# ---- block 1 ----
block_1/clock_nets.png
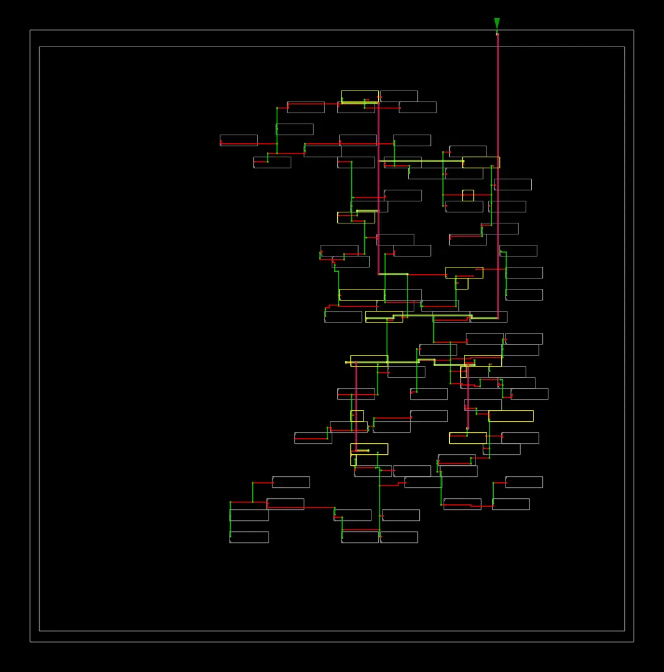

$ cat config.mk
export PLATFORM = sky130hd
export DESIGN_NAME = inv_mixcolumn_serial_8
export DESIGN_NICKNAME = d
export VERILOG_FILES = /design/src/rtl/inv_mixcolumn_serial_8.sv
export SDC_FILE = /design/constraint.sdc
export NUM_CORES = 1
export LEC_CHECK = 0
export CAP_MARGIN = 40
export CORE_AREA = 2 2 147 149
export DETAILED_ROUTE_END_ITERATION = 8
export DIE_AREA = 0 0 149 151
export GPL_TIMING_DRIVEN = 0
export SETUP_SLACK_MARGIN = 0.3
export SLEW_MARGIN = 10
export SYNTH_ARGS = -nofsm -noshare
export SYNTH_HDL_FRONTEND = slang
export SYNTH_SLANG_ARGS = --single-unit
$ cat constraint.sdc
create_clock -name clk -period 2.48 [get_ports clk]
set_input_delay 0.372 -clock clk [delete_from_list [all_inputs] [get_ports clk]]
set_output_delay 0.372 -clock clk [all_outputs]
set_load 0.03 [all_outputs]
$ cat src/rtl/inv_mixcolumn_serial_8.sv
// inv_mixcolumn_serial_8
// Byte-serial AES InvMixColumns: four column bytes a0..a3 in, four result
// bytes b0..b3 out, over GF(2^8) with polynomial 0x11B. A four-byte output
// buffer lets the next column accumulate while the previous one drains.
// Optional macro INV_MIXCOL_FWD_EN adds a 'fwd' input that switches the
// coefficients to forward MixColumns, sampled on a0 and held for the column.
module inv_mixcolumn_serial_8 (
  input  logic       clk,
  input  logic       rst_n,
  input  logic       clr,
`ifdef INV_MIXCOL_FWD_EN
  input  logic       fwd,
`endif
  input  logic       in_valid,
  output logic       in_ready,
  input  logic [7:0] in_data,
  output logic       out_valid,
  input  logic       out_ready,
  output logic [7:0] out_data,
  output logic       out_last,
  output logic       busy
);

  localparam logic [0:0] ST_EMPTY = 1'b0;
  localparam logic [0:0] ST_DRAIN = 1'b1;

  logic [0:0] state;
  logic [1:0] in_cnt;
  logic [1:0] out_cnt;
  logic [7:0] acc      [4];
  logic [7:0] acc_next [4];
  logic [7:0] term     [4];
  logic [7:0] obuf     [4];

  logic [7:0] x1, x2, x4, x8;
  logic [7:0] p2, p3, p9, pb, pd, pe;
  logic       col_fwd;
  logic       in_fire;
  logic       out_fire;
  logic       commit;

  // Multiply by x (0x02) in GF(2^8), reducing by 0x11B.
  function automatic logic [7:0] xtime(input logic [7:0] v);
    return {v[6:0], 1'b0} ^ (v[7] ? 8'h1b : 8'h00);
  endfunction

  // Products of the incoming byte built from a shared xtime chain.
  always_comb begin
    x1 = in_data;
    x2 = xtime(x1);
    x4 = xtime(x2);
    x8 = xtime(x4);
    p2 = x2;
    p3 = x2 ^ x1;
    p9 = x8 ^ x1;
    pb = x8 ^ x2 ^ x1;
    pd = x8 ^ x4 ^ x1;
    pe = x8 ^ x4 ^ x2;
  end

`ifdef INV_MIXCOL_FWD_EN
  logic fwd_q;

  // The a0 byte uses fwd directly; later bytes of the column use the held copy.
  assign col_fwd = (in_cnt == 2'd0) ? fwd : fwd_q;

  // Capture the direction on a0 so mid-column changes are ignored.
  always_ff @(posedge clk or negedge rst_n) begin
    if (!rst_n) begin
      fwd_q <= 1'b0;
    end else if (!clr && in_fire && (in_cnt == 2'd0)) begin
      fwd_q <= fwd;
    end
  end
`else
  assign col_fwd = 1'b0;
`endif

  // Per output byte i, pick coefficient c[(j-i) mod 4] for the byte index j = in_cnt.
  always_comb begin
    for (int i = 0; i < 4; i++) begin
      term[i] = 8'h00;
      case (in_cnt - i[1:0])
        2'd0:    term[i] = col_fwd ? p2 : pe;
        2'd1:    term[i] = col_fwd ? p3 : pb;
        2'd2:    term[i] = col_fwd ? x1 : pd;
        default: term[i] = col_fwd ? x1 : p9;
      endcase
      acc_next[i] = acc[i] ^ term[i];
    end
  end

  // The final byte a3 waits only while the buffer still holds undrained bytes.
  assign in_ready  = !((in_cnt == 2'd3) && (state == ST_DRAIN) &&
                       !((out_cnt == 2'd3) && out_ready));
  assign in_fire   = in_valid & in_ready;
  assign commit    = in_fire & (in_cnt == 2'd3);
  assign out_valid = (state == ST_DRAIN);
  assign out_fire  = out_valid & out_ready;
  assign out_last  = out_valid & (out_cnt == 2'd3);
  assign busy      = (in_cnt != 2'd0) | (state == ST_DRAIN);

  // Output byte mux; reads zero whenever nothing is buffered.
  always_comb begin
    out_data = 8'h00;
    if (state == ST_DRAIN) begin
      out_data = obuf[out_cnt];
    end
  end

  // Byte counter and accumulators; a flush or a completed column restarts them.
  always_ff @(posedge clk or negedge rst_n) begin
    if (!rst_n) begin
      in_cnt <= 2'd0;
      for (int i = 0; i < 4; i++) acc[i] <= 8'h00;
    end else if (clr) begin
      in_cnt <= 2'd0;
      for (int i = 0; i < 4; i++) acc[i] <= 8'h00;
    end else if (in_fire) begin
      in_cnt <= in_cnt + 2'd1;
      for (int i = 0; i < 4; i++) acc[i] <= commit ? 8'h00 : acc_next[i];
    end
  end

  // Output buffer loads the finished column including the a3 contribution.
  always_ff @(posedge clk or negedge rst_n) begin
    if (!rst_n) begin
      for (int i = 0; i < 4; i++) obuf[i] <= 8'h00;
    end else if (!clr && commit) begin
      for (int i = 0; i < 4; i++) obuf[i] <= acc_next[i];
    end
  end

  // Drain FSM: a commit always (re)starts at b0, otherwise step per handshake.
  always_ff @(posedge clk or negedge rst_n) begin
    if (!rst_n) begin
      state   <= ST_EMPTY;
      out_cnt <= 2'd0;
    end else if (clr) begin
      state   <= ST_EMPTY;
      out_cnt <= 2'd0;
    end else if (commit) begin
      state   <= ST_DRAIN;
      out_cnt <= 2'd0;
    end else if (out_fire) begin
      if (out_cnt == 2'd3) begin
        state   <= ST_EMPTY;
        out_cnt <= 2'd0;
      end else begin
        out_cnt <= out_cnt + 2'd1;
      end
    end
  end

endmodule

# ---- block 2 ----
--- config.mk ---
export PLATFORM = sky130hd
export DESIGN_NAME = jt51_mixacc
export DESIGN_NICKNAME = d
export VERILOG_FILES = /design/src/rtl/jt51_mixacc_pkg.sv /design/src/rtl/jt51_mixacc_sat.sv /design/src/rtl/jt51_mixacc.sv
export SDC_FILE = /design/constraint.sdc
export NUM_CORES = 1
export LEC_CHECK = 0
export CORE_ASPECT_RATIO = 1.2
export CORE_MARGIN = 2
export CORE_UTILIZATION = 60
export CTS_CLUSTER_DIAMETER = 30
export CTS_CLUSTER_SIZE = 40
export DETAILED_ROUTE_END_ITERATION = 8
export GPL_ROUTABILITY_DRIVEN = 0
export GPL_TIMING_DRIVEN = 0
export HOLD_SLACK_MARGIN = 0.12
export PLACE_DENSITY = 0.86
export SLEW_MARGIN = 40
export SYNTH_ARGS = -nofsm -noshare
export SYNTH_HDL_FRONTEND = slang
export SYNTH_SLANG_ARGS = --single-unit
--- constraint.sdc ---
create_clock -name clk -period 16.5 [get_ports clk]
set_clock_uncertainty 0.15 [all_clocks]
set_input_delay 2.475 -clock clk [delete_from_list [all_inputs] [get_ports clk]]
set_output_delay 2.475 -clock clk [all_outputs]
set_load 0.005 [all_outputs]
--- src/rtl/jt51_mixacc_pkg.sv ---
// Shared constants and helpers for the jt51_mixacc operator mixer:
// carrier masks per connection algorithm, operator indices and saturation.
package jt51_mixacc_pkg;

  localparam logic [1:0] OP_M1 = 2'd0;
  localparam logic [1:0] OP_M2 = 2'd1;
  localparam logic [1:0] OP_C1 = 2'd2;
  localparam logic [1:0] OP_C2 = 2'd3;

  // Bit order {C2,C1,M2,M1}: a set bit means that operator is a carrier.
  localparam logic [3:0] CON_MASK [8] = '{
    4'b1000, 4'b1000, 4'b1000, 4'b1000,
    4'b1100, 4'b1110, 4'b1110, 4'b1111
  };

  function automatic logic signed [31:0] sat(input logic signed [31:0] v, input int ow);
    logic signed [31:0] hi;
    logic signed [31:0] lo;
    hi = (32'sd1 <<< (ow - 1)) - 32'sd1;
    lo = -(32'sd1 <<< (ow - 1));
    if (v > hi) sat = hi;
    else if (v < lo) sat = lo;
    else sat = v;
  endfunction

endpackage

--- src/rtl/jt51_mixacc_sat.sv ---
// Combinational signed saturation from IW to OW bits, flagging when the
// value had to be clamped.
module jt51_mixacc_sat
  import jt51_mixacc_pkg::*;
#(
  parameter int IW = 17,
  parameter int OW = 16
) (
  input  logic signed [IW-1:0] din,
  output logic signed [OW-1:0] dout,
  output logic                 clip
);

  logic signed [31:0] ext;
  logic signed [31:0] res;

  always_comb begin
    ext  = 32'(din);
    res  = sat(ext, OW);
    dout = res[OW-1:0];
    clip = (res != ext);
  end

endmodule

--- src/rtl/jt51_mixacc.sv ---
// Time-multiplexed FM operator mixer: per-channel carrier sums, L/R panning
// and saturation to the output width, one stereo sample per frame.
module jt51_mixacc
  import jt51_mixacc_pkg::*;
#(
  parameter int CH  = 8,
  parameter int OPS = 4,
  parameter int IW  = 14,
  parameter int NW  = 12,
  parameter int OW  = 16,
  parameter int AW  = OW + $clog2(CH) + 1
) (
  input  logic                        clk,
  input  logic                        rst,
  input  logic                        cen,
  input  logic                        zero,
  input  logic [2:0]                  con_I,
  input  logic [1:0]                  rl_I,
  input  logic signed [IW-1:0]        op_out,
  input  logic                        ne,
  input  logic signed [NW-1:0]        noise_mix,
  input  logic [CH-1:0]               ch_mute,
  output logic signed [OW-1:0]        left,
  output logic signed [OW-1:0]        right,
  output logic                        sample,
  output logic                        clip_l,
  output logic                        clip_r,
  output logic [$clog2(CH*OPS)-1:0]   slot
);

  localparam int CW = $clog2(CH);
  localparam int SW = $clog2(CH*OPS);
  localparam logic [SW-1:0] LAST = SW'(CH*OPS-1);

  logic [SW-1:0]        slot_q, slot_d, cur_slot;
  logic [CW-1:0]        ch;
  logic [1:0]           op;
  logic                 synced_q, synced_d;
  logic                 active, frame_end;
  logic signed [IW-1:0] operand_raw, operand;
  logic signed [OW-1:0] buf_q [CH];
  logic signed [OW-1:0] buf_d [CH];
  logic signed [OW:0]   chan_sum;
  logic signed [OW-1:0] chan;
  logic                 unused_chan_clip;
  logic signed [AW-1:0] pre_l_q, pre_l_d, pre_r_q, pre_r_d;
  logic signed [AW-1:0] pre_l_acc, pre_r_acc;
  logic signed [OW-1:0] left_q, left_d, right_q, right_d, left_sat, right_sat;
  logic                 clip_l_q, clip_l_d, clip_r_q, clip_r_d, clip_l_sat, clip_r_sat;
  logic                 sample_q, sample_d;

  // A zero strobe overrides the running count so the slot restarts at ch0/M1.
  always_comb begin
    cur_slot    = zero ? '0 : slot_q;
    ch          = cur_slot[CW-1:0];
    op          = cur_slot[SW-1:CW];
    active      = synced_q | zero;
    frame_end   = (cur_slot == LAST);
    operand_raw = op_out;
    if (ne && op == OP_C2 && ch == CW'(CH-1)) operand_raw = IW'(noise_mix);
    operand = '0;
    if (CON_MASK[con_I][op] && !ch_mute[ch]) operand = operand_raw;
    chan_sum = (OW+1)'(buf_q[ch]) + (OW+1)'(operand);
  end

  jt51_mixacc_sat #(.IW(OW+1), .OW(OW)) u_chan_sat (
    .din  (chan_sum),
    .dout (chan),
    .clip (unused_chan_clip)
  );

  // Channel 0 starts a fresh stereo accumulation, which also discards any partial frame.
  always_comb begin
    pre_l_acc = (ch == '0) ? '0 : pre_l_q;
    pre_r_acc = (ch == '0) ? '0 : pre_r_q;
    if (rl_I[0]) pre_l_acc = pre_l_acc + AW'(chan);
    if (rl_I[1]) pre_r_acc = pre_r_acc + AW'(chan);
  end

  jt51_mixacc_sat #(.IW(AW), .OW(OW)) u_left_sat (
    .din  (pre_l_acc),
    .dout (left_sat),
    .clip (clip_l_sat)
  );

  jt51_mixacc_sat #(.IW(AW), .OW(OW)) u_right_sat (
    .din  (pre_r_acc),
    .dout (right_sat),
    .clip (clip_r_sat)
  );

  always_comb begin
    slot_d   = slot_q;
    synced_d = synced_q;
    buf_d    = buf_q;
    pre_l_d  = pre_l_q;
    pre_r_d  = pre_r_q;
    left_d   = left_q;
    right_d  = right_q;
    clip_l_d = clip_l_q;
    clip_r_d = clip_r_q;
    sample_d = sample_q;
    if (cen) begin
      slot_d   = frame_end ? '0 : cur_slot + SW'(1);
      synced_d = synced_q | zero;
      sample_d = 1'b0;
      if (active) begin
        buf_d[ch] = (op == OP_M1) ? OW'(operand) : chan;
        if (op == OP_C2) begin
          pre_l_d = pre_l_acc;
          pre_r_d = pre_r_acc;
        end
        if (frame_end) begin
          left_d   = left_sat;
          right_d  = right_sat;
          clip_l_d = clip_l_sat;
          clip_r_d = clip_r_sat;
          sample_d = 1'b1;
        end
      end
    end
  end

  always_ff @(posedge clk) begin
    if (rst) begin
      slot_q   <= '0;
      synced_q <= 1'b0;
      buf_q    <= '{default: '0};
      pre_l_q  <= '0;
      pre_r_q  <= '0;
      left_q   <= '0;
      right_q  <= '0;
      clip_l_q <= 1'b0;
      clip_r_q <= 1'b0;
      sample_q <= 1'b0;
    end else begin
      slot_q   <= slot_d;
      synced_q <= synced_d;
      buf_q    <= buf_d;
      pre_l_q  <= pre_l_d;
      pre_r_q  <= pre_r_d;
      left_q   <= left_d;
      right_q  <= right_d;
      clip_l_q <= clip_l_d;
      clip_r_q <= clip_r_d;
      sample_q <= sample_d;
    end
  end

  assign left   = left_q;
  assign right  = right_q;
  assign sample = sample_q;
  assign clip_l = clip_l_q;
  assign clip_r = clip_r_q;
  assign slot   = slot_q;

endmodule

# ---- block 3 ----
===== config.mk =====
export PLATFORM = sky130hd
export DESIGN_NAME = ahb_lsu
export DESIGN_NICKNAME = d
export VERILOG_FILES = /design/src/rtl/arm_mem_pkg.sv /design/src/rtl/lsu_load_align.sv /design/src/rtl/ahb_lsu.sv
export SDC_FILE = /design/constraint.sdc
export NUM_CORES = 1
export LEC_CHECK = 0
export ABC_CLOCK_PERIOD_IN_PS = 1700
export CAP_MARGIN = 10
export CELL_PAD_IN_SITES_DETAIL_PLACEMENT = 1
export CELL_PAD_IN_SITES_GLOBAL_PLACEMENT = 2
export CORE_MARGIN = 5
export CORE_UTILIZATION = 24
export DETAILED_ROUTE_END_ITERATION = 16
export HOLD_SLACK_MARGIN = 0.02
export PLACE_DENSITY = 0.86
export SETUP_SLACK_MARGIN = 0.5
export SLEW_MARGIN = 20
export SYNTH_ARGS = -nofsm -noshare
export SYNTH_HDL_FRONTEND = slang
export SYNTH_SLANG_ARGS = --single-unit

===== constraint.sdc =====
create_clock -name clk -period 1.7 [get_ports clk]
set_input_delay 0.34 -clock clk [delete_from_list [all_inputs] [get_ports clk]]
set_output_delay 0.34 -clock clk [all_outputs]
set_load 0.01 [all_outputs]

===== src/rtl/arm_mem_pkg.sv =====
// Shared encodings for the ARM memory-access path: size codes, AHB-Lite
// transfer/size encodings, LSU state enum and small helper functions.
package arm_mem_pkg;

  // Decode-side access size (AHB_size)
  localparam logic [1:0] SZ_WORD = 2'b00;
  localparam logic [1:0] SZ_HALF = 2'b10;
  localparam logic [1:0] SZ_BYTE = 2'b11;

  // AHB-Lite HTRANS
  localparam logic [1:0] HTRANS_IDLE   = 2'b00;
  localparam logic [1:0] HTRANS_NONSEQ = 2'b10;

  // AHB-Lite HSIZE
  localparam logic [2:0] HSIZE_BYTE = 3'b000;
  localparam logic [2:0] HSIZE_HALF = 3'b001;
  localparam logic [2:0] HSIZE_WORD = 3'b010;

  typedef enum logic [1:0] {
    ST_IDLE,
    ST_ADDR,
    ST_DATA,
    ST_SWP_W
  } lsu_state_e;

  // Latched attributes of the op in flight
  typedef struct packed {
    logic       is_ld;   // plain load
    logic       is_swp;  // locked read-then-write
    logic       sext;    // sign-extend sub-word load data
    logic [1:0] size;
    logic [4:0] id;
  } lsu_op_t;

  function automatic logic [2:0] hsize_of(input logic [1:0] size);
    case (size)
      SZ_BYTE: hsize_of = HSIZE_BYTE;
      SZ_HALF: hsize_of = HSIZE_HALF;
      default: hsize_of = HSIZE_WORD;
    endcase
  endfunction

  function automatic logic misaligned(input logic [1:0] size, input logic [1:0] a);
    case (size)
      SZ_BYTE: misaligned = 1'b0;
      SZ_HALF: misaligned = a[0];
      default: misaligned = |a;
    endcase
  endfunction

  // Sub-word stores are replicated so every byte lane carries the data
  function automatic logic [31:0] wdata_rep(input logic [1:0] size, input logic [31:0] wd);
    case (size)
      SZ_BYTE: wdata_rep = {4{wd[7:0]}};
      SZ_HALF: wdata_rep = {2{wd[15:0]}};
      default: wdata_rep = wd;
    endcase
  endfunction

endpackage


===== src/rtl/lsu_load_align.sv =====
// Picks the addressed byte/halfword lane out of a 32-bit read beat and
// zero- or sign-extends it; word loads pass straight through.
module lsu_load_align
  import arm_mem_pkg::*;
(
  input  logic [31:0] rdata,
  input  logic [1:0]  addr,
  input  logic [1:0]  size,
  input  logic        sext,
  output logic [31:0] data
);

  logic [7:0]  byte_v;
  logic [15:0] half_v;

  // Lane select and extension
  always_comb begin
    byte_v = rdata[{addr, 3'b000} +: 8];
    half_v = addr[1] ? rdata[31:16] : rdata[15:0];
    case (size)
      SZ_BYTE: data = {{24{sext & byte_v[7]}}, byte_v};
      SZ_HALF: data = {{16{sext & half_v[15]}}, half_v};
      default: data = rdata;
    endcase
  end

endmodule


===== src/rtl/ahb_lsu.sv =====
// Single-transfer AHB-Lite master load/store unit. One op in flight; the
// pipeline is stalled (busy) from the address phase until completion.
// SWP runs as a locked read followed by a write to the same address, with
// the read data written back only once the write has completed.
module ahb_lsu
  import arm_mem_pkg::*;
#(
  parameter int ADDR_W = 32,
  parameter int DATA_W = 32
) (
  input  logic              clk,
  input  logic              rst,
  input  logic              req_valid,
  output logic              req_ready,
  input  logic              wr_en,
  input  logic              rd_en,
  input  logic [1:0]        size,
  input  logic              ldr_p,
  input  logic              ldrs_s,
  input  logic [31:0]       alu_result,
  input  logic [31:0]       base,
  input  logic [DATA_W-1:0] wdata,
  input  logic [4:0]        ld_id,
  output logic [ADDR_W-1:0] HADDR,
  output logic [1:0]        HTRANS,
  output logic              HWRITE,
  output logic [2:0]        HSIZE,
  output logic [2:0]        HBURST,
  output logic              HMASTLOCK,
  output logic [DATA_W-1:0] HWDATA,
  input  logic [DATA_W-1:0] HRDATA,
  input  logic              HREADY,
  input  logic              HRESP,
  output logic              busy,
  output logic              wb_en,
  output logic [4:0]        wb_id,
  output logic [31:0]       wb_data,
  output logic              data_abort,
  output logic              align_fault
);

  lsu_state_e  state_q, state_d;
  lsu_op_t     op_q;
  logic [31:0] addr_q, wdata_q, rdata_q, eff_addr, ld_src, ld_data;
  logic [2:0]  hsize_q;
  logic        hwrite_q, lock_q, swp_wr_q;
  logic        take, fault, done, abort;

  assign eff_addr = ldr_p ? alu_result : base;

  // State register
  always_ff @(posedge clk) begin
    if (rst) state_q <= ST_IDLE;
    else     state_q <= state_d;
  end

  // Next state and per-cycle events
  always_comb begin
    state_d = state_q;
    take    = 1'b0;
    fault   = 1'b0;
    done    = 1'b0;
    abort   = 1'b0;
    case (state_q)
      ST_IDLE: begin
        // wr_en=rd_en=0 is accepted here and simply dropped
        if (req_valid && (wr_en || rd_en)) begin
          if (misaligned(size, eff_addr[1:0])) fault = 1'b1;
          else begin
            take    = 1'b1;
            state_d = ST_ADDR;
          end
        end
      end
      ST_ADDR, ST_SWP_W: if (HREADY) state_d = ST_DATA;
      ST_DATA: begin
        if (HREADY) begin
          if (HRESP) begin
            // second cycle of the two-cycle ERROR response
            abort   = 1'b1;
            state_d = ST_IDLE;
          end else begin
            done    = 1'b1;
            state_d = (op_q.is_swp && !swp_wr_q) ? ST_SWP_W : ST_IDLE;
          end
        end
      end
      default: state_d = ST_IDLE;
    endcase
  end

  // Request latch and bus-side control registers
  always_ff @(posedge clk) begin
    if (rst) begin
      op_q     <= '0;
      addr_q   <= '0;
      wdata_q  <= '0;
      hsize_q  <= HSIZE_BYTE;
      hwrite_q <= 1'b0;
      lock_q   <= 1'b0;
      swp_wr_q <= 1'b0;
      rdata_q  <= '0;
    end else begin
      if (take) begin
        op_q     <= '{is_ld: rd_en & ~wr_en, is_swp: rd_en & wr_en,
                      sext: ldrs_s, size: size, id: ld_id};
        addr_q   <= eff_addr;
        wdata_q  <= wdata_rep(size, wdata);
        hsize_q  <= hsize_of(size);
        hwrite_q <= wr_en & ~rd_en;
        lock_q   <= wr_en & rd_en;
        swp_wr_q <= 1'b0;
      end
      if (abort) lock_q <= 1'b0;
      if (done) begin
        if (op_q.is_swp && !swp_wr_q) begin
          // hold read data until the write half of the SWP finishes
          rdata_q  <= HRDATA;
          swp_wr_q <= 1'b1;
          hwrite_q <= 1'b1;
        end else begin
          lock_q <= 1'b0;
        end
      end
    end
  end

  // SWP writes back the captured read beat, loads the live bus beat
  assign ld_src = swp_wr_q ? rdata_q : HRDATA;

  lsu_load_align u_align (
    .rdata (ld_src),
    .addr  (addr_q[1:0]),
    .size  (op_q.size),
    .sext  (op_q.sext),
    .data  (ld_data)
  );

  // Write-back port and one-cycle fault strobes
  always_ff @(posedge clk) begin
    if (rst) begin
      wb_en       <= 1'b0;
      wb_id       <= '0;
      wb_data     <= '0;
      data_abort  <= 1'b0;
      align_fault <= 1'b0;
    end else begin
      wb_en       <= 1'b0;
      data_abort  <= abort;
      align_fault <= fault;
      if (done && (op_q.is_ld || (op_q.is_swp && swp_wr_q))) begin
        wb_en   <= 1'b1;
        wb_id   <= op_q.id;
        wb_data <= ld_data;
      end
    end
  end

  assign req_ready = (state_q == ST_IDLE);
  assign busy      = ~req_ready;
  assign HTRANS    = (state_q == ST_ADDR || state_q == ST_SWP_W) ? HTRANS_NONSEQ : HTRANS_IDLE;
  assign HADDR     = addr_q[ADDR_W-1:0];
  assign HWRITE    = hwrite_q;
  assign HSIZE     = hsize_q;
  assign HBURST    = 3'b000;
  assign HMASTLOCK = lock_q;
  assign HWDATA    = wdata_q;

endmodule


block_2/layers.png
Bar = 50 um. Two of the layers only.
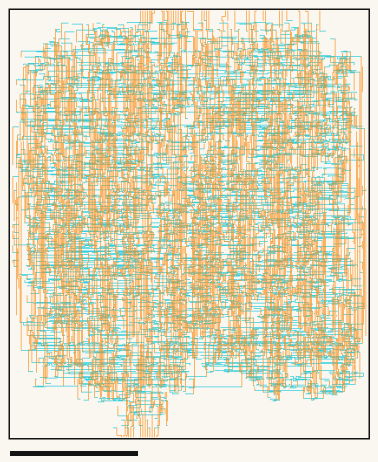
Key: M1 = cyan [wire length 16,700 um]; M2 = orange [wire length 22.4 mm]

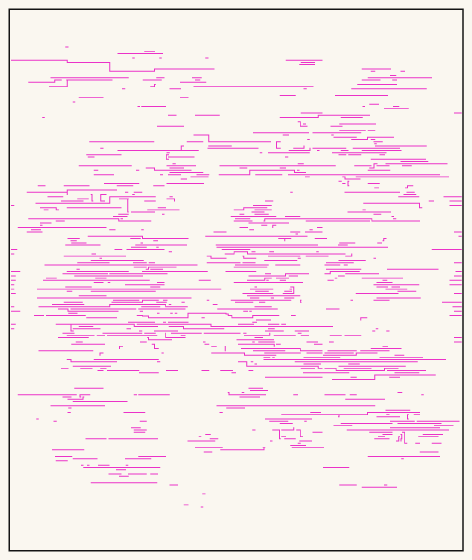
block_2/m3.png
The wires run mostly horizontal. The layer carries 4,530 um of wire. The layer holds 9.5% of the routed length.

==> results.txt, block 2 <==
flow finished, numbers: Comb power frac=0.200, final worst slack=between 2000 and 3000 ps, placed wire-length estimate=34.4 mm, post-layout util=0.727, dpl cell area=14,400 um^2, ANT nets after route=0, fraction of registers with async set or reset after synthesis=0, hold_ws=approximately 310 ps, switch share=0.309, Area Growth Syn to Fin=19.0%, GR peak layer=met2, Late-Pin Clk Latency=530 ps, Detail Route met3 WL=~4.5 mm, # clk buffers=49, Critical Path End Type=register, row count=59, hold bufs inserted after CTS=0, r2r endpoint=clip_l, layout cells sized above 1=0.0663, internal power=1140 uW, ys flops=roughly 210, final net count=roughly 1,900, die height=167 um, Yosys top cell by instances=nor2_1, met2 GRT Util=0.679, critical path launch point type=input port, number of CTS-inserted buffers=39, # diodes=0, status=finished, final reports clean, Max-area cell share=0.316, Setup WS pre-CTS=2550 ps, vias in the first global route=about 14,000, measured slew at the worst slew-check pin=approximately 930 ps, drt wl/cell=around 22 um, initial antenna violation count=0, Post-synth EDFFs=0, Worst Setup EP=clip_l
[block 2: power by group through the flow]
| stage | registers, uW | clock network [uW] | logic (uW) |
|---|---|---|---|
| after floorplan | 523 | 0 | 219 |
| after global placement | 523 | 0 | 302 |
| after detailed placement | 523 | 0 | 310 |
| after CTS | 513 | 800 | 313 |
| after global routing | 513 | 826 | 352 |
| final | 513 | 808 | 331 |
[block 2: critical path: cells and delay by family]
family	cells	cell delay (ps)
buffers and inverters	9	2830
AND-OR/OR-AND	10	2560
adder cells (fa/ha/maj)	7	2140
AND/OR/NAND/NOR	15	3660
multiplexers	1	430
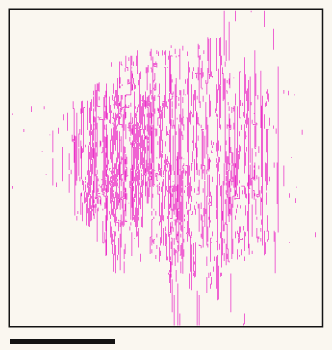
block_1/m2.png
Bar = 50 um.
The wires run mostly vertical. The longest straight run is 79.2 um.

## Picture notes: block_1/clock_nets.png
Late-Pin Clk Latency: 340 ps
clk_skew: 8.01 ps
clk sinks: 69

==> results.txt, block 1 <==
flow finished, numbers: status=finished, final reports clean, Cell Pwr Density=699 nW/um^2, CP Launch Point=out_cnt[0], tap cell count=275, net switching power=between 1500 and 2000 uW, CP max-delay cell=mux4_2, Post-synth EDFFs=0, Syn. warnings=0, WP buf/inv=3, drt wl/cell=17.6 um, Flops=69, Cell Type Count=roughly 56, Critical Path End Type=output pin, fraction of registers with async set or reset after synthesis=1.00, Finished Cell Area=6670 um^2, # clk buffers=11, crit-path cells=buf_6 > buf_12 > mux4_2 > and2_4 > buf_6, switch share=0.347, Area Growth Syn to Fin=30.0%, yosys aoi share=0.242, combinational gate power=1700 uW, placed wire-length estimate=about 11 mm, sequential cell area share=0.259, nonclk inv count=17, area of the core=20,800 um^2, Relative slew margins=0.580, Seq. pwr=between 1500 and 2000 uW, gr usage total=0.143, R2R depth=7, Die W=149 um, IO Count=25, first-pass GRT wire length=25.0 mm, CP most frequent cell=buf_6, Commonest Layout Cell=dfrtp_1, Adders+Majority by Area=0.0219, crit path DAT=1800 ps, OpenROAD warning count=36, Post-route DRC=0, final net count=about 660, Reg power frac=0.337, Fmax=461 MHz, clock buffer depth=2, row count=about 53, CTS H-tree lvls=3, # fillers=roughly 2,200, Max-area cell share=0.337, Top cells by area=dfrtp_1 34%, xnor2_1 8.2%, o21ai_0 5.3%, nand2_1 4.5%, mux4_2 3.5%, mux frac, synth=0.0532, clock network power share=0.298, ANT nets after route=0, critical path launch point type=register, Vias/cell=5.14, final WL=16.1 mm, Post-Syn Area per Cell=8.82 um^2
-- block 1: flip-flops by register name, summed over array words and instances (netlist names) --
name       cells
acc           32
out_cnt        2
in_cnt         2
obuf          32
out_valid      1
-- block 1: what timing repair did --
action,CTS,global route
setup endpoints to repair,72,67
hold buffers,1,0
setup buffers,7,12
resized,145,86
pin swaps,5,6
endpoints found under the hold margin,22,0
-- block 1: routing by layer --
layer,GRT usage,wire [um]
met2,0.223,7300
met5,0,0
met1,0.204,7500
met3,0.0259,1010
met4,0.0410,277
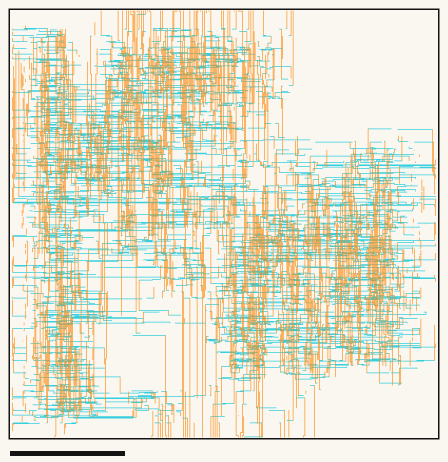
block_3/layers.png
Bar = 50 um. Two of the layers only.
Key: M2 = orange [wire length 18,400 um]; M1 = cyan [wire length 15,800 um]

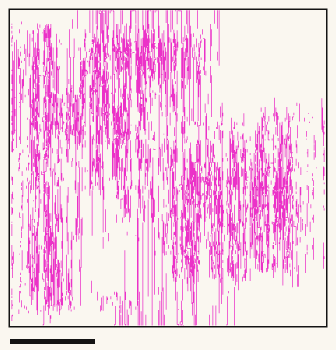
block_3/m2.png
Bar = 50 um.
The longest straight run is 78.2 um. The layer holds 49% of the routed length.

==> results.txt, block 3 <==
flow finished, numbers: status=complete, but fails checks, failing checks=negative setup slack, clock network power share=0.377, Commonest Layout Cell=buf_6, P_leak=around 0.0054 uW, CP required=approximately 2000 ps, internal power=7170 uW, largest net degree at the start of global routing=89, Reg power frac=0.376, Top Consumer=clock, Worst path max stage delay=540 ps, Worst R2R Start=HADDR[1], Die W=approximately 190 um, hold bufs inserted after CTS=0, period utilisation layout=1.07, most common logic cells in the final layout=141 x buf_6, 131 x clkdlybuf4s50_1, 105 x buf_4, post-CTS setup repair buffer count=24, Slew Limit Fails=0, final worst slack=-122 ps, MaxCap Viol Count=0, Critical Path End Type=register, OpenROAD warning count=29, Hold Crit Depth=3, crit-path cells=mux4_2 > mux2_4 > a31oi_4 > buf_12 > a211oi_1, Clk. pwr=around 3900 uW, CP top delay family=multiplexers, FP Util=0.244, met1 GRT Util=0.244, Tot Pwr=10,300 uW, Relative slew margins=0.622, Placed Instances=1,508, Yosys top cell by instances=dfxtp_1, port bufs=approximately 250, RSZ-0062 raised after global routing=true, post-CTS sizing=around 720, area of the core=about 31,000 um^2, measured slew at the worst slew-check pin=568 ps, worst hold path type=in -> reg, Area Growth Syn to Fin=91.1%, number of cells on the critical path=5, CP Launch Point=HADDR[1], Final setup viols=40, Detail Route met3 WL=2.54 mm, non-filler cells, final=1,626, CP max-delay cell=mux4_2, r2r endpoint=wb_data[28], Finished Cell Area=14,300 um^2, ys cells=847, initial antenna violation count=3, drt first pass iters=4, clk sinks=around 150, register area share after synthesis=0.409, placed wire-length estimate=23.7 mm, CTS H-tree lvls=4, Final Hold Fails=0, fraction of registers with async set or reset after synthesis=0, Post-Syn Area per Cell=approximately 8.8 um^2
## block 3: cell families after synthesis
logic type             Yosys count  share of synthesized area
and+or+nand+nor                218                      0.135
other                            1                   0.000501
DFF                            153                      0.409
buffers and inverters          103                     0.0660
muxes                           86                      0.135
AOI/OAI and AO/OA              286                      0.255
## block 3: cell type report
class | instances | area, um^2
fill | 3277 | 16300
multi-input combinational | 596 | 5030
timing repair buffer | 439 | 4930
sequential | 153 | 3250
tap | 396 | 495
clock buffer | 19 | 453
clock inverter | 13 | 128
inverter | 8 | 30.0
antenna | 2 | 5.00

# ---- block 4 ----
### src/rtl/adder_share_ctrl_if.sv
`default_nettype none
// ============================================================================
// Module      : adder_share_ctrl_if
// Description : Bus bundle between the adder-sharing controller, its
//               requesting clients, the shared adder and the response consumer.
//               master = client/adder/consumer side, slave = controller.
// Revision    : 1.0  initial release
// ============================================================================
interface adder_share_ctrl_if #(
  parameter int NREQ = 4,
  parameter int IDW  = 2,
  parameter int W    = 4
);
  // Requester side
  logic [NREQ-1:0]   req;
  logic [NREQ*W-1:0] req_a;
  logic [NREQ*W-1:0] req_b;
  logic [NREQ-1:0]   ack;
  // Shared adder side
  logic [W-1:0]      add_a;
  logic [W-1:0]      add_b;
  logic              add_en;
  logic [W-1:0]      add_sum;
  logic              add_ovf;
  // Response side
  logic              rsp_valid;
  logic              rsp_ready;
  logic [IDW-1:0]    rsp_id;
  logic [W-1:0]      rsp_sum;
  logic              rsp_ovf;
  // Status
  logic              busy;

  modport master (
    output req, req_a, req_b, add_sum, add_ovf, rsp_ready,
    input  ack, add_a, add_b, add_en, rsp_valid, rsp_id, rsp_sum, rsp_ovf, busy
  );

  modport slave (
    input  req, req_a, req_b, add_sum, add_ovf, rsp_ready,
    output ack, add_a, add_b, add_en, rsp_valid, rsp_id, rsp_sum, rsp_ovf, busy
  );
endinterface
`default_nettype wire

### src/rtl/adder_share_ctrl.sv
`default_nettype none
// ============================================================================
// Module      : adder_share_ctrl
// Description : Time-shares one registered adder (1-cycle latency, enable
//               gated) among NREQ requesters. Round-robin arbitration,
//               operand muxing, adder sequencing and a held response tagged
//               with the owning requester ID.
//               Optional macro ADDER_SHARE_OVF_TRAP_EN adds an overflow trap
//               pulse (ovf_trap_o) and a saturating overflow counter
//               (ovf_cnt_o).
// Revision    : 1.0  initial release
// ============================================================================
module adder_share_ctrl #(
  parameter int NREQ = 4,
  parameter int IDW  = 2,
  parameter int W    = 4
) (
  input  logic              clk_i,
  input  logic              rst_i,
  adder_share_ctrl_if.slave bus_if
`ifdef ADDER_SHARE_OVF_TRAP_EN
  ,
  output logic              ovf_trap_o,
  output logic [7:0]        ovf_cnt_o
`endif
);

  typedef enum logic [1:0] {
    S_IDLE    = 2'd0,
    S_ISSUE   = 2'd1,
    S_CAPTURE = 2'd2,
    S_RESP    = 2'd3
  } state_t;

  state_t          state_q;
  logic [IDW-1:0]  rr_ptr_q;
  logic [IDW-1:0]  gnt_q;
  logic [NREQ-1:0] ack_q;
  logic [W-1:0]    add_a_q;
  logic [W-1:0]    add_b_q;
  logic            add_en_q;
  logic            rsp_valid_q;
  logic [IDW-1:0]  rsp_id_q;
  logic [W-1:0]    rsp_sum_q;
  logic            rsp_ovf_q;
  logic            busy_q;

  logic [W-1:0]    req_a_arr [NREQ];
  logic [W-1:0]    req_b_arr [NREQ];
  logic [IDW-1:0]  win_idx_d;
  logic            win_any_d;
  logic [IDW-1:0]  cand_idx;
  int unsigned     cand_sum;

  // Unpack the flattened operand buses so the winner can be selected by index
  for (genvar i = 0; i < NREQ; i++) begin : g_unpack
    assign req_a_arr[i] = bus_if.req_a[i*W +: W];
    assign req_b_arr[i] = bus_if.req_b[i*W +: W];
  end

  // Round-robin search: first requesting index at or after rr_ptr, wrapping
  always_comb begin
    win_any_d = 1'b0;
    win_idx_d = '0;
    cand_sum  = 0;
    cand_idx  = '0;
    for (int k = 0; k < NREQ; k++) begin
      cand_sum = 32'(rr_ptr_q) + 32'(k);
      if (cand_sum >= 32'(NREQ)) begin
        cand_sum = cand_sum - 32'(NREQ);
      end
      cand_idx = IDW'(cand_sum);
      if (!win_any_d && bus_if.req[cand_idx]) begin
        win_any_d = 1'b1;
        win_idx_d = cand_idx;
      end
    end
  end

  // Controller FSM; every bus output is a register loaded on state transitions
  always_ff @(posedge clk_i or posedge rst_i) begin
    if (rst_i) begin
      state_q     <= S_IDLE;
      rr_ptr_q    <= '0;
      gnt_q       <= '0;
      ack_q       <= '0;
      add_a_q     <= '0;
      add_b_q     <= '0;
      add_en_q    <= 1'b0;
      rsp_valid_q <= 1'b0;
      rsp_id_q    <= '0;
      rsp_sum_q   <= '0;
      rsp_ovf_q   <= 1'b0;
      busy_q      <= 1'b0;
    end else begin
      case (state_q)
        S_IDLE: begin
          // Outputs for ISSUE are loaded here so they are live for that whole cycle
          if (win_any_d) begin
            gnt_q    <= win_idx_d;
            ack_q    <= {{(NREQ-1){1'b0}}, 1'b1} << win_idx_d;
            add_a_q  <= req_a_arr[win_idx_d];
            add_b_q  <= req_b_arr[win_idx_d];
            add_en_q <= 1'b1;
            busy_q   <= 1'b1;
            state_q  <= S_ISSUE;
          end
        end
        S_ISSUE: begin
          // Adder samples its operands on this edge; drop enable so its
          // output is held until captured
          ack_q    <= '0;
          add_en_q <= 1'b0;
          rr_ptr_q <= (gnt_q == IDW'(NREQ-1)) ? '0 : gnt_q + 1'b1;
          state_q  <= S_CAPTURE;
        end
        S_CAPTURE: begin
          rsp_sum_q   <= bus_if.add_sum;
          rsp_ovf_q   <= bus_if.add_ovf;
          rsp_id_q    <= gnt_q;
          rsp_valid_q <= 1'b1;
          state_q     <= S_RESP;
        end
        S_RESP: begin
          if (bus_if.rsp_ready) begin
            rsp_valid_q <= 1'b0;
            busy_q      <= 1'b0;
            state_q     <= S_IDLE;
          end
        end
        default: begin
          state_q <= S_IDLE;
        end
      endcase
    end
  end

  assign bus_if.ack       = ack_q;
  assign bus_if.add_a     = add_a_q;
  assign bus_if.add_b     = add_b_q;
  assign bus_if.add_en    = add_en_q;
  assign bus_if.rsp_valid = rsp_valid_q;
  assign bus_if.rsp_id    = rsp_id_q;
  assign bus_if.rsp_sum   = rsp_sum_q;
  assign bus_if.rsp_ovf   = rsp_ovf_q;
  assign bus_if.busy      = busy_q;

`ifdef ADDER_SHARE_OVF_TRAP_EN
  logic [7:0] ovf_cnt_q;

  // Saturating count of overflowing results, counted as they are captured
  always_ff @(posedge clk_i or posedge rst_i) begin
    if (rst_i) begin
      ovf_cnt_q <= '0;
    end else if ((state_q == S_CAPTURE) && bus_if.add_ovf && (ovf_cnt_q != 8'hFF)) begin
      ovf_cnt_q <= ovf_cnt_q + 8'd1;
    end
  end

  // Trap is visible during the CAPTURE cycle itself, alongside the adder result
  assign ovf_trap_o = (state_q == S_CAPTURE) && bus_if.add_ovf;
  assign ovf_cnt_o  = ovf_cnt_q;
`endif

endmodule
`default_nettype wire

### src/flat_wrapper.sv
// flat-port wrapper written by rule: the top's interface ports become plain ports
module adder_share_ctrl_flat 
#(
  parameter int NREQ = 4,
  parameter int IDW  = 2,
  parameter int W    = 4
)
  (clk_i, rst_i, bus_if_req, bus_if_req_a, bus_if_req_b, bus_if_add_sum, bus_if_add_ovf, bus_if_rsp_ready, bus_if_ack, bus_if_add_a, bus_if_add_b, bus_if_add_en, bus_if_rsp_valid, bus_if_rsp_id, bus_if_rsp_sum, bus_if_rsp_ovf, bus_if_busy);
  adder_share_ctrl_if #(.NREQ(NREQ), .IDW(IDW), .W(W)) bus_if_i ();
  input  logic clk_i;
  input  logic rst_i;
  input wire logic [$bits(bus_if_i.req)-1:0] bus_if_req;
  input wire logic [$bits(bus_if_i.req_a)-1:0] bus_if_req_a;
  input wire logic [$bits(bus_if_i.req_b)-1:0] bus_if_req_b;
  input wire logic [$bits(bus_if_i.add_sum)-1:0] bus_if_add_sum;
  input wire logic [$bits(bus_if_i.add_ovf)-1:0] bus_if_add_ovf;
  input wire logic [$bits(bus_if_i.rsp_ready)-1:0] bus_if_rsp_ready;
  output wire logic [$bits(bus_if_i.ack)-1:0] bus_if_ack;
  output wire logic [$bits(bus_if_i.add_a)-1:0] bus_if_add_a;
  output wire logic [$bits(bus_if_i.add_b)-1:0] bus_if_add_b;
  output wire logic [$bits(bus_if_i.add_en)-1:0] bus_if_add_en;
  output wire logic [$bits(bus_if_i.rsp_valid)-1:0] bus_if_rsp_valid;
  output wire logic [$bits(bus_if_i.rsp_id)-1:0] bus_if_rsp_id;
  output wire logic [$bits(bus_if_i.rsp_sum)-1:0] bus_if_rsp_sum;
  output wire logic [$bits(bus_if_i.rsp_ovf)-1:0] bus_if_rsp_ovf;
  output wire logic [$bits(bus_if_i.busy)-1:0] bus_if_busy;
  assign bus_if_i.req = bus_if_req;
  assign bus_if_i.req_a = bus_if_req_a;
  assign bus_if_i.req_b = bus_if_req_b;
  assign bus_if_i.add_sum = bus_if_add_sum;
  assign bus_if_i.add_ovf = bus_if_add_ovf;
  assign bus_if_i.rsp_ready = bus_if_rsp_ready;
  assign bus_if_ack = bus_if_i.ack;
  assign bus_if_add_a = bus_if_i.add_a;
  assign bus_if_add_b = bus_if_i.add_b;
  assign bus_if_add_en = bus_if_i.add_en;
  assign bus_if_rsp_valid = bus_if_i.rsp_valid;
  assign bus_if_rsp_id = bus_if_i.rsp_id;
  assign bus_if_rsp_sum = bus_if_i.rsp_sum;
  assign bus_if_rsp_ovf = bus_if_i.rsp_ovf;
  assign bus_if_busy = bus_if_i.busy;
  adder_share_ctrl #(.NREQ(NREQ), .IDW(IDW), .W(W)) u_core (.clk_i(clk_i), .rst_i(rst_i), .bus_if(bus_if_i));
endmodule
### config.mk
export PLATFORM = sky130hd
export DESIGN_NAME = adder_share_ctrl_flat
export DESIGN_NICKNAME = d
export VERILOG_FILES = /design/src/rtl/adder_share_ctrl_if.sv /design/src/rtl/adder_share_ctrl.sv /design/src/flat_wrapper.sv
export SDC_FILE = /design/constraint.sdc
export NUM_CORES = 1
export LEC_CHECK = 0
export CELL_PAD_IN_SITES_DETAIL_PLACEMENT = 0
export CELL_PAD_IN_SITES_GLOBAL_PLACEMENT = 1
export CORE_ASPECT_RATIO = 1.1
export CORE_UTILIZATION = 31
export DETAILED_ROUTE_END_ITERATION = 12
export MAX_ROUTING_LAYER = met4
export PLACE_DENSITY = 0.9
export SYNTH_ARGS = -nofsm -noshare
export SYNTH_HDL_FRONTEND = slang
export SYNTH_SLANG_ARGS = --single-unit
### constraint.sdc
create_clock -name clk_i -period 2 [get_ports clk_i]
set_input_delay 0.4 -clock clk_i [delete_from_list [all_inputs] [get_ports clk_i]]
set_output_delay 0.4 -clock clk_i [all_outputs]
set_load 0.005 [all_outputs]
# ---- block 5 ----
### config.mk
export PLATFORM = sky130hd
export DESIGN_NAME = banco_registradores_param
export DESIGN_NICKNAME = d
export VERILOG_FILES = /design/src/rtl/banco_pkg.sv /design/src/rtl/banco_dump_ctrl.sv /design/src/rtl/banco_registradores_param.sv
export SDC_FILE = /design/constraint.sdc
export NUM_CORES = 1
export LEC_CHECK = 0
export CORE_UTILIZATION = 38
export DETAILED_ROUTE_END_ITERATION = 12
export GPL_ROUTABILITY_DRIVEN = 0
export PLACE_DENSITY_LB_ADDON = 0.1
export SETUP_SLACK_MARGIN = 0.4
export SYNTH_ARGS = -nofsm -noshare
export SYNTH_HDL_FRONTEND = slang
export SYNTH_SLANG_ARGS = --single-unit
### constraint.sdc
create_clock -name clock -period 3.46 [get_ports clock]
set_input_delay 0.346 -clock clock [delete_from_list [all_inputs] [get_ports clock]]
set_output_delay 0.346 -clock clock [all_outputs]
set_load 0.01 [all_outputs]
### src/rtl/banco_pkg.sv
// banco_pkg: shared defaults and main FSM state type for the MIPS register file
package banco_pkg;
    localparam int LARGURA_PADRAO = 32;
    localparam int PROFUNDIDADE_PADRAO = 32;
    localparam int SP_IDX_PADRAO = 29;
    localparam logic [31:0] SP_INIT_PADRAO = 32'h7fffeffc;
    typedef enum logic [1:0] {INIT, IDLE, DUMP} estado_t;
endpackage

### src/rtl/banco_dump_ctrl.sv
// banco_dump_ctrl: streams every register as valid/ready beats
// ports: clock/reset; iniciar starts a dump at index 0; valor is the array
// word at dump_end supplied by the parent; dump_* is the beat stream;
// concluido pulses on the accepted final beat
module banco_dump_ctrl
    import banco_pkg::*;
#(
    parameter int LARGURA = LARGURA_PADRAO,
    parameter int PROFUNDIDADE = PROFUNDIDADE_PADRAO,
    localparam int AW = $clog2(PROFUNDIDADE)
) (
    input  logic               clock,
    input  logic               reset,
    input  logic               iniciar,
    input  logic [LARGURA-1:0] valor,
    input  logic               dump_ready,
    output logic               dump_valid,
    output logic [AW-1:0]      dump_end,
    output logic [LARGURA-1:0] dump_dado,
    output logic               dump_ultimo,
    output logic               concluido
);
    localparam logic [AW-1:0] ULTIMO = AW'(PROFUNDIDADE - 1);
    logic aceito;
    always_comb begin
        aceito = dump_valid && dump_ready;
        dump_ultimo = dump_valid && dump_end == ULTIMO;
        concluido = aceito && dump_ultimo;
        dump_dado = dump_valid ? valor : '0;
    end
    // the counter wraps back to 0 after the last beat, so idle index is 0
    always_ff @(posedge clock or posedge reset) begin
        if (reset) begin
            dump_valid <= 1'b0;
            dump_end <= '0;
        end else if (iniciar) begin
            dump_valid <= 1'b1;
            dump_end <= '0;
        end else if (aceito) begin
            dump_valid <= !dump_ultimo;
            dump_end <= dump_end + 1'b1;
        end
    end
endmodule

### src/rtl/banco_registradores_param.sv
// banco_registradores_param: parametrised MIPS register file with init sweep and debug dump
// ports: clock/reset (async, active-high); wren/end_escrita/dado_escrita write port;
// end_leitura/dado_leitura packed combinational read lanes; pronto after the sweep;
// dump_start plus dump_valid/ready/end/dado/ultimo debug stream
module banco_registradores_param
    import banco_pkg::*;
#(
    parameter int                 LARGURA = LARGURA_PADRAO,
    parameter int                 PROFUNDIDADE = PROFUNDIDADE_PADRAO,
    parameter int                 N_LEITURA = 2,
    parameter bit                 BYPASS = 1'b1,
    parameter int                 SP_IDX = SP_IDX_PADRAO,
    parameter logic [LARGURA-1:0] SP_INIT = LARGURA'(SP_INIT_PADRAO),
    localparam int                AW = $clog2(PROFUNDIDADE)
) (
    input  logic                         clock,
    input  logic                         reset,
    input  logic                         wren,
    input  logic [AW-1:0]                end_escrita,
    input  logic [LARGURA-1:0]           dado_escrita,
    input  logic [N_LEITURA*AW-1:0]      end_leitura,
    output logic [N_LEITURA*LARGURA-1:0] dado_leitura,
    output logic                         pronto,
    input  logic                         dump_start,
    output logic                         dump_valid,
    input  logic                         dump_ready,
    output logic [AW-1:0]                dump_end,
    output logic [LARGURA-1:0]           dump_dado,
    output logic                         dump_ultimo
);
    localparam logic [AW-1:0] ULTIMO = AW'(PROFUNDIDADE - 1);
    localparam logic [AW-1:0] SP = AW'(SP_IDX);
    estado_t estado, proximo;
    logic [AW-1:0] cnt_init, end_w;
    logic [LARGURA-1:0] dado_w;
    logic [LARGURA-1:0] mem [PROFUNDIDADE];
    logic iniciar, concluido, escreve;
    always_ff @(posedge clock or posedge reset) begin
        if (reset) estado <= INIT;
        else estado <= proximo;
    end
    always_comb begin
        proximo = estado;
        if (estado == INIT && cnt_init == ULTIMO) proximo = IDLE;
        else if (estado == IDLE && dump_start) proximo = DUMP;
        else if (estado == DUMP && concluido) proximo = IDLE;
    end
    // the sweep owns the write port during INIT; register 0 is never written afterwards
    always_comb begin
        pronto = estado != INIT;
        iniciar = estado == IDLE && dump_start;
        escreve = estado == INIT || (wren && end_escrita != '0);
        end_w = estado == INIT ? cnt_init : end_escrita;
        dado_w = estado == INIT ? (cnt_init == SP ? SP_INIT : '0) : dado_escrita;
    end
    always_ff @(posedge clock or posedge reset) begin
        if (reset) cnt_init <= '0;
        else if (estado == INIT) cnt_init <= cnt_init + 1'b1;
    end
    always_ff @(posedge clock) begin
        if (escreve) mem[end_w] <= dado_w;
    end
    for (genvar k = 0; k < N_LEITURA; k++) begin : g_leitura
        logic [AW-1:0] ra;
        assign ra = end_leitura[k*AW +: AW];
        assign dado_leitura[k*LARGURA +: LARGURA] =
            estado == INIT ? '0 :
            (BYPASS && wren && end_escrita == ra && ra != '0) ? dado_escrita : mem[ra];
    end
    banco_dump_ctrl #(.LARGURA(LARGURA), .PROFUNDIDADE(PROFUNDIDADE)) u_dump (
        .clock      (clock),
        .reset      (reset),
        .iniciar    (iniciar),
        .valor      (mem[dump_end]),
        .dump_ready (dump_ready),
        .dump_valid (dump_valid),
        .dump_end   (dump_end),
        .dump_dado  (dump_dado),
        .dump_ultimo(dump_ultimo),
        .concluido  (concluido)
    );
endmodule

# ---- block 6 ----
## src/rtl/prime_lane_scheduler_if.sv

```systemverilog
// Scheduler-side bundle: job control/status toward the top-level glue and the
// launch/result vectors toward the prime-checker lane array.
interface prime_lane_scheduler_if #(
    parameter int unsigned N_UNITS = 8,
    parameter int unsigned WIDTH   = 32
);
    logic                       start;
    logic [WIDTH-1:0]           test_number;
    logic                       busy;
    logic                       done;
    logic                       found;
    logic [WIDTH-1:0]           prime_val;
    logic [WIDTH-1:0]           orig_val;
    logic [WIDTH-1:0]           count;
    logic [2:0]                 state;
    logic [N_UNITS-1:0]         unit_start;
    logic [N_UNITS*WIDTH-1:0]   unit_value;
    logic [N_UNITS-1:0]         unit_done;
    logic [N_UNITS-1:0]         unit_is_prime;

    modport slave (
        input  start, test_number, unit_done, unit_is_prime,
        output busy, done, found, prime_val, orig_val, count, state,
               unit_start, unit_value
    );

    modport master (
        output start, test_number, unit_done, unit_is_prime,
        input  busy, done, found, prime_val, orig_val, count, state,
               unit_start, unit_value
    );
endinterface

```

## src/rtl/prime_lane_scheduler.sv

```systemverilog
// Issues consecutive candidates to N_UNITS checker lanes and retires their verdicts
// strictly in ascending order to report the smallest prime >= test_number.
module prime_lane_scheduler #(
    parameter int unsigned N_UNITS  = 8,
    parameter int unsigned WIDTH    = 32,
    parameter int unsigned MAX_SPAN = 4096
) (
    input  logic                  clk,
    input  logic                  rst,
    prime_lane_scheduler_if.slave bus
);

    localparam int unsigned      LW   = (N_UNITS > 1) ? $clog2(N_UNITS) : 1;
    localparam logic [WIDTH-1:0] MAXV = {WIDTH{1'b1}};
    localparam logic [WIDTH-1:0] SPAN = WIDTH'(MAX_SPAN);
    localparam logic [WIDTH-1:0] NU   = WIDTH'(N_UNITS);
    localparam logic [WIDTH-1:0] TWO  = WIDTH'(2);

    typedef enum logic [2:0] {
        S_IDLE  = 3'b000,
        S_LOAD  = 3'b001,
        S_RUN   = 3'b010,
        S_DRAIN = 3'b011,
        S_DONE  = 3'b100
    } state_e;

    state_e             state_q, state_d;
    logic [WIDTH-1:0]   orig_q, orig_d, count_q, count_d, next_q, next_d, prime_q, prime_d;
    logic               found_q, found_d, exh_q, exh_d, busy_q, busy_d, done_q, done_d;
    logic [N_UNITS-1:0] pend_q, pend_d, rv_q, rv_d, rp_q, rp_d, ustart_q, ustart_d;
    logic [1:0]         dly_q [N_UNITS];
    logic [1:0]         dly_d [N_UNITS];
    logic [WIDTH-1:0]   val_q [N_UNITS];
    logic [WIDTH-1:0]   val_d [N_UNITS];

    logic               start_acc, free_hit, ret_hit, all_cap, issue_go, ret_go;
    logic               ret_prime, span_stop;
    logic [LW-1:0]      free_idx, ret_idx;
    logic [WIDTH-1:0]   tn_base, orig_base, count_inc;

    // Lane scan: lowest free lane, the lane holding the in-order candidate, drain status
    always_comb begin
        free_hit = 1'b0;
        free_idx = '0;
        ret_hit  = 1'b0;
        ret_idx  = '0;
        all_cap  = 1'b1;
        for (int unsigned i = 0; i < N_UNITS; i++) begin
            if (!pend_q[i] && !free_hit) begin
                free_hit = 1'b1;
                free_idx = LW'(i);
            end
            if (pend_q[i] && rv_q[i] && (val_q[i] == count_q)) begin
                ret_hit = 1'b1;
                ret_idx = LW'(i);
            end
            if (pend_q[i] && !rv_q[i]) all_cap = 1'b0;
        end
        start_acc = bus.start && ((state_q == S_IDLE) || (state_q == S_DONE));
        tn_base   = (bus.test_number < TWO) ? TWO : bus.test_number;
        orig_base = (orig_q < TWO) ? TWO : orig_q;
        count_inc = (count_q == MAXV) ? MAXV : count_q + WIDTH'(1);
        ret_prime = rp_q[ret_idx];
        span_stop = (count_q == MAXV) || ((count_inc - orig_base) == SPAN);
        issue_go  = ((state_q == S_LOAD) || (state_q == S_RUN)) && free_hit
                    && ((next_q - count_q) < NU) && !exh_q;
        ret_go    = (state_q == S_RUN) && ret_hit;
    end

    always_ff @(posedge clk) begin
        if (rst) state_q <= S_IDLE;
        else     state_q <= state_d;
    end

    always_comb begin
        state_d = state_q;
        unique case (state_q)
            S_IDLE, S_DONE: if (start_acc) state_d = S_LOAD;
            S_LOAD:         state_d = S_RUN;
            S_RUN:          if (ret_go && (ret_prime || span_stop)) state_d = S_DRAIN;
            S_DRAIN:        if (all_cap) state_d = S_DONE;
            default:        state_d = S_IDLE;
        endcase
    end

    // Datapath and registered outputs
    always_comb begin
        orig_d   = orig_q;
        count_d  = count_q;
        next_d   = next_q;
        prime_d  = prime_q;
        found_d  = found_q;
        exh_d    = exh_q;
        pend_d   = pend_q;
        rv_d     = rv_q;
        rp_d     = rp_q;
        dly_d    = dly_q;
        val_d    = val_q;
        ustart_d = '0;

        if (start_acc) begin
            orig_d  = bus.test_number;
            count_d = tn_base;
            next_d  = tn_base;
            found_d = 1'b0;
            exh_d   = 1'b0;
        end

        // done is ignored until the lane has had a full cycle to drop its previous result
        for (int unsigned i = 0; i < N_UNITS; i++) begin
            if (pend_q[i] && !rv_q[i]) begin
                if (dly_q[i] != 2'd0) begin
                    dly_d[i] = dly_q[i] - 2'd1;
                end else if (bus.unit_done[i]) begin
                    rv_d[i] = 1'b1;
                    rp_d[i] = bus.unit_is_prime[i];
                end
            end
        end

        if (issue_go) begin
            pend_d[free_idx]   = 1'b1;
            rv_d[free_idx]     = 1'b0;
            dly_d[free_idx]    = 2'd2;
            val_d[free_idx]    = next_q;
            ustart_d[free_idx] = 1'b1;
            if (next_q == MAXV) exh_d = 1'b1;
            else                next_d = next_q + WIDTH'(1);
        end

        if (ret_go) begin
            if (ret_prime) begin
                prime_d = count_q;
                found_d = 1'b1;
            end else begin
                pend_d[ret_idx] = 1'b0;
                rv_d[ret_idx]   = 1'b0;
                count_d         = count_inc;
                if (span_stop) found_d = 1'b0;
            end
        end

        if ((state_q == S_DRAIN) && all_cap) begin
            pend_d = '0;
            rv_d   = '0;
        end

        busy_d = (state_d == S_LOAD) || (state_d == S_RUN) || (state_d == S_DRAIN);
        done_d = (state_d == S_DONE);
    end

    always_ff @(posedge clk) begin
        if (rst) begin
            orig_q   <= '0;
            count_q  <= '0;
            next_q   <= '0;
            prime_q  <= '0;
            found_q  <= 1'b0;
            exh_q    <= 1'b0;
            busy_q   <= 1'b0;
            done_q   <= 1'b0;
            pend_q   <= '0;
            rv_q     <= '0;
            rp_q     <= '0;
            ustart_q <= '0;
            for (int unsigned i = 0; i < N_UNITS; i++) begin
                dly_q[i] <= 2'd0;
                val_q[i] <= '0;
            end
        end else begin
            orig_q   <= orig_d;
            count_q  <= count_d;
            next_q   <= next_d;
            prime_q  <= prime_d;
            found_q  <= found_d;
            exh_q    <= exh_d;
            busy_q   <= busy_d;
            done_q   <= done_d;
            pend_q   <= pend_d;
            rv_q     <= rv_d;
            rp_q     <= rp_d;
            ustart_q <= ustart_d;
            dly_q    <= dly_d;
            val_q    <= val_d;
        end
    end

    assign bus.busy       = busy_q;
    assign bus.done       = done_q;
    assign bus.found      = found_q;
    assign bus.prime_val  = prime_q;
    assign bus.orig_val   = orig_q;
    assign bus.count      = count_q;
    assign bus.state      = state_q;
    assign bus.unit_start = ustart_q;

    for (genvar g = 0; g < N_UNITS; g++) begin : g_val
        assign bus.unit_value[g*WIDTH +: WIDTH] = val_q[g];
    end

endmodule

```

## src/flat_wrapper.sv

```systemverilog
// flat-port wrapper written by rule: the top's interface ports become plain ports
module prime_lane_scheduler_flat 
#(
    parameter int unsigned N_UNITS  = 8,
    parameter int unsigned WIDTH    = 32,
    parameter int unsigned MAX_SPAN = 4096
)
  (clk, rst, bus_start, bus_test_number, bus_unit_done, bus_unit_is_prime, bus_busy, bus_done, bus_found, bus_prime_val, bus_orig_val, bus_count, bus_state, bus_unit_start, bus_unit_value);
  prime_lane_scheduler_if #(.N_UNITS(N_UNITS), .WIDTH(WIDTH)) bus_i ();
  input  logic clk;
  input  logic rst;
  input wire logic [$bits(bus_i.start)-1:0] bus_start;
  input wire logic [$bits(bus_i.test_number)-1:0] bus_test_number;
  input wire logic [$bits(bus_i.unit_done)-1:0] bus_unit_done;
  input wire logic [$bits(bus_i.unit_is_prime)-1:0] bus_unit_is_prime;
  output wire logic [$bits(bus_i.busy)-1:0] bus_busy;
  output wire logic [$bits(bus_i.done)-1:0] bus_done;
  output wire logic [$bits(bus_i.found)-1:0] bus_found;
  output wire logic [$bits(bus_i.prime_val)-1:0] bus_prime_val;
  output wire logic [$bits(bus_i.orig_val)-1:0] bus_orig_val;
  output wire logic [$bits(bus_i.count)-1:0] bus_count;
  output wire logic [$bits(bus_i.state)-1:0] bus_state;
  output wire logic [$bits(bus_i.unit_start)-1:0] bus_unit_start;
  output wire logic [$bits(bus_i.unit_value)-1:0] bus_unit_value;
  assign bus_i.start = bus_start;
  assign bus_i.test_number = bus_test_number;
  assign bus_i.unit_done = bus_unit_done;
  assign bus_i.unit_is_prime = bus_unit_is_prime;
  assign bus_busy = bus_i.busy;
  assign bus_done = bus_i.done;
  assign bus_found = bus_i.found;
  assign bus_prime_val = bus_i.prime_val;
  assign bus_orig_val = bus_i.orig_val;
  assign bus_count = bus_i.count;
  assign bus_state = bus_i.state;
  assign bus_unit_start = bus_i.unit_start;
  assign bus_unit_value = bus_i.unit_value;
  prime_lane_scheduler #(.N_UNITS(N_UNITS), .WIDTH(WIDTH), .MAX_SPAN(MAX_SPAN)) u_core (.clk(clk), .rst(rst), .bus(bus_i));
endmodule
```

## config.mk

```make
export PLATFORM = sky130hd
export DESIGN_NAME = prime_lane_scheduler_flat
export DESIGN_NICKNAME = d
export VERILOG_FILES = /design/src/rtl/prime_lane_scheduler_if.sv /design/src/rtl/prime_lane_scheduler.sv /design/src/flat_wrapper.sv
export SDC_FILE = /design/constraint.sdc
export NUM_CORES = 1
export LEC_CHECK = 0
export ABC_AREA = 0
export CAP_MARGIN = 5
export CELL_PAD_IN_SITES_DETAIL_PLACEMENT = 0
export CELL_PAD_IN_SITES_GLOBAL_PLACEMENT = 1
export CORE_UTILIZATION = 41
export DETAILED_ROUTE_END_ITERATION = 10
export GPL_TIMING_DRIVEN = 0
export PLACE_DENSITY = 0.8
export SLEW_MARGIN = 10
export SYNTH_ARGS = -nofsm -noshare
export SYNTH_HDL_FRONTEND = slang
export SYNTH_SLANG_ARGS = --single-unit
export TNS_END_PERCENT = 30
```

## constraint.sdc

```tcl
create_clock -name clk -period 6.9 [get_ports clk]
set_input_delay 1.035 -clock clk [delete_from_list [all_inputs] [get_ports clk]]
set_output_delay 1.035 -clock clk [all_outputs]
set_load 0.03 [all_outputs]
```

# ---- block 7 ----
## src/rtl/cbus_arbiter_pkg.sv

```systemverilog
// Shared cbus types, burst encodings and arbiter state encoding.
// Imported by the arbiter top and its round-robin picker.
package cbus_arbiter_pkg;

  localparam int CBUS_AW = 32;
  localparam int CBUS_DW = 64;
  localparam int CBUS_SW = CBUS_DW / 8;
  localparam int CBUS_LW = 8;

  typedef enum logic [1:0] {
    BURST_FIXED = 2'd0,
    BURST_INCR  = 2'd1,
    BURST_WRAP  = 2'd2
  } cbus_burst_e;

  typedef struct packed {
    logic               valid;
    logic               is_write;
    logic [2:0]         size;
    logic [CBUS_AW-1:0] addr;
    logic [CBUS_SW-1:0] strobe;
    logic [CBUS_DW-1:0] data;
    logic [CBUS_LW-1:0] len;
    cbus_burst_e        burst;
  } cbus_req_t;

  typedef struct packed {
    logic               ready;
    logic               last;
    logic [CBUS_DW-1:0] data;
  } cbus_resp_t;

  typedef logic [0:0] arb_state_t;

  localparam arb_state_t ARB_IDLE = 1'b0;
  localparam arb_state_t ARB_BUSY = 1'b1;

  // Beat counter decrement that holds at zero.
  function automatic logic [CBUS_LW-1:0] beat_dec(
    input logic [CBUS_LW-1:0] cnt
  );
    return (cnt == '0) ? cnt : cnt - 1'b1;
  endfunction

endpackage

```

## src/rtl/cbus_arbiter_rr_pick.sv

```systemverilog
// Combinational winner picker for the cbus arbiter.
// Round-robin searches from last+1 with wrap; fixed takes lowest index.
module cbus_rr_pick
  import cbus_arbiter_pkg::*;
#(
  parameter int NUM_REQ     = 2,
  parameter int ROUND_ROBIN = 1
) (
  input  logic [NUM_REQ-1:0]         valid,
  input  logic [$clog2(NUM_REQ)-1:0] last,
  output logic [$clog2(NUM_REQ)-1:0] winner,
  output logic                       any
);

  localparam int IW = $clog2(NUM_REQ);

  logic [IW-1:0] idx;
  logic          found;

  // First valid requester in search order wins.
  always_comb begin
    winner = '0;
    found  = 1'b0;
    idx    = '0;
    for (int k = 0; k < NUM_REQ; k++) begin
      if (ROUND_ROBIN != 0) begin
        idx = IW'((int'(last) + 1 + k) % NUM_REQ);
      end else begin
        idx = IW'(k);
      end
      if (!found && valid[idx]) begin
        winner = idx;
        found  = 1'b1;
      end
    end
  end

  assign any = |valid;

endmodule

```

## src/rtl/cbus_arbiter.sv

```systemverilog
// N-to-1 cbus arbiter: grant is locked for a whole burst.
// Tracks beats and flags upstream/downstream protocol errors.
module cbus_arbiter
  import cbus_arbiter_pkg::*;
#(
  parameter int NUM_REQ     = 2,
  parameter int ROUND_ROBIN = 1
) (
  input  logic                       clk,
  input  logic                       reset,
  input  cbus_req_t                  ireqs  [NUM_REQ],
  output cbus_resp_t                 iresps [NUM_REQ],
  output cbus_req_t                  oreq,
  input  cbus_resp_t                 oresp,
  output logic                       busy,
  output logic [$clog2(NUM_REQ)-1:0] grant_idx,
  output logic                       proto_err
);

  localparam int IW = $clog2(NUM_REQ);

  arb_state_t         state_q, state_d;
  logic [IW-1:0]      grant_q, grant_d;
  logic [CBUS_LW-1:0] beats_q, beats_d;
  logic               err_q, err_d;

  logic [NUM_REQ-1:0] valid_vec;
  logic [IW-1:0]      pick_idx;
  logic               pick_any;
  cbus_req_t          gnt_req;

  // Collect upstream valids for the picker.
  always_comb begin
    valid_vec = '0;
    for (int i = 0; i < NUM_REQ; i++) begin
      valid_vec[i] = ireqs[i].valid;
    end
  end

  cbus_rr_pick #(
    .NUM_REQ     (NUM_REQ),
    .ROUND_ROBIN (ROUND_ROBIN)
  ) u_pick (
    .valid  (valid_vec),
    .last   (grant_q),
    .winner (pick_idx),
    .any    (pick_any)
  );

  assign gnt_req = ireqs[grant_q];

  // Arbitration, beat accounting and sticky error detection.
  always_comb begin
    state_d = state_q;
    grant_d = grant_q;
    beats_d = beats_q;
    err_d   = err_q;
    unique case (1'b1)
      (state_q == ARB_IDLE): begin
        if (oresp.ready) begin
          err_d = 1'b1;
        end
        if (pick_any) begin
          grant_d = pick_idx;
          beats_d = ireqs[pick_idx].len;
          state_d = ARB_BUSY;
        end
      end
      (state_q == ARB_BUSY): begin
        if (oresp.last && beats_q != '0) begin
          err_d = 1'b1;
        end
        if (oresp.ready && !oresp.last
            && beats_q == '0) begin
          err_d = 1'b1;
        end
        if (!gnt_req.valid) begin
          err_d = 1'b1;
        end
        if (oresp.ready) begin
          beats_d = beat_dec(beats_q);
        end
        if (oresp.ready && oresp.last) begin
          state_d = ARB_IDLE;
        end
      end
      default: begin
        state_d = ARB_IDLE;
      end
    endcase
  end

  // Route the granted requester only while busy.
  always_comb begin
    oreq = '0;
    for (int j = 0; j < NUM_REQ; j++) begin
      iresps[j] = '0;
    end
    if (state_q == ARB_BUSY) begin
      oreq = gnt_req;
      for (int j = 0; j < NUM_REQ; j++) begin
        if (IW'(j) == grant_q) begin
          iresps[j] = oresp;
        end
      end
    end
  end

  // State registers; reset leaves requester 0 first in line.
  always_ff @(posedge clk or negedge reset) begin
    if (!reset) begin
      state_q <= ARB_IDLE;
      grant_q <= IW'(NUM_REQ - 1);
      beats_q <= '0;
      err_q   <= 1'b0;
    end else begin
      state_q <= state_d;
      grant_q <= grant_d;
      beats_q <= beats_d;
      err_q   <= err_d;
    end
  end

  assign busy      = (state_q == ARB_BUSY);
  assign grant_idx = grant_q;
  assign proto_err = err_q;

endmodule

```

## config.mk

```make
export PLATFORM = sky130hd
export DESIGN_NAME = cbus_arbiter
export DESIGN_NICKNAME = d
export VERILOG_FILES = /design/src/rtl/cbus_arbiter_pkg.sv /design/src/rtl/cbus_arbiter_rr_pick.sv /design/src/rtl/cbus_arbiter.sv
export SDC_FILE = /design/constraint.sdc
export NUM_CORES = 1
export LEC_CHECK = 0
export CORE_AREA = 2 2 216 218
export CTS_BUF_LIST = sky130_fd_sc_hd__clkbuf_4 sky130_fd_sc_hd__clkbuf_8
export DETAILED_ROUTE_END_ITERATION = 7
export DIE_AREA = 0 0 218 220
export GPL_TIMING_DRIVEN = 0
export PLACE_DENSITY = 0.36
export SYNTH_ARGS = -nofsm -noshare
export SYNTH_HDL_FRONTEND = slang
export SYNTH_SLANG_ARGS = --single-unit
```

## constraint.sdc

```tcl
create_clock -name clk -period 2 [get_ports clk]
set_input_delay 0.5 -clock clk [delete_from_list [all_inputs] [get_ports clk]]
set_output_delay 0.5 -clock clk [all_outputs]
set_load 0.005 [all_outputs]
```

block_5/layers.png
Bar = 100 um. Two of the layers only.
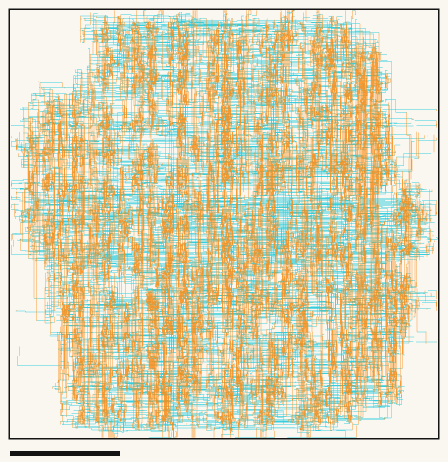
Key: M1 = cyan [wire length 94.8 mm]; M2 = orange [wire length 107 mm]

==> results.txt, block 5 <==
flow finished, numbers: nonclk inv count=6, register area share after synthesis=0.543, number of cells on the critical path=8, Late-Pin Clk Latency=760 ps, hold bufs inserted after CTS=1, final worst path period need=3630 ps, clk_skew=28.9 ps, Final setup viols=31, period utilisation layout=1.05, CP required=3110 ps, CTS H-tree lvls=3, Worst path max stage delay=540 ps, Root Driver=clkbuf_16, ys cells=3,296, final worst slack=-165 ps, RSZ-0062 raised after global routing=true, post-CTS sizing=452, failing checks=negative setup slack, Worst R2R Start=estado[1], drt first pass iters=8, initial DRC count=slightly below 6,000, worst hold path type=in -> reg, Slew Limit Fails=0, combinational gate power=16,000 uW, # fillers=12,500, final net count=3,792, status=complete, but fails checks, Setup WS pre-CTS=-173 ps, tap cell count=2,016, Area Growth Syn to Fin=23.6%, Finished Cell Area=between 70,000 and 80,000 um^2, largest net degree at the start of global routing=43, CP Launch Point=u_dump.dump_end[0], initial antenna violation count=9, Top cells by area=edfxtp_1 54%, mux4_2 26%, mux2i_1 6.2%, clkbuf_1 1.0%, a22oi_1 0.97%, yosys aoi share=0.0717, P_leak=between 0.02 and 0.025 uW, CP max-delay cell=dfrtp_4, Post-synth EDFFs=1,024, vias in the first global route=between 40,000 and 50,000, row count=142, Cell Type Count=52, net switching power=13,500 uW, ys flops=between 1,000 and 1,500, area share of xor/xnor cells in the synthesized design=0.00229, largest family of logic cells by area=multiplexers, drt wl/cell=41.5 um, dpl cell area=64,100 um^2, non-filler cells, final=5,855
==> block 5: sequential cells by signal, indices dropped and copies added (netlist names) <==
register / cells
u_dump.dump_end: 5
mem: 1024
estado: 2
cnt_init: 5
u_dump.dump_valid: 1
==> block 5: per-layer routing <==
metal,GRT usage,vias up,part of all wire
li1,-,15200,-
met1,0.433,21600,0.39
met2,0.465,3078,0.44
met3,0.0883,623,0.12
met4,0.144,10,0.049
met5,0,-,0.00026
==> block 5: worst reg2reg max path, cell delays in order (launching register included) <==
cell     delay [ps]
dfrtp_1         440
nor2_4          360
inv_6           180
o31ai_1         600
nand2_1         430
nor2_4          210
buf_12          410
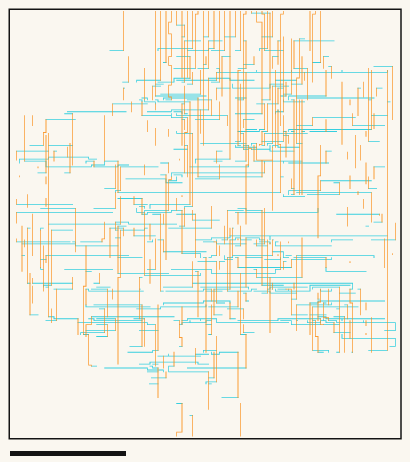
block_4/layers.png
Bar = 20 um. Two of the layers only.
Key: M2 = orange [wire length 1,670 um]; M1 = cyan [wire length 1,550 um]

==> results.txt, block 4 <==
flow finished, numbers: Simple Share, Synth=0.107, Max-area cell share=0.482, status=finished, final reports clean, first-pass GRT wire length=5.42 mm, Comb area share=0.305, drt first pass iters=4, Die W=~67 um, Detail Route met3 WL=210 um, Vias/cell=between 4 and 5, Setup CP Type=in -> reg, Storage cell area=~700 um^2, combinational gate power=around 1600 uW, aggregate global routing overflow=0, drt wl/cell=13.2 um, CP Launch Point=bus_if_req[2], net count after synthesis=approximately 180, Post-synth EDFFs=0, Top Layer Used=met4, Critical Path End Type=register, vias in the first global route=1,234, net switching power=slightly above 1000 uW, met3 usage=0.0202, die height=between 70 and 80 um, yosys aoi share=0.151, clock buffer depth=2, mapped cell area=1450 um^2, Worst R2R Start=u_core.rr_ptr_q[1], Top FF cell, synth=dfrtp_1
[block 4: through the flow]
stage | setup WS, ps | area [um^2] | hold slack, ps
2_1_floorplan | 545 | 1450 | 465
6_report | 198 | 2290 | 490
4_1_cts | 188 | 2290 | 498
3_3_place_gp | -49.1 | 2240 | 468
5_1_grt | 75.8 | 2290 | 532
3_5_place_dp | -103 | 2240 | 472
[block 4: critical path: stages]
cell	delay [ps]
clkdlybuf4s50_1	520
nor2b_1	230
o32a_4	380
mux2i_1	270
o221ai_1	140
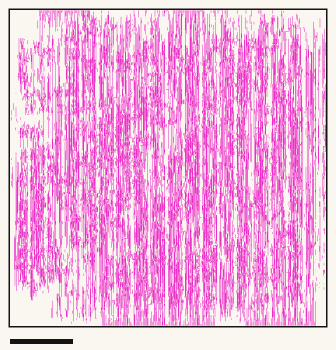
block_6/m2.png
Bar = 50 um.
The layer holds 44% of the routed length. 3,124 nets have wire on it. The wires run mostly vertical.

==> results.txt, block 6 <==
flow finished, numbers: clk_skew=36.9 ps, sequential cell area share=0.274, Max VDD drop=about 0.16 mV, final net count=3,549, worst hold path type=reg -> reg, clock network power share=0.379, # diodes=2, final worst slack=-1.54 ps, combinational gate power=1850 uW, initial DRC count=3,814, CTS tree=yes, total number of vias=roughly 28,000, OpenROAD warning count=26, hold_ws=475 ps, final worst path period need=roughly 6900 ps, clock transition at the registers of the reported paths=70 ps, aggregate global routing overflow=0, Tot Pwr=7260 uW, met3 usage=0.0773, tap cell count=782, largest net degree at the start of global routing=16, status=complete, but fails checks, failing checks=max-capacitance violations, max-slew violations, negative setup slack, ys flops=439, mux frac, synth=0.0589, area share of xor/xnor cells in the synthesized design=0.106, Top Consumer=clock, comb_multi_in=approximately 2,200, internal power=4770 uW, Seq. pwr=2660 uW, Cell Type Count=95, MaxCap Viol Count=1, Final setup viols=1, Top cells by area=dfxtp_1 35%, xor2_1 8.6%, a22o_1 6.7%, mux2i_1 5.7%, nor2_1 4.3%, # clk buffers=74, net count after synthesis=3,086, Clk. pwr=2750 uW, register area share after synthesis=0.351, Post-Syn Area per Cell=between 8 and 9 um^2, met1 GRT Util=0.539, Yosys top cell by instances=dfxtp_1, clock buffer depth=3, met2 GRT Util=0.679, CP max-delay cell=dfxtp_1, mapped cell area=25,100 um^2, fraction of registers with async set or reset after synthesis=0, number of non-clock buffers=628, Slew Limit Fails=11
[block 6: repair_timing]
item | CTS | global route
pin swaps | 0 | 2
buffers inserted | 0 | 2
endpoints found under the setup margin | 248 | 164
hold buffers | 0 | 0
resized | 81 | 17
[block 6: per-layer routing]
layer,up-vias,wire length [um]
met1,13500,53000
met4,0,10700
met2,1974,61600
met5,-,0
met3,478,14500
li1,11700,-
[block 6: worst paths after layout]
| path | cells after the start | endpoint |
|---|---|---|
| min | 2 | u_core.dly_q[0] |
| min reg2reg | 2 | u_core.dly_q[0] |
| max reg2reg | 21 | u_core.bus.found |
| max | 21 | u_core.bus.found |
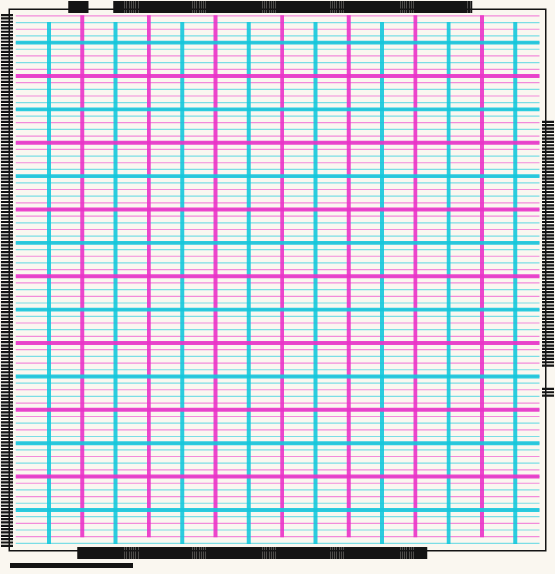
block_7/floorplan.png
Bar = 50 um. Pins as bars on the die edge.
Key: VDD = magenta; VSS = cyan
The core has 79 rows. 15 straps on met5. 560 signal pins sit on the boundary.

==> results.txt, block 7 <==
flow finished, numbers: CTS H-tree lvls=1, total number of vias=6,529, Final Hold Fails=0, CP required=1500 ps, Flops=11, Commonest Layout Cell=clkdlybuf4s50_1, FP Util=0.0758, most common logic cells in the final layout=304 x clkdlybuf4s50_1, 173 x buf_6, 131 x buf_2, worst hold path type=reg -> reg, worst-path maximum fanout=6, failing checks=negative setup slack, Final setup viols=251, final worst slack=-407 ps, port bufs=roughly 560, hold bufs inserted after CTS=0, Tot Pwr=about 9700 uW, Largest register FFs=8, Placed Instances=1,670, post-CTS sizing=1,091, Post-Synthesis Cells=slightly above 500, clk sinks=11, Worst Setup EP=oreq[68], initial DRC count=126, Chip Area=48,000 um^2, Slew Limit Fails=0, dpl cell area=between 9000 and 10,000 um^2, Comb area share=0.276, Cell Pwr Density=around 800 nW/um^2, OpenROAD warning count=29, status=complete, but fails checks
-- block 7: synth_stat cells (all sizes together) (3+ instances only) --
library cell	count	area [um^2]
and2	65	407
nor3	5	25.0
o21ai	6	33.8
nand2	6	22.5
buf	16	95.1
mux2i	126	1260
and3	66	413
dfrtp	10	250
a21oi	4	23.8
clkbuf	35	131
nor2	127	477
a32oi	3	26.3
a211oi	4	30.0
inv	6	22.5
-- block 7: report_power, final --
part / switching (uW) / internal [uW] / leakage (uW)
clock: 98.9 / 138 / 0.0000255
sequential: 129 / 311 / 0.000120
combinational: 3250 / 5750 / 0.00578
total: 3470 / 6200 / 0.00593

# ---- block 8 ----
File: src/rtl/countdown_timer.sv
// countdown_timer: loadable down-counter with single-cycle expiry pulse.
//
// A period is accepted over a valid/ready load port while idle, counted down to zero,
// and a one-cycle done pulse is emitted at terminal count. In auto-reload mode the
// stored period is reloaded at terminal count and counting continues. A running count
// can be held with pause_i or cancelled with abort_i (abort wins over pause).
//
// Ports:
//   clk_i        clock, all logic on posedge
//   rst_i        synchronous active-high reset
//   s_valid_i    load request
//   s_ready_o    load accept (combinational: idle and not in reset)
//   s_data_i     period to load, in cycles; zero gives an immediate expiry
//   reload_en_i  auto-reload at terminal count, sampled in the terminal cycle
//   pause_i      hold the count this cycle (running only)
//   abort_i      cancel a running count (running only)
//   count_o      live remaining count
//   busy_o       high while counting
//   done_o       one-cycle expiry pulse
//   expiries_o   number of done pulses since reset, wrapping
module countdown_timer #(
  parameter int unsigned WIDTH     = 8,
  parameter int unsigned EXP_WIDTH = 16
) (
  input  logic                 clk_i,
  input  logic                 rst_i,
  input  logic                 s_valid_i,
  output logic                 s_ready_o,
  input  logic [WIDTH-1:0]     s_data_i,
  input  logic                 reload_en_i,
  input  logic                 pause_i,
  input  logic                 abort_i,
  output logic [WIDTH-1:0]     count_o,
  output logic                 busy_o,
  output logic                 done_o,
  output logic [EXP_WIDTH-1:0] expiries_o
);

  typedef enum logic {StIdle, StRun} state_e;

  state_e               state_q, state_d;
  logic [WIDTH-1:0]     count_q, count_d;
  logic [WIDTH-1:0]     period_q, period_d;
  logic                 busy_q, busy_d;
  logic                 done_q, done_d;
  logic [EXP_WIDTH-1:0] expiries_q, expiries_d;

  always_comb begin
    state_d  = state_q;
    count_d  = count_q;
    period_d = period_q;
    busy_d   = busy_q;
    done_d   = 1'b0;

    unique case (state_q)
      StIdle: begin
        if (s_valid_i) begin
          period_d = s_data_i;
          count_d  = s_data_i;
          if (s_data_i != '0) begin
            state_d = StRun;
            busy_d  = 1'b1;
          end else begin
            // Zero-length period expires at once without entering RUN.
            done_d = 1'b1;
          end
        end
      end
      StRun: begin
        if (abort_i) begin
          state_d = StIdle;
          count_d = '0;
          busy_d  = 1'b0;
        end else if (pause_i) begin
          // Hold everything, including at terminal count.
        end else if (count_q > WIDTH'(1)) begin
          count_d = count_q - WIDTH'(1);
        end else begin
          // Terminal count; RUN is only entered with a non-zero count, so this is count==1.
          done_d = 1'b1;
          if (reload_en_i) begin
            count_d = period_q;
          end else begin
            state_d = StIdle;
            count_d = '0;
            busy_d  = 1'b0;
          end
        end
      end
      default: begin
        state_d = StIdle;
        count_d = '0;
        busy_d  = 1'b0;
      end
    endcase

    // Counted alongside the registered pulse so expiries_o includes a visible done_o.
    expiries_d = expiries_q + {{(EXP_WIDTH-1){1'b0}}, done_d};
  end

  always_ff @(posedge clk_i) begin
    if (rst_i) begin
      state_q    <= StIdle;
      count_q    <= '0;
      period_q   <= '0;
      busy_q     <= 1'b0;
      done_q     <= 1'b0;
      expiries_q <= '0;
    end else begin
      state_q    <= state_d;
      count_q    <= count_d;
      period_q   <= period_d;
      busy_q     <= busy_d;
      done_q     <= done_d;
      expiries_q <= expiries_d;
    end
  end

  assign s_ready_o  = !rst_i && (state_q == StIdle);
  assign count_o    = count_q;
  assign busy_o     = busy_q;
  assign done_o     = done_q;
  assign expiries_o = expiries_q;

endmodule

File: config.mk
export PLATFORM = sky130hd
export DESIGN_NAME = countdown_timer
export DESIGN_NICKNAME = d
export VERILOG_FILES = /design/src/rtl/countdown_timer.sv
export SDC_FILE = /design/constraint.sdc
export NUM_CORES = 1
export LEC_CHECK = 0
export CAP_MARGIN = 20
export CELL_PAD_IN_SITES_DETAIL_PLACEMENT = 1
export CELL_PAD_IN_SITES_GLOBAL_PLACEMENT = 1
export CORE_MARGIN = 4
export CORE_UTILIZATION = 40
export CTS_BUF_LIST = sky130_fd_sc_hd__clkbuf_2 sky130_fd_sc_hd__clkbuf_4 sky130_fd_sc_hd__clkbuf_8
export CTS_CLUSTER_DIAMETER = 50
export DETAILED_ROUTE_END_ITERATION = 8
export HOLD_SLACK_MARGIN = 0.03
export PLACE_DENSITY_LB_ADDON = 0.1
export SYNTH_ARGS = -nofsm -noshare
export SYNTH_HDL_FRONTEND = slang
export SYNTH_SLANG_ARGS = --single-unit
File: constraint.sdc
create_clock -name clk_i -period 6.7 [get_ports clk_i]
set_clock_uncertainty 0.2 [all_clocks]
set_input_delay 1.34 -clock clk_i [delete_from_list [all_inputs] [get_ports clk_i]]
set_output_delay 1.34 -clock clk_i [all_outputs]
set_load 0.005 [all_outputs]
# ---- block 9 ----
File: src/rtl/bicubic_pass_scheduler_pkg.sv
// Shared types and constants for the two-pass bicubic scheduler.
package bicubic_pkg;

  localparam int unsigned PIX_W               = 8;
  localparam int unsigned NUM_TAPS            = 4;
  localparam int unsigned WCODE_W             = 4;
  localparam int unsigned PHASE_W             = 2;
  localparam int unsigned WINDOW_W            = NUM_TAPS * NUM_TAPS * PIX_W;
  localparam int unsigned SCALE_SHIFT_DEFAULT = 14;

  typedef enum logic [1:0] {
    ST_IDLE  = 2'd0,
    ST_HPASS = 2'd1,
    ST_VPASS = 2'd2,
    ST_OUT   = 2'd3
  } state_e;

  // Four weight codes, element 0 drives dp_w1 (leftmost/topmost tap).
  typedef logic [NUM_TAPS-1:0][WCODE_W-1:0] wvec_t;

  typedef struct packed {
    logic [WINDOW_W-1:0] window;
    logic [PHASE_W-1:0]  phase_x;
    logic [PHASE_W-1:0]  phase_y;
  } window_req_t;

  // Weight codes understood by the external datapath (weights scaled by 128):
  // 0:0  1:128  2:111  3:72  4:29  5:-3  6:-8  7:-9
  // Each phase row sums to 128, so two passes scale by 2^14.
  localparam wvec_t WEIGHT_LUT [NUM_TAPS] = '{
    16'h0010,   // phase 0: {0, 128, 0, 0}
    16'h5427,   // phase 1: {-9, 111, 29, -3}
    16'h6336,   // phase 2: {-8, 72, 72, -8}
    16'h7245    // phase 3: {-3, 29, 111, -9}
  };

endpackage

File: src/rtl/bicubic_pass_scheduler_if.sv
// Window input and pixel output handshakes of the scheduler.
interface bicubic_pass_scheduler_if;
  import bicubic_pkg::*;

  logic                s_valid;
  logic                s_ready;
  logic [WINDOW_W-1:0] s_window;
  logic [PHASE_W-1:0]  s_phase_x;
  logic [PHASE_W-1:0]  s_phase_y;
  logic                m_valid;
  logic                m_ready;
  logic [PIX_W-1:0]    m_pixel;
  logic                m_clamped;

  // Environment side: supplies windows, consumes pixels.
  modport master (
    output s_valid, s_window, s_phase_x, s_phase_y, m_ready,
    input  s_ready, m_valid, m_pixel, m_clamped
  );

  // Scheduler side.
  modport slave (
    input  s_valid, s_window, s_phase_x, s_phase_y, m_ready,
    output s_ready, m_valid, m_pixel, m_clamped
  );
endinterface

File: src/rtl/bicubic_pass_scheduler_result_clamp.sv
// Converts the final sign-magnitude inner product into an 8-bit pixel.
module bicubic_result_clamp
  import bicubic_pkg::*;
#(
  parameter int unsigned MAG_W       = 31,
  parameter int unsigned SCALE_SHIFT = SCALE_SHIFT_DEFAULT
) (
  input  logic [MAG_W-1:0] mag,
  input  logic             sign,
  output logic [PIX_W-1:0] pixel_c,
  output logic             clamped_c
);

  logic [MAG_W-1:0] shifted_c;

  // Negative or zero floors at 0; oversized magnitudes saturate at 255.
  always_comb begin
    shifted_c = mag >> SCALE_SHIFT;
    pixel_c   = '0;
    clamped_c = 1'b0;
    if (sign || (mag == '0)) begin
      clamped_c = sign;
    end else if (shifted_c > MAG_W'(255)) begin
      pixel_c   = PIX_W'(255);
      clamped_c = 1'b1;
    end else begin
      pixel_c   = shifted_c[PIX_W-1:0];
    end
  end

endmodule

File: src/rtl/bicubic_pass_scheduler.sv
// Sequences horizontal then vertical passes of a 4x4 bicubic window through
// an external weight x pixel-matrix datapath and clamps the final result.
module bicubic_pass_scheduler
  import bicubic_pkg::*;
#(
  parameter int unsigned PRODUCT_WIDTH = 32,
  parameter int unsigned SCALE_SHIFT   = SCALE_SHIFT_DEFAULT
) (
  input  logic                        clk,
  input  logic                        rst,
  bicubic_pass_scheduler_if.slave     bus,
  output logic [WCODE_W-1:0]          dp_w1,
  output logic [WCODE_W-1:0]          dp_w2,
  output logic [WCODE_W-1:0]          dp_w3,
  output logic [WCODE_W-1:0]          dp_w4,
  output logic [16*PRODUCT_WIDTH-1:0] dp_p,
  input  logic [PRODUCT_WIDTH-2:0]    dp_ip1,
  input  logic [PRODUCT_WIDTH-2:0]    dp_ip2,
  input  logic [PRODUCT_WIDTH-2:0]    dp_ip3,
  input  logic [PRODUCT_WIDTH-2:0]    dp_ip4,
  input  logic                        dp_sign1,
  input  logic                        dp_sign2,
  input  logic                        dp_sign3,
  input  logic                        dp_sign4,
  output logic                        busy
);

  localparam int unsigned MAG_W = PRODUCT_WIDTH - 1;

  state_e                         state_q, state_d;
  window_req_t                    req_q, req_d;
  logic [NUM_TAPS-1:0][MAG_W-1:0] mag_q, mag_d;
  logic [NUM_TAPS-1:0]            sign_q, sign_d;
  logic                           m_valid_q, m_valid_d;
  logic [PIX_W-1:0]               m_pixel_q, m_pixel_d;
  logic                           m_clamped_q, m_clamped_d;

  logic                           s_ready_c;
  logic                           accept_c;
  wvec_t                          dp_w_c;
  logic [PIX_W-1:0]               clamp_pixel_c;
  logic                           clamp_flag_c;

  assign accept_c = bus.s_valid && s_ready_c;

  // State register
  always_ff @(posedge clk or posedge rst) begin
    if (rst) state_q <= ST_IDLE;
    else     state_q <= state_d;
  end

  // Next-state logic: fixed H -> V -> OUT sequence, back-to-back from OUT
  always_comb begin
    state_d = state_q;
    unique case (state_q)
      ST_IDLE:  if (accept_c) state_d = ST_HPASS;
      ST_HPASS: state_d = ST_VPASS;
      ST_VPASS: state_d = ST_OUT;
      ST_OUT:   if (bus.m_ready) state_d = accept_c ? ST_HPASS : ST_IDLE;
      default:  state_d = ST_IDLE;
    endcase
  end

  // Output decode: input handshake and datapath operands (quiescent outside passes)
  always_comb begin
    s_ready_c = 1'b0;
    dp_w_c    = '0;
    dp_p      = '0;
    unique case (state_q)
      ST_IDLE: s_ready_c = 1'b1;
      ST_HPASS: begin
        dp_w_c = WEIGHT_LUT[req_q.phase_x];
        for (int i = 0; i < int'(NUM_TAPS * NUM_TAPS); i++) begin
          dp_p[i*PRODUCT_WIDTH +: PRODUCT_WIDTH] = PRODUCT_WIDTH'(req_q.window[i*PIX_W +: PIX_W]);
        end
      end
      ST_VPASS: begin
        dp_w_c = WEIGHT_LUT[req_q.phase_y];
        for (int k = 0; k < int'(NUM_TAPS); k++) begin
          dp_p[k*PRODUCT_WIDTH +: PRODUCT_WIDTH] = {sign_q[k], mag_q[k]};
        end
      end
      ST_OUT:  s_ready_c = bus.m_ready;
      default: s_ready_c = 1'b0;
    endcase
  end

  // Data register updates: capture, intermediate results, output pixel
  always_comb begin
    req_d       = req_q;
    mag_d       = mag_q;
    sign_d      = sign_q;
    m_valid_d   = m_valid_q;
    m_pixel_d   = m_pixel_q;
    m_clamped_d = m_clamped_q;
    if (accept_c) begin
      req_d = '{window: bus.s_window, phase_x: bus.s_phase_x, phase_y: bus.s_phase_y};
    end
    if (state_q == ST_HPASS) begin
      mag_d  = {dp_ip4, dp_ip3, dp_ip2, dp_ip1};
      sign_d = {dp_sign4, dp_sign3, dp_sign2, dp_sign1};
    end
    if (state_q == ST_VPASS) begin
      m_valid_d   = 1'b1;
      m_pixel_d   = clamp_pixel_c;
      m_clamped_d = clamp_flag_c;
    end else if ((state_q == ST_OUT) && bus.m_ready) begin
      m_valid_d   = 1'b0;
    end
  end

  // Data registers
  always_ff @(posedge clk or posedge rst) begin
    if (rst) begin
      req_q       <= '0;
      mag_q       <= '0;
      sign_q      <= '0;
      m_valid_q   <= 1'b0;
      m_pixel_q   <= '0;
      m_clamped_q <= 1'b0;
    end else begin
      req_q       <= req_d;
      mag_q       <= mag_d;
      sign_q      <= sign_d;
      m_valid_q   <= m_valid_d;
      m_pixel_q   <= m_pixel_d;
      m_clamped_q <= m_clamped_d;
    end
  end

  bicubic_result_clamp #(
    .MAG_W       (MAG_W),
    .SCALE_SHIFT (SCALE_SHIFT)
  ) u_clamp (
    .mag       (dp_ip1),
    .sign      (dp_sign1),
    .pixel_c   (clamp_pixel_c),
    .clamped_c (clamp_flag_c)
  );

  assign bus.s_ready   = s_ready_c;
  assign bus.m_valid   = m_valid_q;
  assign bus.m_pixel   = m_pixel_q;
  assign bus.m_clamped = m_clamped_q;
  assign busy          = (state_q != ST_IDLE);
  assign dp_w1         = dp_w_c[0];
  assign dp_w2         = dp_w_c[1];
  assign dp_w3         = dp_w_c[2];
  assign dp_w4         = dp_w_c[3];

endmodule

File: src/flat_wrapper.sv
// flat-port wrapper written by rule: the top's interface ports become plain ports
module bicubic_pass_scheduler_flat import bicubic_pkg::*;
#(
  parameter int unsigned PRODUCT_WIDTH = 32,
  parameter int unsigned SCALE_SHIFT   = SCALE_SHIFT_DEFAULT
)
  (clk, rst, dp_w1, dp_w2, dp_w3, dp_w4, dp_p, dp_ip1, dp_ip2, dp_ip3, dp_ip4, dp_sign1, dp_sign2, dp_sign3, dp_sign4, busy, bus_s_valid, bus_s_window, bus_s_phase_x, bus_s_phase_y, bus_m_ready, bus_s_ready, bus_m_valid, bus_m_pixel, bus_m_clamped);
  bicubic_pass_scheduler_if bus_i ();
  input  logic clk;
  input  logic rst;
  output logic [WCODE_W-1:0] dp_w1;
  output logic [WCODE_W-1:0] dp_w2;
  output logic [WCODE_W-1:0] dp_w3;
  output logic [WCODE_W-1:0] dp_w4;
  output logic [16*PRODUCT_WIDTH-1:0] dp_p;
  input  logic [PRODUCT_WIDTH-2:0] dp_ip1;
  input  logic [PRODUCT_WIDTH-2:0] dp_ip2;
  input  logic [PRODUCT_WIDTH-2:0] dp_ip3;
  input  logic [PRODUCT_WIDTH-2:0] dp_ip4;
  input  logic dp_sign1;
  input  logic dp_sign2;
  input  logic dp_sign3;
  input  logic dp_sign4;
  output logic busy;
  input wire logic [$bits(bus_i.s_valid)-1:0] bus_s_valid;
  input wire logic [$bits(bus_i.s_window)-1:0] bus_s_window;
  input wire logic [$bits(bus_i.s_phase_x)-1:0] bus_s_phase_x;
  input wire logic [$bits(bus_i.s_phase_y)-1:0] bus_s_phase_y;
  input wire logic [$bits(bus_i.m_ready)-1:0] bus_m_ready;
  output wire logic [$bits(bus_i.s_ready)-1:0] bus_s_ready;
  output wire logic [$bits(bus_i.m_valid)-1:0] bus_m_valid;
  output wire logic [$bits(bus_i.m_pixel)-1:0] bus_m_pixel;
  output wire logic [$bits(bus_i.m_clamped)-1:0] bus_m_clamped;
  assign bus_i.s_valid = bus_s_valid;
  assign bus_i.s_window = bus_s_window;
  assign bus_i.s_phase_x = bus_s_phase_x;
  assign bus_i.s_phase_y = bus_s_phase_y;
  assign bus_i.m_ready = bus_m_ready;
  assign bus_s_ready = bus_i.s_ready;
  assign bus_m_valid = bus_i.m_valid;
  assign bus_m_pixel = bus_i.m_pixel;
  assign bus_m_clamped = bus_i.m_clamped;
  bicubic_pass_scheduler #(.PRODUCT_WIDTH(PRODUCT_WIDTH), .SCALE_SHIFT(SCALE_SHIFT)) u_core (.clk(clk), .rst(rst), .bus(bus_i), .dp_w1(dp_w1), .dp_w2(dp_w2), .dp_w3(dp_w3), .dp_w4(dp_w4), .dp_p(dp_p), .dp_ip1(dp_ip1), .dp_ip2(dp_ip2), .dp_ip3(dp_ip3), .dp_ip4(dp_ip4), .dp_sign1(dp_sign1), .dp_sign2(dp_sign2), .dp_sign3(dp_sign3), .dp_sign4(dp_sign4), .busy(busy));
endmodule
File: config.mk
export PLATFORM = sky130hd
export DESIGN_NAME = bicubic_pass_scheduler_flat
export DESIGN_NICKNAME = d
export VERILOG_FILES = /design/src/rtl/bicubic_pass_scheduler_pkg.sv /design/src/rtl/bicubic_pass_scheduler_if.sv /design/src/rtl/bicubic_pass_scheduler_result_clamp.sv /design/src/rtl/bicubic_pass_scheduler.sv /design/src/flat_wrapper.sv
export SDC_FILE = /design/constraint.sdc
export NUM_CORES = 1
export LEC_CHECK = 0
export ABC_CLOCK_PERIOD_IN_PS = 20700
export CORE_AREA = 2 2 311 313
export DETAILED_ROUTE_END_ITERATION = 12
export DIE_AREA = 0 0 313 315
export PLACE_DENSITY = 0.42
export REMOVE_ABC_BUFFERS = 1
export SYNTH_ARGS = -nofsm -noshare
export SYNTH_HDL_FRONTEND = slang
export SYNTH_SLANG_ARGS = --single-unit
File: constraint.sdc
create_clock -name clk -period 20.7 [get_ports clk]
set_clock_uncertainty 0.1 [all_clocks]
set_input_delay 4.14 -clock clk [delete_from_list [all_inputs] [get_ports clk]]
set_output_delay 4.14 -clock clk [all_outputs]
set_load 0.02 [all_outputs]
# ---- block 10 ----
File: config.mk
export PLATFORM = sky130hd
export DESIGN_NAME = tone_selector
export DESIGN_NICKNAME = d
export VERILOG_FILES = /design/src/rtl/tone_selector.sv
export SDC_FILE = /design/constraint.sdc
export NUM_CORES = 1
export LEC_CHECK = 0
export CORE_AREA = 2 2 106 108
export DETAILED_ROUTE_END_ITERATION = 6
export DIE_AREA = 0 0 108 110
export GPL_TIMING_DRIVEN = 0
export PLACE_DENSITY = 0.69
export SETUP_SLACK_MARGIN = 0.15
export SLEW_MARGIN = 20
export SYNTH_ARGS = -nofsm -noshare
export SYNTH_HDL_FRONTEND = slang
export SYNTH_SLANG_ARGS = --single-unit
File: constraint.sdc
create_clock -name in_clk -period 2.88 [get_ports in_clk]
set_clock_uncertainty 0.2 [all_clocks]
set_input_delay 0.432 -clock in_clk [delete_from_list [all_inputs] [get_ports in_clk]]
set_output_delay 0.432 -clock in_clk [all_outputs]
set_load 0.03 [all_outputs]
File: src/rtl/tone_selector.sv
// Note-selection front end: synchronises switches/buttons, debounces the octave
// buttons and runs the manual / auto-scale state machine that picks freq_out.

module tone_debounce #(
    parameter int DEBOUNCE_CYCLES = 1_000_000
) (
    input  logic in_clk,
    input  logic reset_n,
    input  logic level_sync,
    output logic press
);
    localparam int CW = (DEBOUNCE_CYCLES > 1) ? $clog2(DEBOUNCE_CYCLES) : 1;

    logic          level;
    logic [CW-1:0] cnt;

    // press is registered, which adds the final edge of button-to-octave latency
    always_ff @(posedge in_clk or negedge reset_n) begin
        if (!reset_n) begin
            level <= 1'b0;
            cnt   <= '0;
            press <= 1'b0;
        end else begin
            press <= 1'b0;
            if (level_sync == level) begin
                cnt <= '0;
            end else if (cnt == CW'(DEBOUNCE_CYCLES - 1)) begin
                level <= level_sync;
                cnt   <= '0;
                press <= level_sync;
            end else begin
                cnt <= cnt + CW'(1);
            end
        end
    end
endmodule

module tone_selector #(
    parameter int CLK_HZ          = 50_000_000,
    parameter int DEBOUNCE_CYCLES = 1_000_000,
    parameter int NOTE_CYCLES     = 25_000_000,
    parameter int GAP_CYCLES      = 2_500_000
) (
    input  logic        in_clk,
    input  logic        reset_n,
    input  logic [2:0]  sw,
    input  logic        auto_mode,
    input  logic        play_en,
    input  logic        oct_up_btn,
    input  logic        oct_dn_btn,
    output logic [31:0] freq_out,
    output logic [2:0]  note_idx,
    output logic [1:0]  octave,
    output logic        tone_on
);
    localparam int TMAX = (NOTE_CYCLES > GAP_CYCLES) ? NOTE_CYCLES : GAP_CYCLES;
    localparam int TW   = (TMAX > 1) ? $clog2(TMAX) : 1;

    typedef enum logic [1:0] {MANUAL, AUTO_NOTE, AUTO_GAP} state_t;

    function automatic logic [11:0] note_hz(input logic [2:0] idx);
        case (idx)
            3'd0:    note_hz = 12'd262;
            3'd1:    note_hz = 12'd294;
            3'd2:    note_hz = 12'd330;
            3'd3:    note_hz = 12'd349;
            3'd4:    note_hz = 12'd392;
            3'd5:    note_hz = 12'd440;
            3'd6:    note_hz = 12'd494;
            default: note_hz = 12'd523;
        endcase
    endfunction

    // bit order: sw[2:0], auto_mode, play_en, oct_up_btn, oct_dn_btn
    logic [6:0] meta, sync;
    always_ff @(posedge in_clk or negedge reset_n) begin
        if (!reset_n) begin
            meta <= '0;
            sync <= '0;
        end else begin
            meta <= {sw, auto_mode, play_en, oct_up_btn, oct_dn_btn};
            sync <= meta;
        end
    end

    logic [2:0] sw_s;
    logic       auto_s, play_s;
    logic [1:0] btn_s, btn_p;
    assign {sw_s, auto_s, play_s, btn_s} = sync;

    genvar g;
    generate
        for (g = 0; g < 2; g++) begin : g_db
            tone_debounce #(.DEBOUNCE_CYCLES(DEBOUNCE_CYCLES)) u_db (
                .in_clk     (in_clk),
                .reset_n    (reset_n),
                .level_sync (btn_s[g]),
                .press      (btn_p[g])
            );
        end
    endgenerate

    logic up_p, dn_p;
    assign up_p = btn_p[1];
    assign dn_p = btn_p[0];

    state_t        state, state_nxt;
    logic [TW-1:0] cnt, cnt_nxt;
    logic [2:0]    note_nxt;
    logic [1:0]    oct_nxt;
    logic          tone_nxt;

    always_comb begin
        oct_nxt = octave;
        if (up_p && !dn_p && octave != 2'd2)
            oct_nxt = octave + 2'd1;
        else if (dn_p && !up_p && octave != 2'd0)
            oct_nxt = octave - 2'd1;
    end

    always_comb begin
        state_nxt = state;
        cnt_nxt   = cnt + TW'(1);
        note_nxt  = note_idx;
        tone_nxt  = play_s;
        case (state)
            MANUAL: begin
                cnt_nxt  = '0;
                note_nxt = sw_s;
                if (auto_s) begin
                    state_nxt = AUTO_NOTE;
                    note_nxt  = 3'd0;
                end
            end
            AUTO_NOTE: begin
                if (!auto_s) begin
                    state_nxt = MANUAL;
                    cnt_nxt   = '0;
                    note_nxt  = sw_s;
                end else if (cnt == TW'(NOTE_CYCLES - 1)) begin
                    state_nxt = AUTO_GAP;
                    cnt_nxt   = '0;
                    tone_nxt  = 1'b0;
                end
            end
            AUTO_GAP: begin
                tone_nxt = 1'b0;
                if (!auto_s) begin
                    state_nxt = MANUAL;
                    cnt_nxt   = '0;
                    note_nxt  = sw_s;
                    tone_nxt  = play_s;
                end else if (cnt == TW'(GAP_CYCLES - 1)) begin
                    state_nxt = AUTO_NOTE;
                    cnt_nxt   = '0;
                    note_nxt  = note_idx + 3'd1;
                    tone_nxt  = play_s;
                end
            end
            default: begin
                state_nxt = MANUAL;
                cnt_nxt   = '0;
                note_nxt  = 3'd0;
                tone_nxt  = 1'b0;
            end
        endcase
    end

    // freq_out is built from the next-state values so it never lags note_idx/octave
    always_ff @(posedge in_clk or negedge reset_n) begin
        if (!reset_n) begin
            state    <= MANUAL;
            cnt      <= '0;
            note_idx <= 3'd0;
            octave   <= 2'd0;
            tone_on  <= 1'b0;
            freq_out <= 32'd262;
        end else begin
            state    <= state_nxt;
            cnt      <= cnt_nxt;
            note_idx <= note_nxt;
            octave   <= oct_nxt;
            tone_on  <= tone_nxt;
            freq_out <= {20'd0, note_hz(note_nxt)} << oct_nxt;
        end
    end
endmodule

# ---- block 11 ----
--- src/rtl/ama_riscv_defines.sv ---
// rtl/ama_riscv_defines.sv - shared immediate-format select codes for decoder and imm gen
package ama_riscv_defines;

  localparam logic [2:0] IG_DISABLED = 3'b000;
  localparam logic [2:0] IG_I_TYPE   = 3'b001;
  localparam logic [2:0] IG_S_TYPE   = 3'b010;
  localparam logic [2:0] IG_B_TYPE   = 3'b011;
  localparam logic [2:0] IG_J_TYPE   = 3'b100;
  localparam logic [2:0] IG_U_TYPE   = 3'b101;

endpackage

--- src/rtl/ama_riscv_imm_gen_dec.sv ---
// rtl/ama_riscv_imm_gen_dec.sv - combinational immediate decode; option IMM_GEN_INVALID_ZERO_EN
module ama_riscv_imm_gen_dec
  import ama_riscv_defines::*;
(
  input  logic [2:0]  ig_sel,
  input  logic [31:7] ig_in,
  output logic [31:0] next_imm,
  output logic        load,
  output logic        clear
);

  // Assemble the immediate for the selected format; load only for valid formats
  always_comb begin
    next_imm = 32'h0;
    load     = 1'b0;
    clear    = 1'b0;
    case (ig_sel)
      IG_I_TYPE: begin
        next_imm = {{20{ig_in[31]}}, ig_in[31:20]};
        load     = 1'b1;
      end
      IG_S_TYPE: begin
        next_imm = {{20{ig_in[31]}}, ig_in[31:25], ig_in[11:7]};
        load     = 1'b1;
      end
      IG_B_TYPE: begin
        next_imm = {{19{ig_in[31]}}, ig_in[31], ig_in[7], ig_in[30:25], ig_in[11:8], 1'b0};
        load     = 1'b1;
      end
      IG_J_TYPE: begin
        next_imm = {{11{ig_in[31]}}, ig_in[31], ig_in[19:12], ig_in[20], ig_in[30:21], 1'b0};
        load     = 1'b1;
      end
      IG_U_TYPE: begin
        next_imm = {ig_in[31:12], 12'h000};
        load     = 1'b1;
      end
      IG_DISABLED: begin
        load = 1'b0;
      end
      default: begin
`ifdef IMM_GEN_INVALID_ZERO_EN
        clear = 1'b1;
`else
        clear = 1'b0;
`endif
      end
    endcase
  end

endmodule

--- src/rtl/ama_riscv_imm_gen.sv ---
// rtl/ama_riscv_imm_gen.sv - registered RV32I immediate generator; option IMM_GEN_INVALID_ZERO_EN
module ama_riscv_imm_gen
  import ama_riscv_defines::*;
(
  input  logic        clk,
  input  logic        rst,
  input  logic [2:0]  ig_sel,
  input  logic [31:7] ig_in,
  output logic [31:0] ig_out
);

  logic [31:0] next_imm;
  logic        load;
  logic        clear;

  ama_riscv_imm_gen_dec u_dec (
    .ig_sel   (ig_sel),
    .ig_in    (ig_in),
    .next_imm (next_imm),
    .load     (load),
    .clear    (clear)
  );

  // Output register: reset wins, then clear of invalid codes, then load; otherwise hold
  always_ff @(posedge clk) begin
    if (rst) begin
      ig_out <= 32'h0;
    end else if (clear) begin
      ig_out <= 32'h0;
    end else if (load) begin
      ig_out <= next_imm;
    end
  end

endmodule

--- config.mk ---
export PLATFORM = sky130hd
export DESIGN_NAME = ama_riscv_imm_gen
export DESIGN_NICKNAME = d
export VERILOG_FILES = /design/src/rtl/ama_riscv_defines.sv /design/src/rtl/ama_riscv_imm_gen_dec.sv /design/src/rtl/ama_riscv_imm_gen.sv
export SDC_FILE = /design/constraint.sdc
export NUM_CORES = 1
export LEC_CHECK = 0
export CAP_MARGIN = 40
export CELL_PAD_IN_SITES_DETAIL_PLACEMENT = 1
export CELL_PAD_IN_SITES_GLOBAL_PLACEMENT = 1
export CORE_UTILIZATION = 32
export CTS_CLUSTER_DIAMETER = 40
export DETAILED_ROUTE_END_ITERATION = 10
export PLACE_DENSITY = 0.92
export RECOVER_POWER = 50
export REMOVE_ABC_BUFFERS = 1
export SLEW_MARGIN = 25
export SYNTH_ARGS = -nofsm -noshare
export SYNTH_HDL_FRONTEND = slang
export SYNTH_SLANG_ARGS = --single-unit
--- constraint.sdc ---
create_clock -name clk -period 3.1 [get_ports clk]
set_input_delay 0.31 -clock clk [delete_from_list [all_inputs] [get_ports clk]]
set_output_delay 0.31 -clock clk [all_outputs]
set_load 0.02 [all_outputs]

## Gallery

Wiring by layer.
panel A
Bar = 20 um. Two of the layers only.
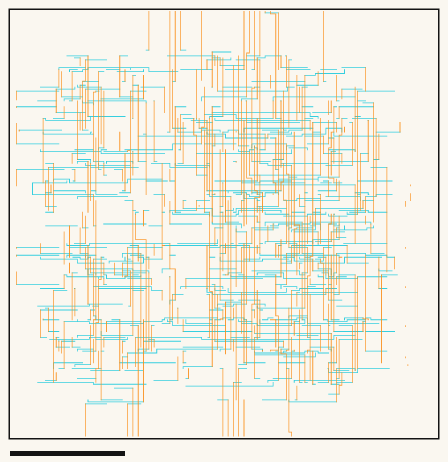
panel B
Bar = 20 um. Two of the layers only.
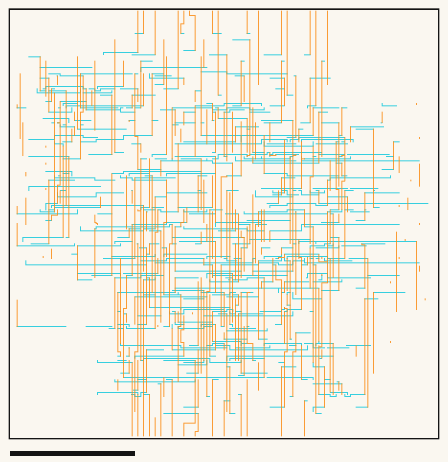
panel C
Bar = 20 um. Two of the layers only.
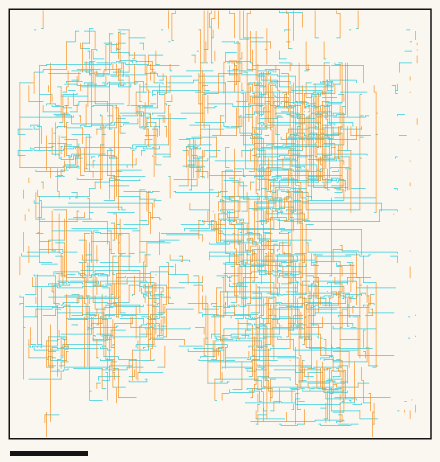
panel D
Bar = 100 um. Two of the layers only.
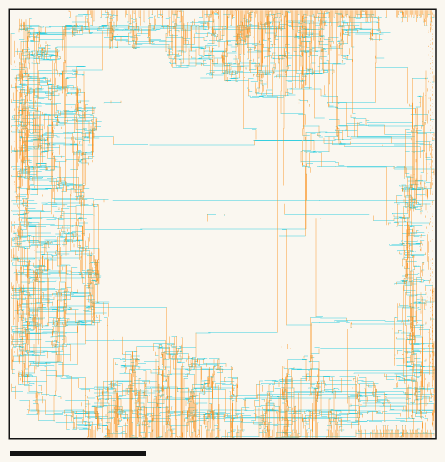
Panel B comes from block 11.
Panel A comes from block 8.
Panel C comes from block 10.
Panel D comes from block 9.

Key to panel A:
Key: M2 = orange [wire length 2,460 um]; M1 = cyan [wire length 2,270 um]

block_9/floorplan.png
Bar = 100 um. Pins as bars on the die edge.
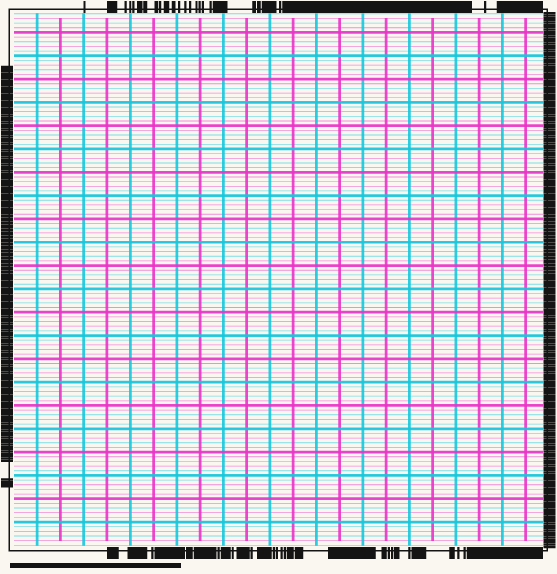
Key: VDD = magenta; VSS = cyan
115 met1 rails follow the rows. 22 straps on met5. 804 signal pins sit on the boundary. 22 straps on met4.

==> results.txt, block 9 <==
flow finished, numbers: gr usage total=0.0900, most common logic cells in the final layout=511 x clkdlybuf4s50_1, 292 x conb_1, 272 x dfrtp_1, status=finished, final reports clean, critical path launch point type=input port, WP buf/inv=2, fraction of registers with async set or reset after synthesis=1.00, period utilisation layout=0.474, die height=315 um, drt first pass iters=4, Hold Crit Depth=2, Die W=313 um, final worst slack=10,880 ps, initial antenna violation count=8, Hold Path End=u_core.bus.m_valid, Placed Instances=2,944, Worst Setup EP=bus_s_ready, post-layout util=0.224, post-CTS sizing=0, MI comb area=6490 um^2, crit-path cells=clkdlybuf4s50_1 > a21oi_2 > nor2_1 > clkdlybuf4s50_1, clk sinks=272, measured slew at the worst slew-check pin=around 1100 ps, final WL=46.7 mm, Top FF cell, synth=dfrtp_1, buffer share of cell area=0.243, Final Hold Fails=0, Cell Type Count=31, Max VDD drop=0.120 mV, Yosys top cell by instances=buf_4, vias in the first global route=10,100, Setup WS pre-CTS=10,890 ps, P_leak=0.00884 uW, largest family of logic cells by area=multiplexers, Flops=272, CP most frequent cell=clkdlybuf4s50_1, CP required=16,460 ps, # clk buffers=61, hold_sp=u_core.bus.m_valid, worst-path maximum fanout=4, Worst R2R Start=u_core.state_q[0], dpl cell area=20,100 um^2, Final GP Congestion=0.757, Post-Synthesis Cells=1,218, largest register by flop count=u_core.req_q, non-filler cells, final=3,015, post-synth top area cell=dfrtp_1, clock buffer depth=3, yosys aoi share=0.0304
[block 9: routing by layer]
metal  routed length [um]  GRT usage  share of wire  vias up
li1                     -          -              -     4434
met1                17500     0.0984           0.37     4800
met2                23000      0.151           0.49      463
met3                 5080     0.0466           0.11       67
met4                 1110     0.0269          0.024       10
met5                   59          0         0.0013        -
[block 9: cell families (layout without fill, tap and decap cells)]
family                     count (synthesis)  in the layout
adders and majority gates                 13             13
muxes                                    260            260
AOI/OAI and AO/OA                         57             57
and+or+nand+nor                          246            246
other                                      1            294
buffers and inverters                    369            597
DFF                                      272            272
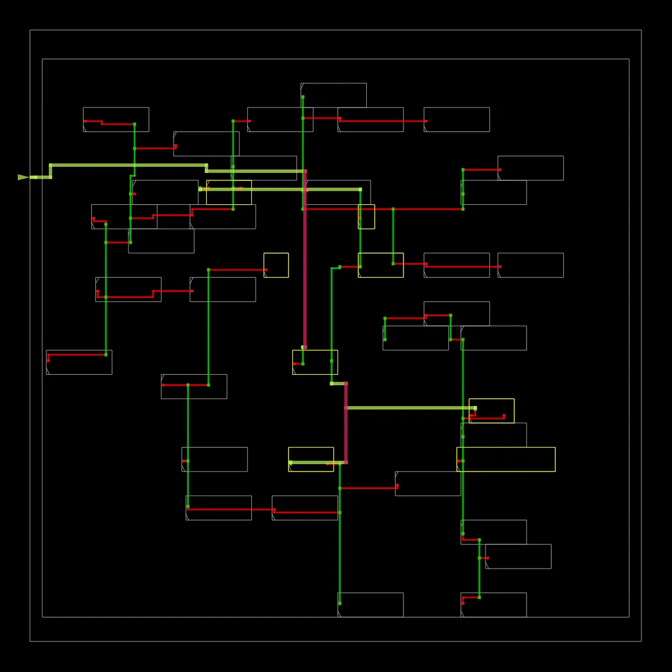
block_11/clock_nets.png
number of CTS-inserted buffers: 5
# clk buffers: 5
Flops: 32
clk sinks: 32

==> results.txt, block 11 <==
flow finished, numbers: nonclk inv count=20, mux frac, synth=0.00795, worst-path maximum fanout=18, Post-route DRC=0, met1 GRT Util=0.235, Chip Area=4700 um^2, largest class=flip-flops and latches, mapped cell area=1420 um^2, post-layout util=0.522, layout cells sized above 1=0.102, Slew Limit Fails=0, placed wire-length estimate=2.99 mm, first-pass GRT wire length=~6.8 mm, drt first pass iters=4, hold bufs inserted after CTS=0, aggregate global routing overflow=0, most common logic cells in the final layout=32 x dfxtp_1, 32 x dlygate4sd3_1, 29 x clkdlybuf4s50_1, Simple Share, Synth=0.134, clock transition at the registers of the reported paths=60 ps, Final Hold Fails=0, MaxCap Viol Count=0, final WL=4.19 mm, Setup CP Type=in -> reg, status=finished, final reports clean, CP max-delay cell=clkdlybuf4s50_1, Yosys top cell by instances=dfxtp_1, # diodes=0, Late-Pin Clk Latency=~280 ps, FP Util=0.344, met2 GRT Util=0.346, initial antenna violation count=0, final worst path period need=roughly 1900 ps, Storage cell area=641 um^2, Comb area share=0.291, met3 usage=0.0592, largest family of logic cells by area=AND-OR/OR-AND gates, P_leak=0.000856 uW
-- block 11: path summary, 6_finish.rpt --
check	end	slack (ps)	cells past startpoint	startpoint
max	ig_out[20]	1170	4	ig_sel[1]
min	ig_out[24]	460	2	ig_out[24]
max reg2reg	ig_out[20]	2270	2	ig_out[20]
min reg2reg	ig_out[24]	460	2	ig_out[24]
-- block 11: power breakdown --
group,internal (uW),switching [uW]
logic,114,124
registers,445,17.0
clock network,238,163
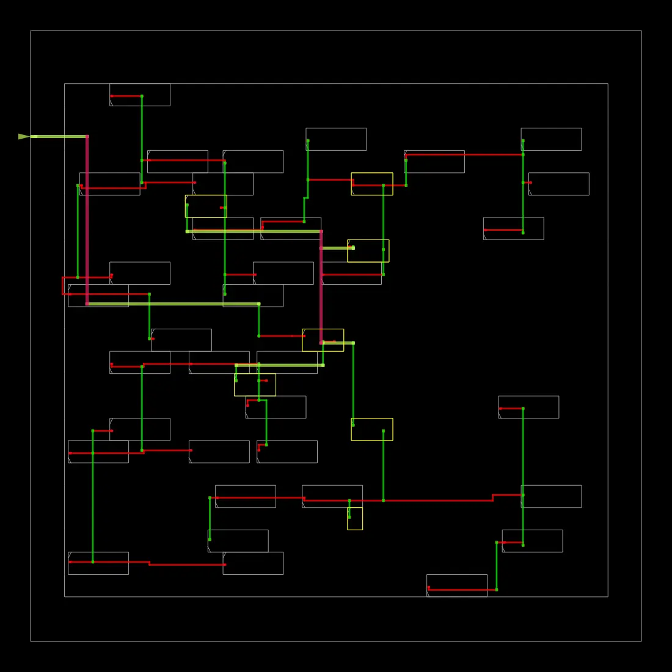
block_8/clock_nets.png
Flops: 35
clk sinks: 35
number of CTS-inserted buffers: 5

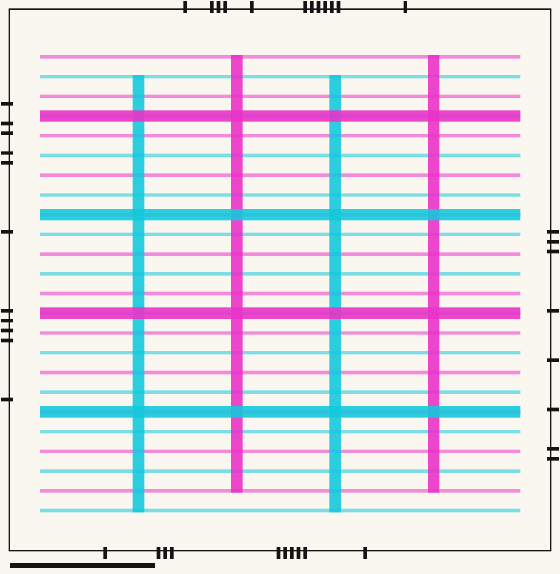
block_8/floorplan.png
Bar = 20 um. Pins as bars on the die edge.
Key: VDD = magenta; VSS = cyan
4 straps on met5. 24 met1 rails follow the rows. 41 signal pins sit on the boundary. 4 straps on met4.

==> results.txt, block 8 <==
flow finished, numbers: placed wire-length estimate=3.64 mm, Top FF cell, synth=dfxtp_1, comb_multi_in=between 150 and 200, hold_sp=period_q[1], net count after synthesis=236, largest net degree at the start of global routing=37, final worst slack=2460 ps, post-synth top area cell=dfxtp_1, mux frac, synth=0.0170, Post-route DRC=0, Area Growth Syn to Fin=29.2%, port bufs=40, Commonest Layout Cell=clkdlybuf4s50_1, Adders+Majority by Area=0.0283, gr usage total=0.194, yosys aoi share=0.198, total number of vias=around 1,700, Critical Path End Type=output pin, post-CTS setup repair buffer count=0, Top Consumer=registers, largest class=combinational gates, tap cell count=~50, Final setup viols=0, measured slew at the worst slew-check pin=~910 ps, status=finished, final reports clean, CP Launch Point=rst_i, area share of xor/xnor cells in the synthesized design=0.0744, Final GP Congestion=0.893, Max-area cell share=0.397, final net count=275, Max VDD drop=0.0935 mV, clock transition at the registers of the reported paths=roughly 70 ps, Placed Instances=300, die height=74.5 um, MI comb area=1000 um^2, initial DRC count=76, Post-Synthesis Cells=218, # fillers=slightly above 500, post-CTS sizing=0, combinational gate power=111 uW, Reg power frac=0.465, largest family of logic cells by area=simple AND/OR/NAND/NOR gates, Worst R2R Start=count_o[7], non-filler cells, final=307
-- block 8: metal layers --
| layer | vias to the layer above | part of all wire | track usage |
|---|---|---|---|
| met3 | 9 | 0.038 | 0.0392 |
| met5 | - | 0 | 0 |
| met4 | 0 | 0.015 | 0.0553 |
| met1 | 802 | 0.46 | 0.258 |
| li1 | 844 | - | - |
| met2 | 42 | 0.49 | 0.320 |
-- block 8: flip-flops by register name (all words and copies together), names as in the netlist --
register / cells
expiries_o: 16
count_o: 8
period_q: 8
busy_o: 1
done_o: 1
state_q: 1
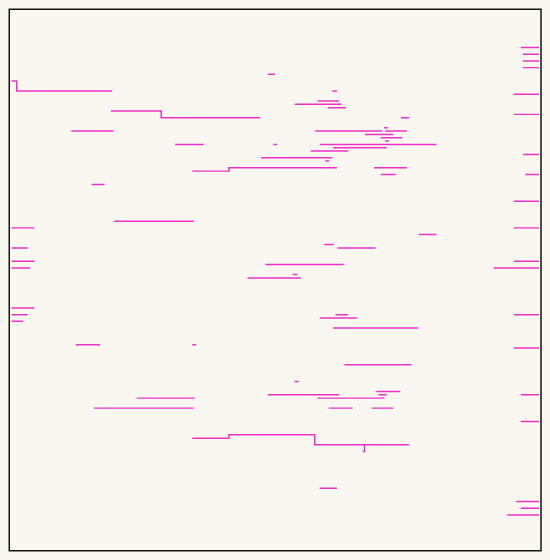
block_10/m3.png
The longest straight run is 23.5 um. The layer carries 544 um of wire. The wires run mostly horizontal.

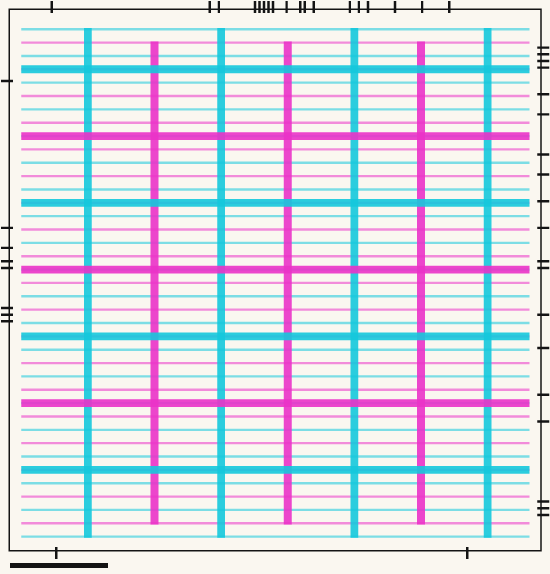
block_10/floorplan.png
Bar = 20 um. Pins as bars on the die edge.
Key: VSS = cyan; VDD = magenta
39 met1 rails follow the rows. 47 signal pins sit on the boundary.

==> results.txt, block 10 <==
flow finished, numbers: Detail Route met3 WL=around 540 um, status=finished, final reports clean, WP buf/inv=2, Late-Pin Clk Latency=380 ps, Chip Area=11,900 um^2, met1 GRT Util=0.255, Root Driver=clkbuf_8, OpenROAD warning count=31, worst-path maximum fanout=10, mapped cell area=5290 um^2, Post-Synthesis Cells=approximately 530, Slew Limit Fails=0, post-layout util=0.603, largest net degree at the start of global routing=60, hold bufs inserted after CTS=1, # clk buffers=9, port bufs=27, first-pass GRT wire length=17.6 mm, Final Hold Fails=0, yosys aoi share=0.0764, drt first pass iters=5, Synth top cells by count=101 x dfrtp_1, 85 x nor2_1, 42 x xor2_1, 39 x nand2_1, 33 x nand3_1, Fmax=between 300 and 400 MHz, aggregate global routing overflow=0
-- block 10: worst max path at each step --
| stage | to | slack, ps | from |
|---|---|---|---|
| after detailed placement | freq_out[9] | -150 | state[0] |
| after CTS | freq_out[5] | 160 | cnt[0] |
| final | freq_out[9] | 160 | state[0] |
| after global placement | freq_out[6] | -2610 | reset_n |
| after floorplan | freq_out[9] | 230 | state[0] |
| after global routing | freq_out[9] | 100 | cnt[0] |
-- block 10: worst register-to-register path, delay by kind of cell (launching register included) --
family,cells,cell delay [ps]
and+or+nand+nor,5,890
adders and majority gates,2,470
buffers and inverters,2,300
DFF,1,430
AOI/OAI and AO/OA,2,330


==> gallery <==
Signal wires on met2.
shot_01.png
Bar = 50 um.
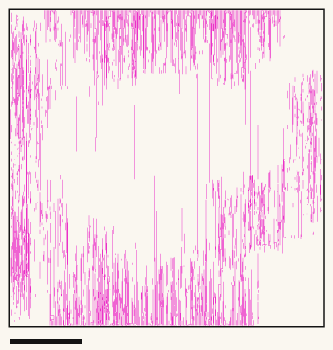
shot_02.png
Bar = 100 um.
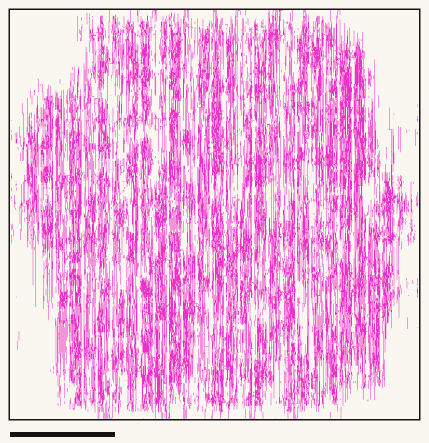
shot_03.png
Bar = 50 um.
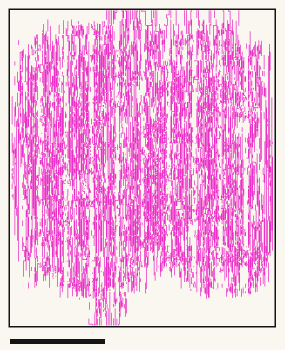
shot_04.png
Bar = 20 um.
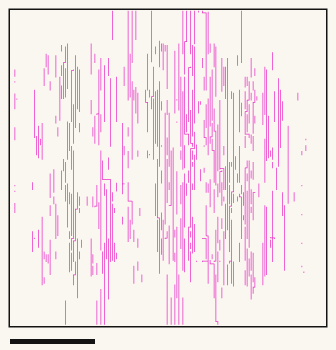
shot_05.png
Bar = 100 um.
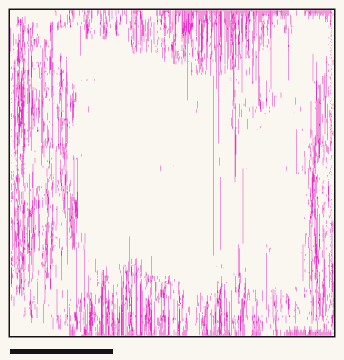
shot_06.png
Bar = 20 um.
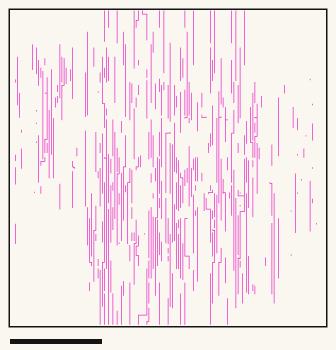
shot_05.png: block 9
shot_04.png: block 8
shot_06.png: block 11
shot_03.png: block 2
shot_02.png: block 5
shot_01.png: block 7
Of these, largest die: shot_02.png
Of these, smallest die: shot_06.png


## Gallery

Signal wires on met3.
(a)
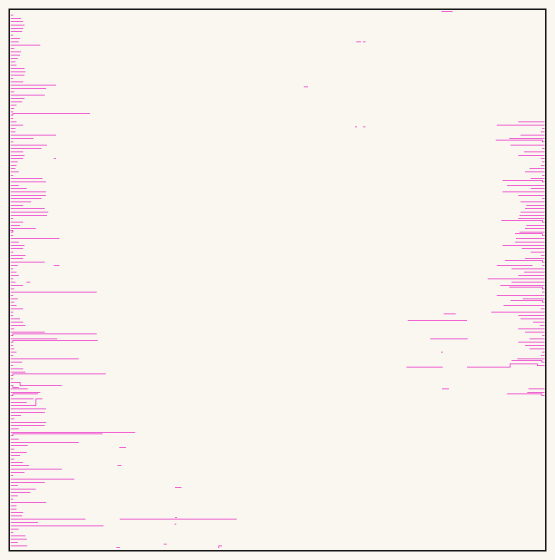
(b)
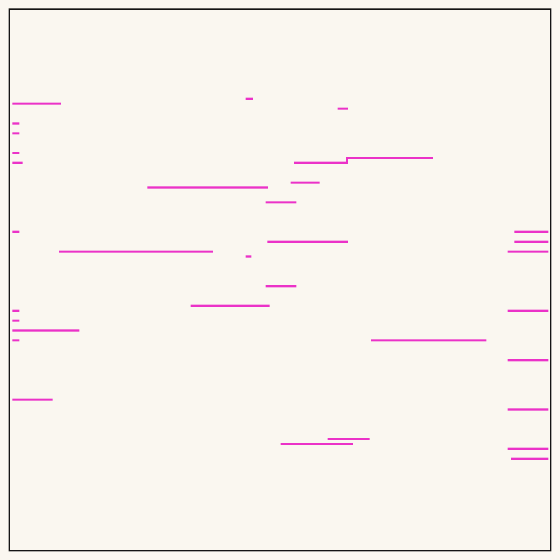
(c)
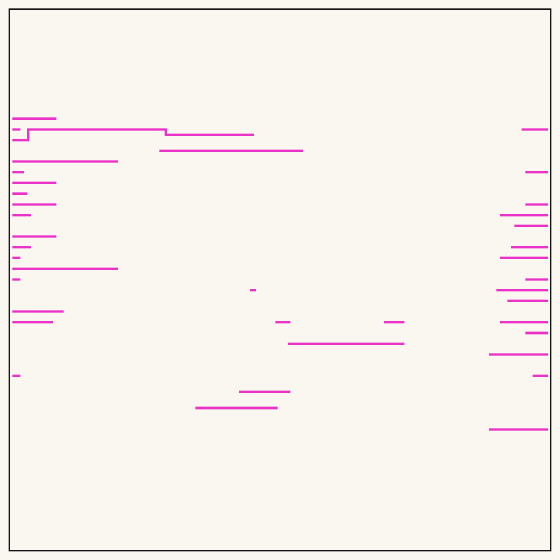
(d)
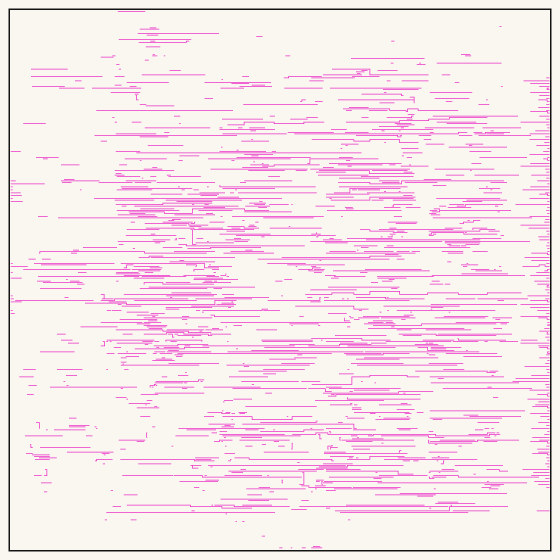
(e)
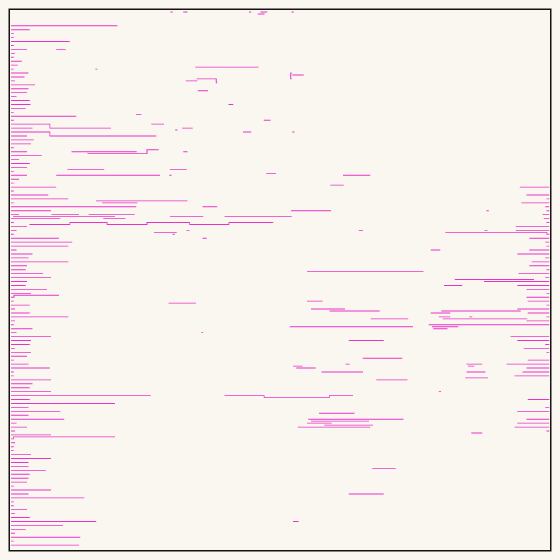
(f)
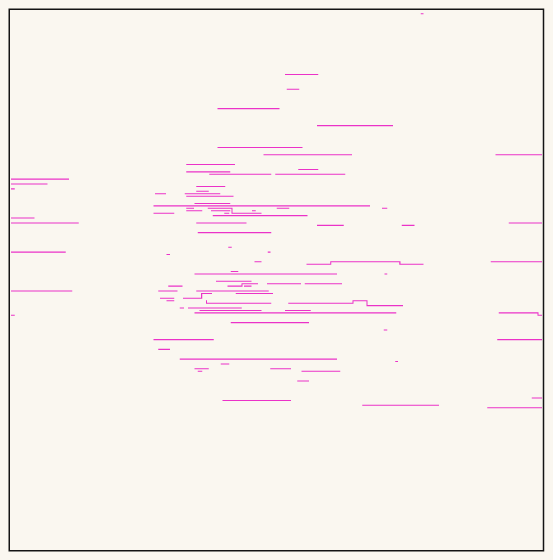
block 1 -> (f)
block 7 -> (a)
block 3 -> (e)
block 6 -> (d)
block 8 -> (b)
block 11 -> (c)

Power is estimated from default activity; no workload was simulated.
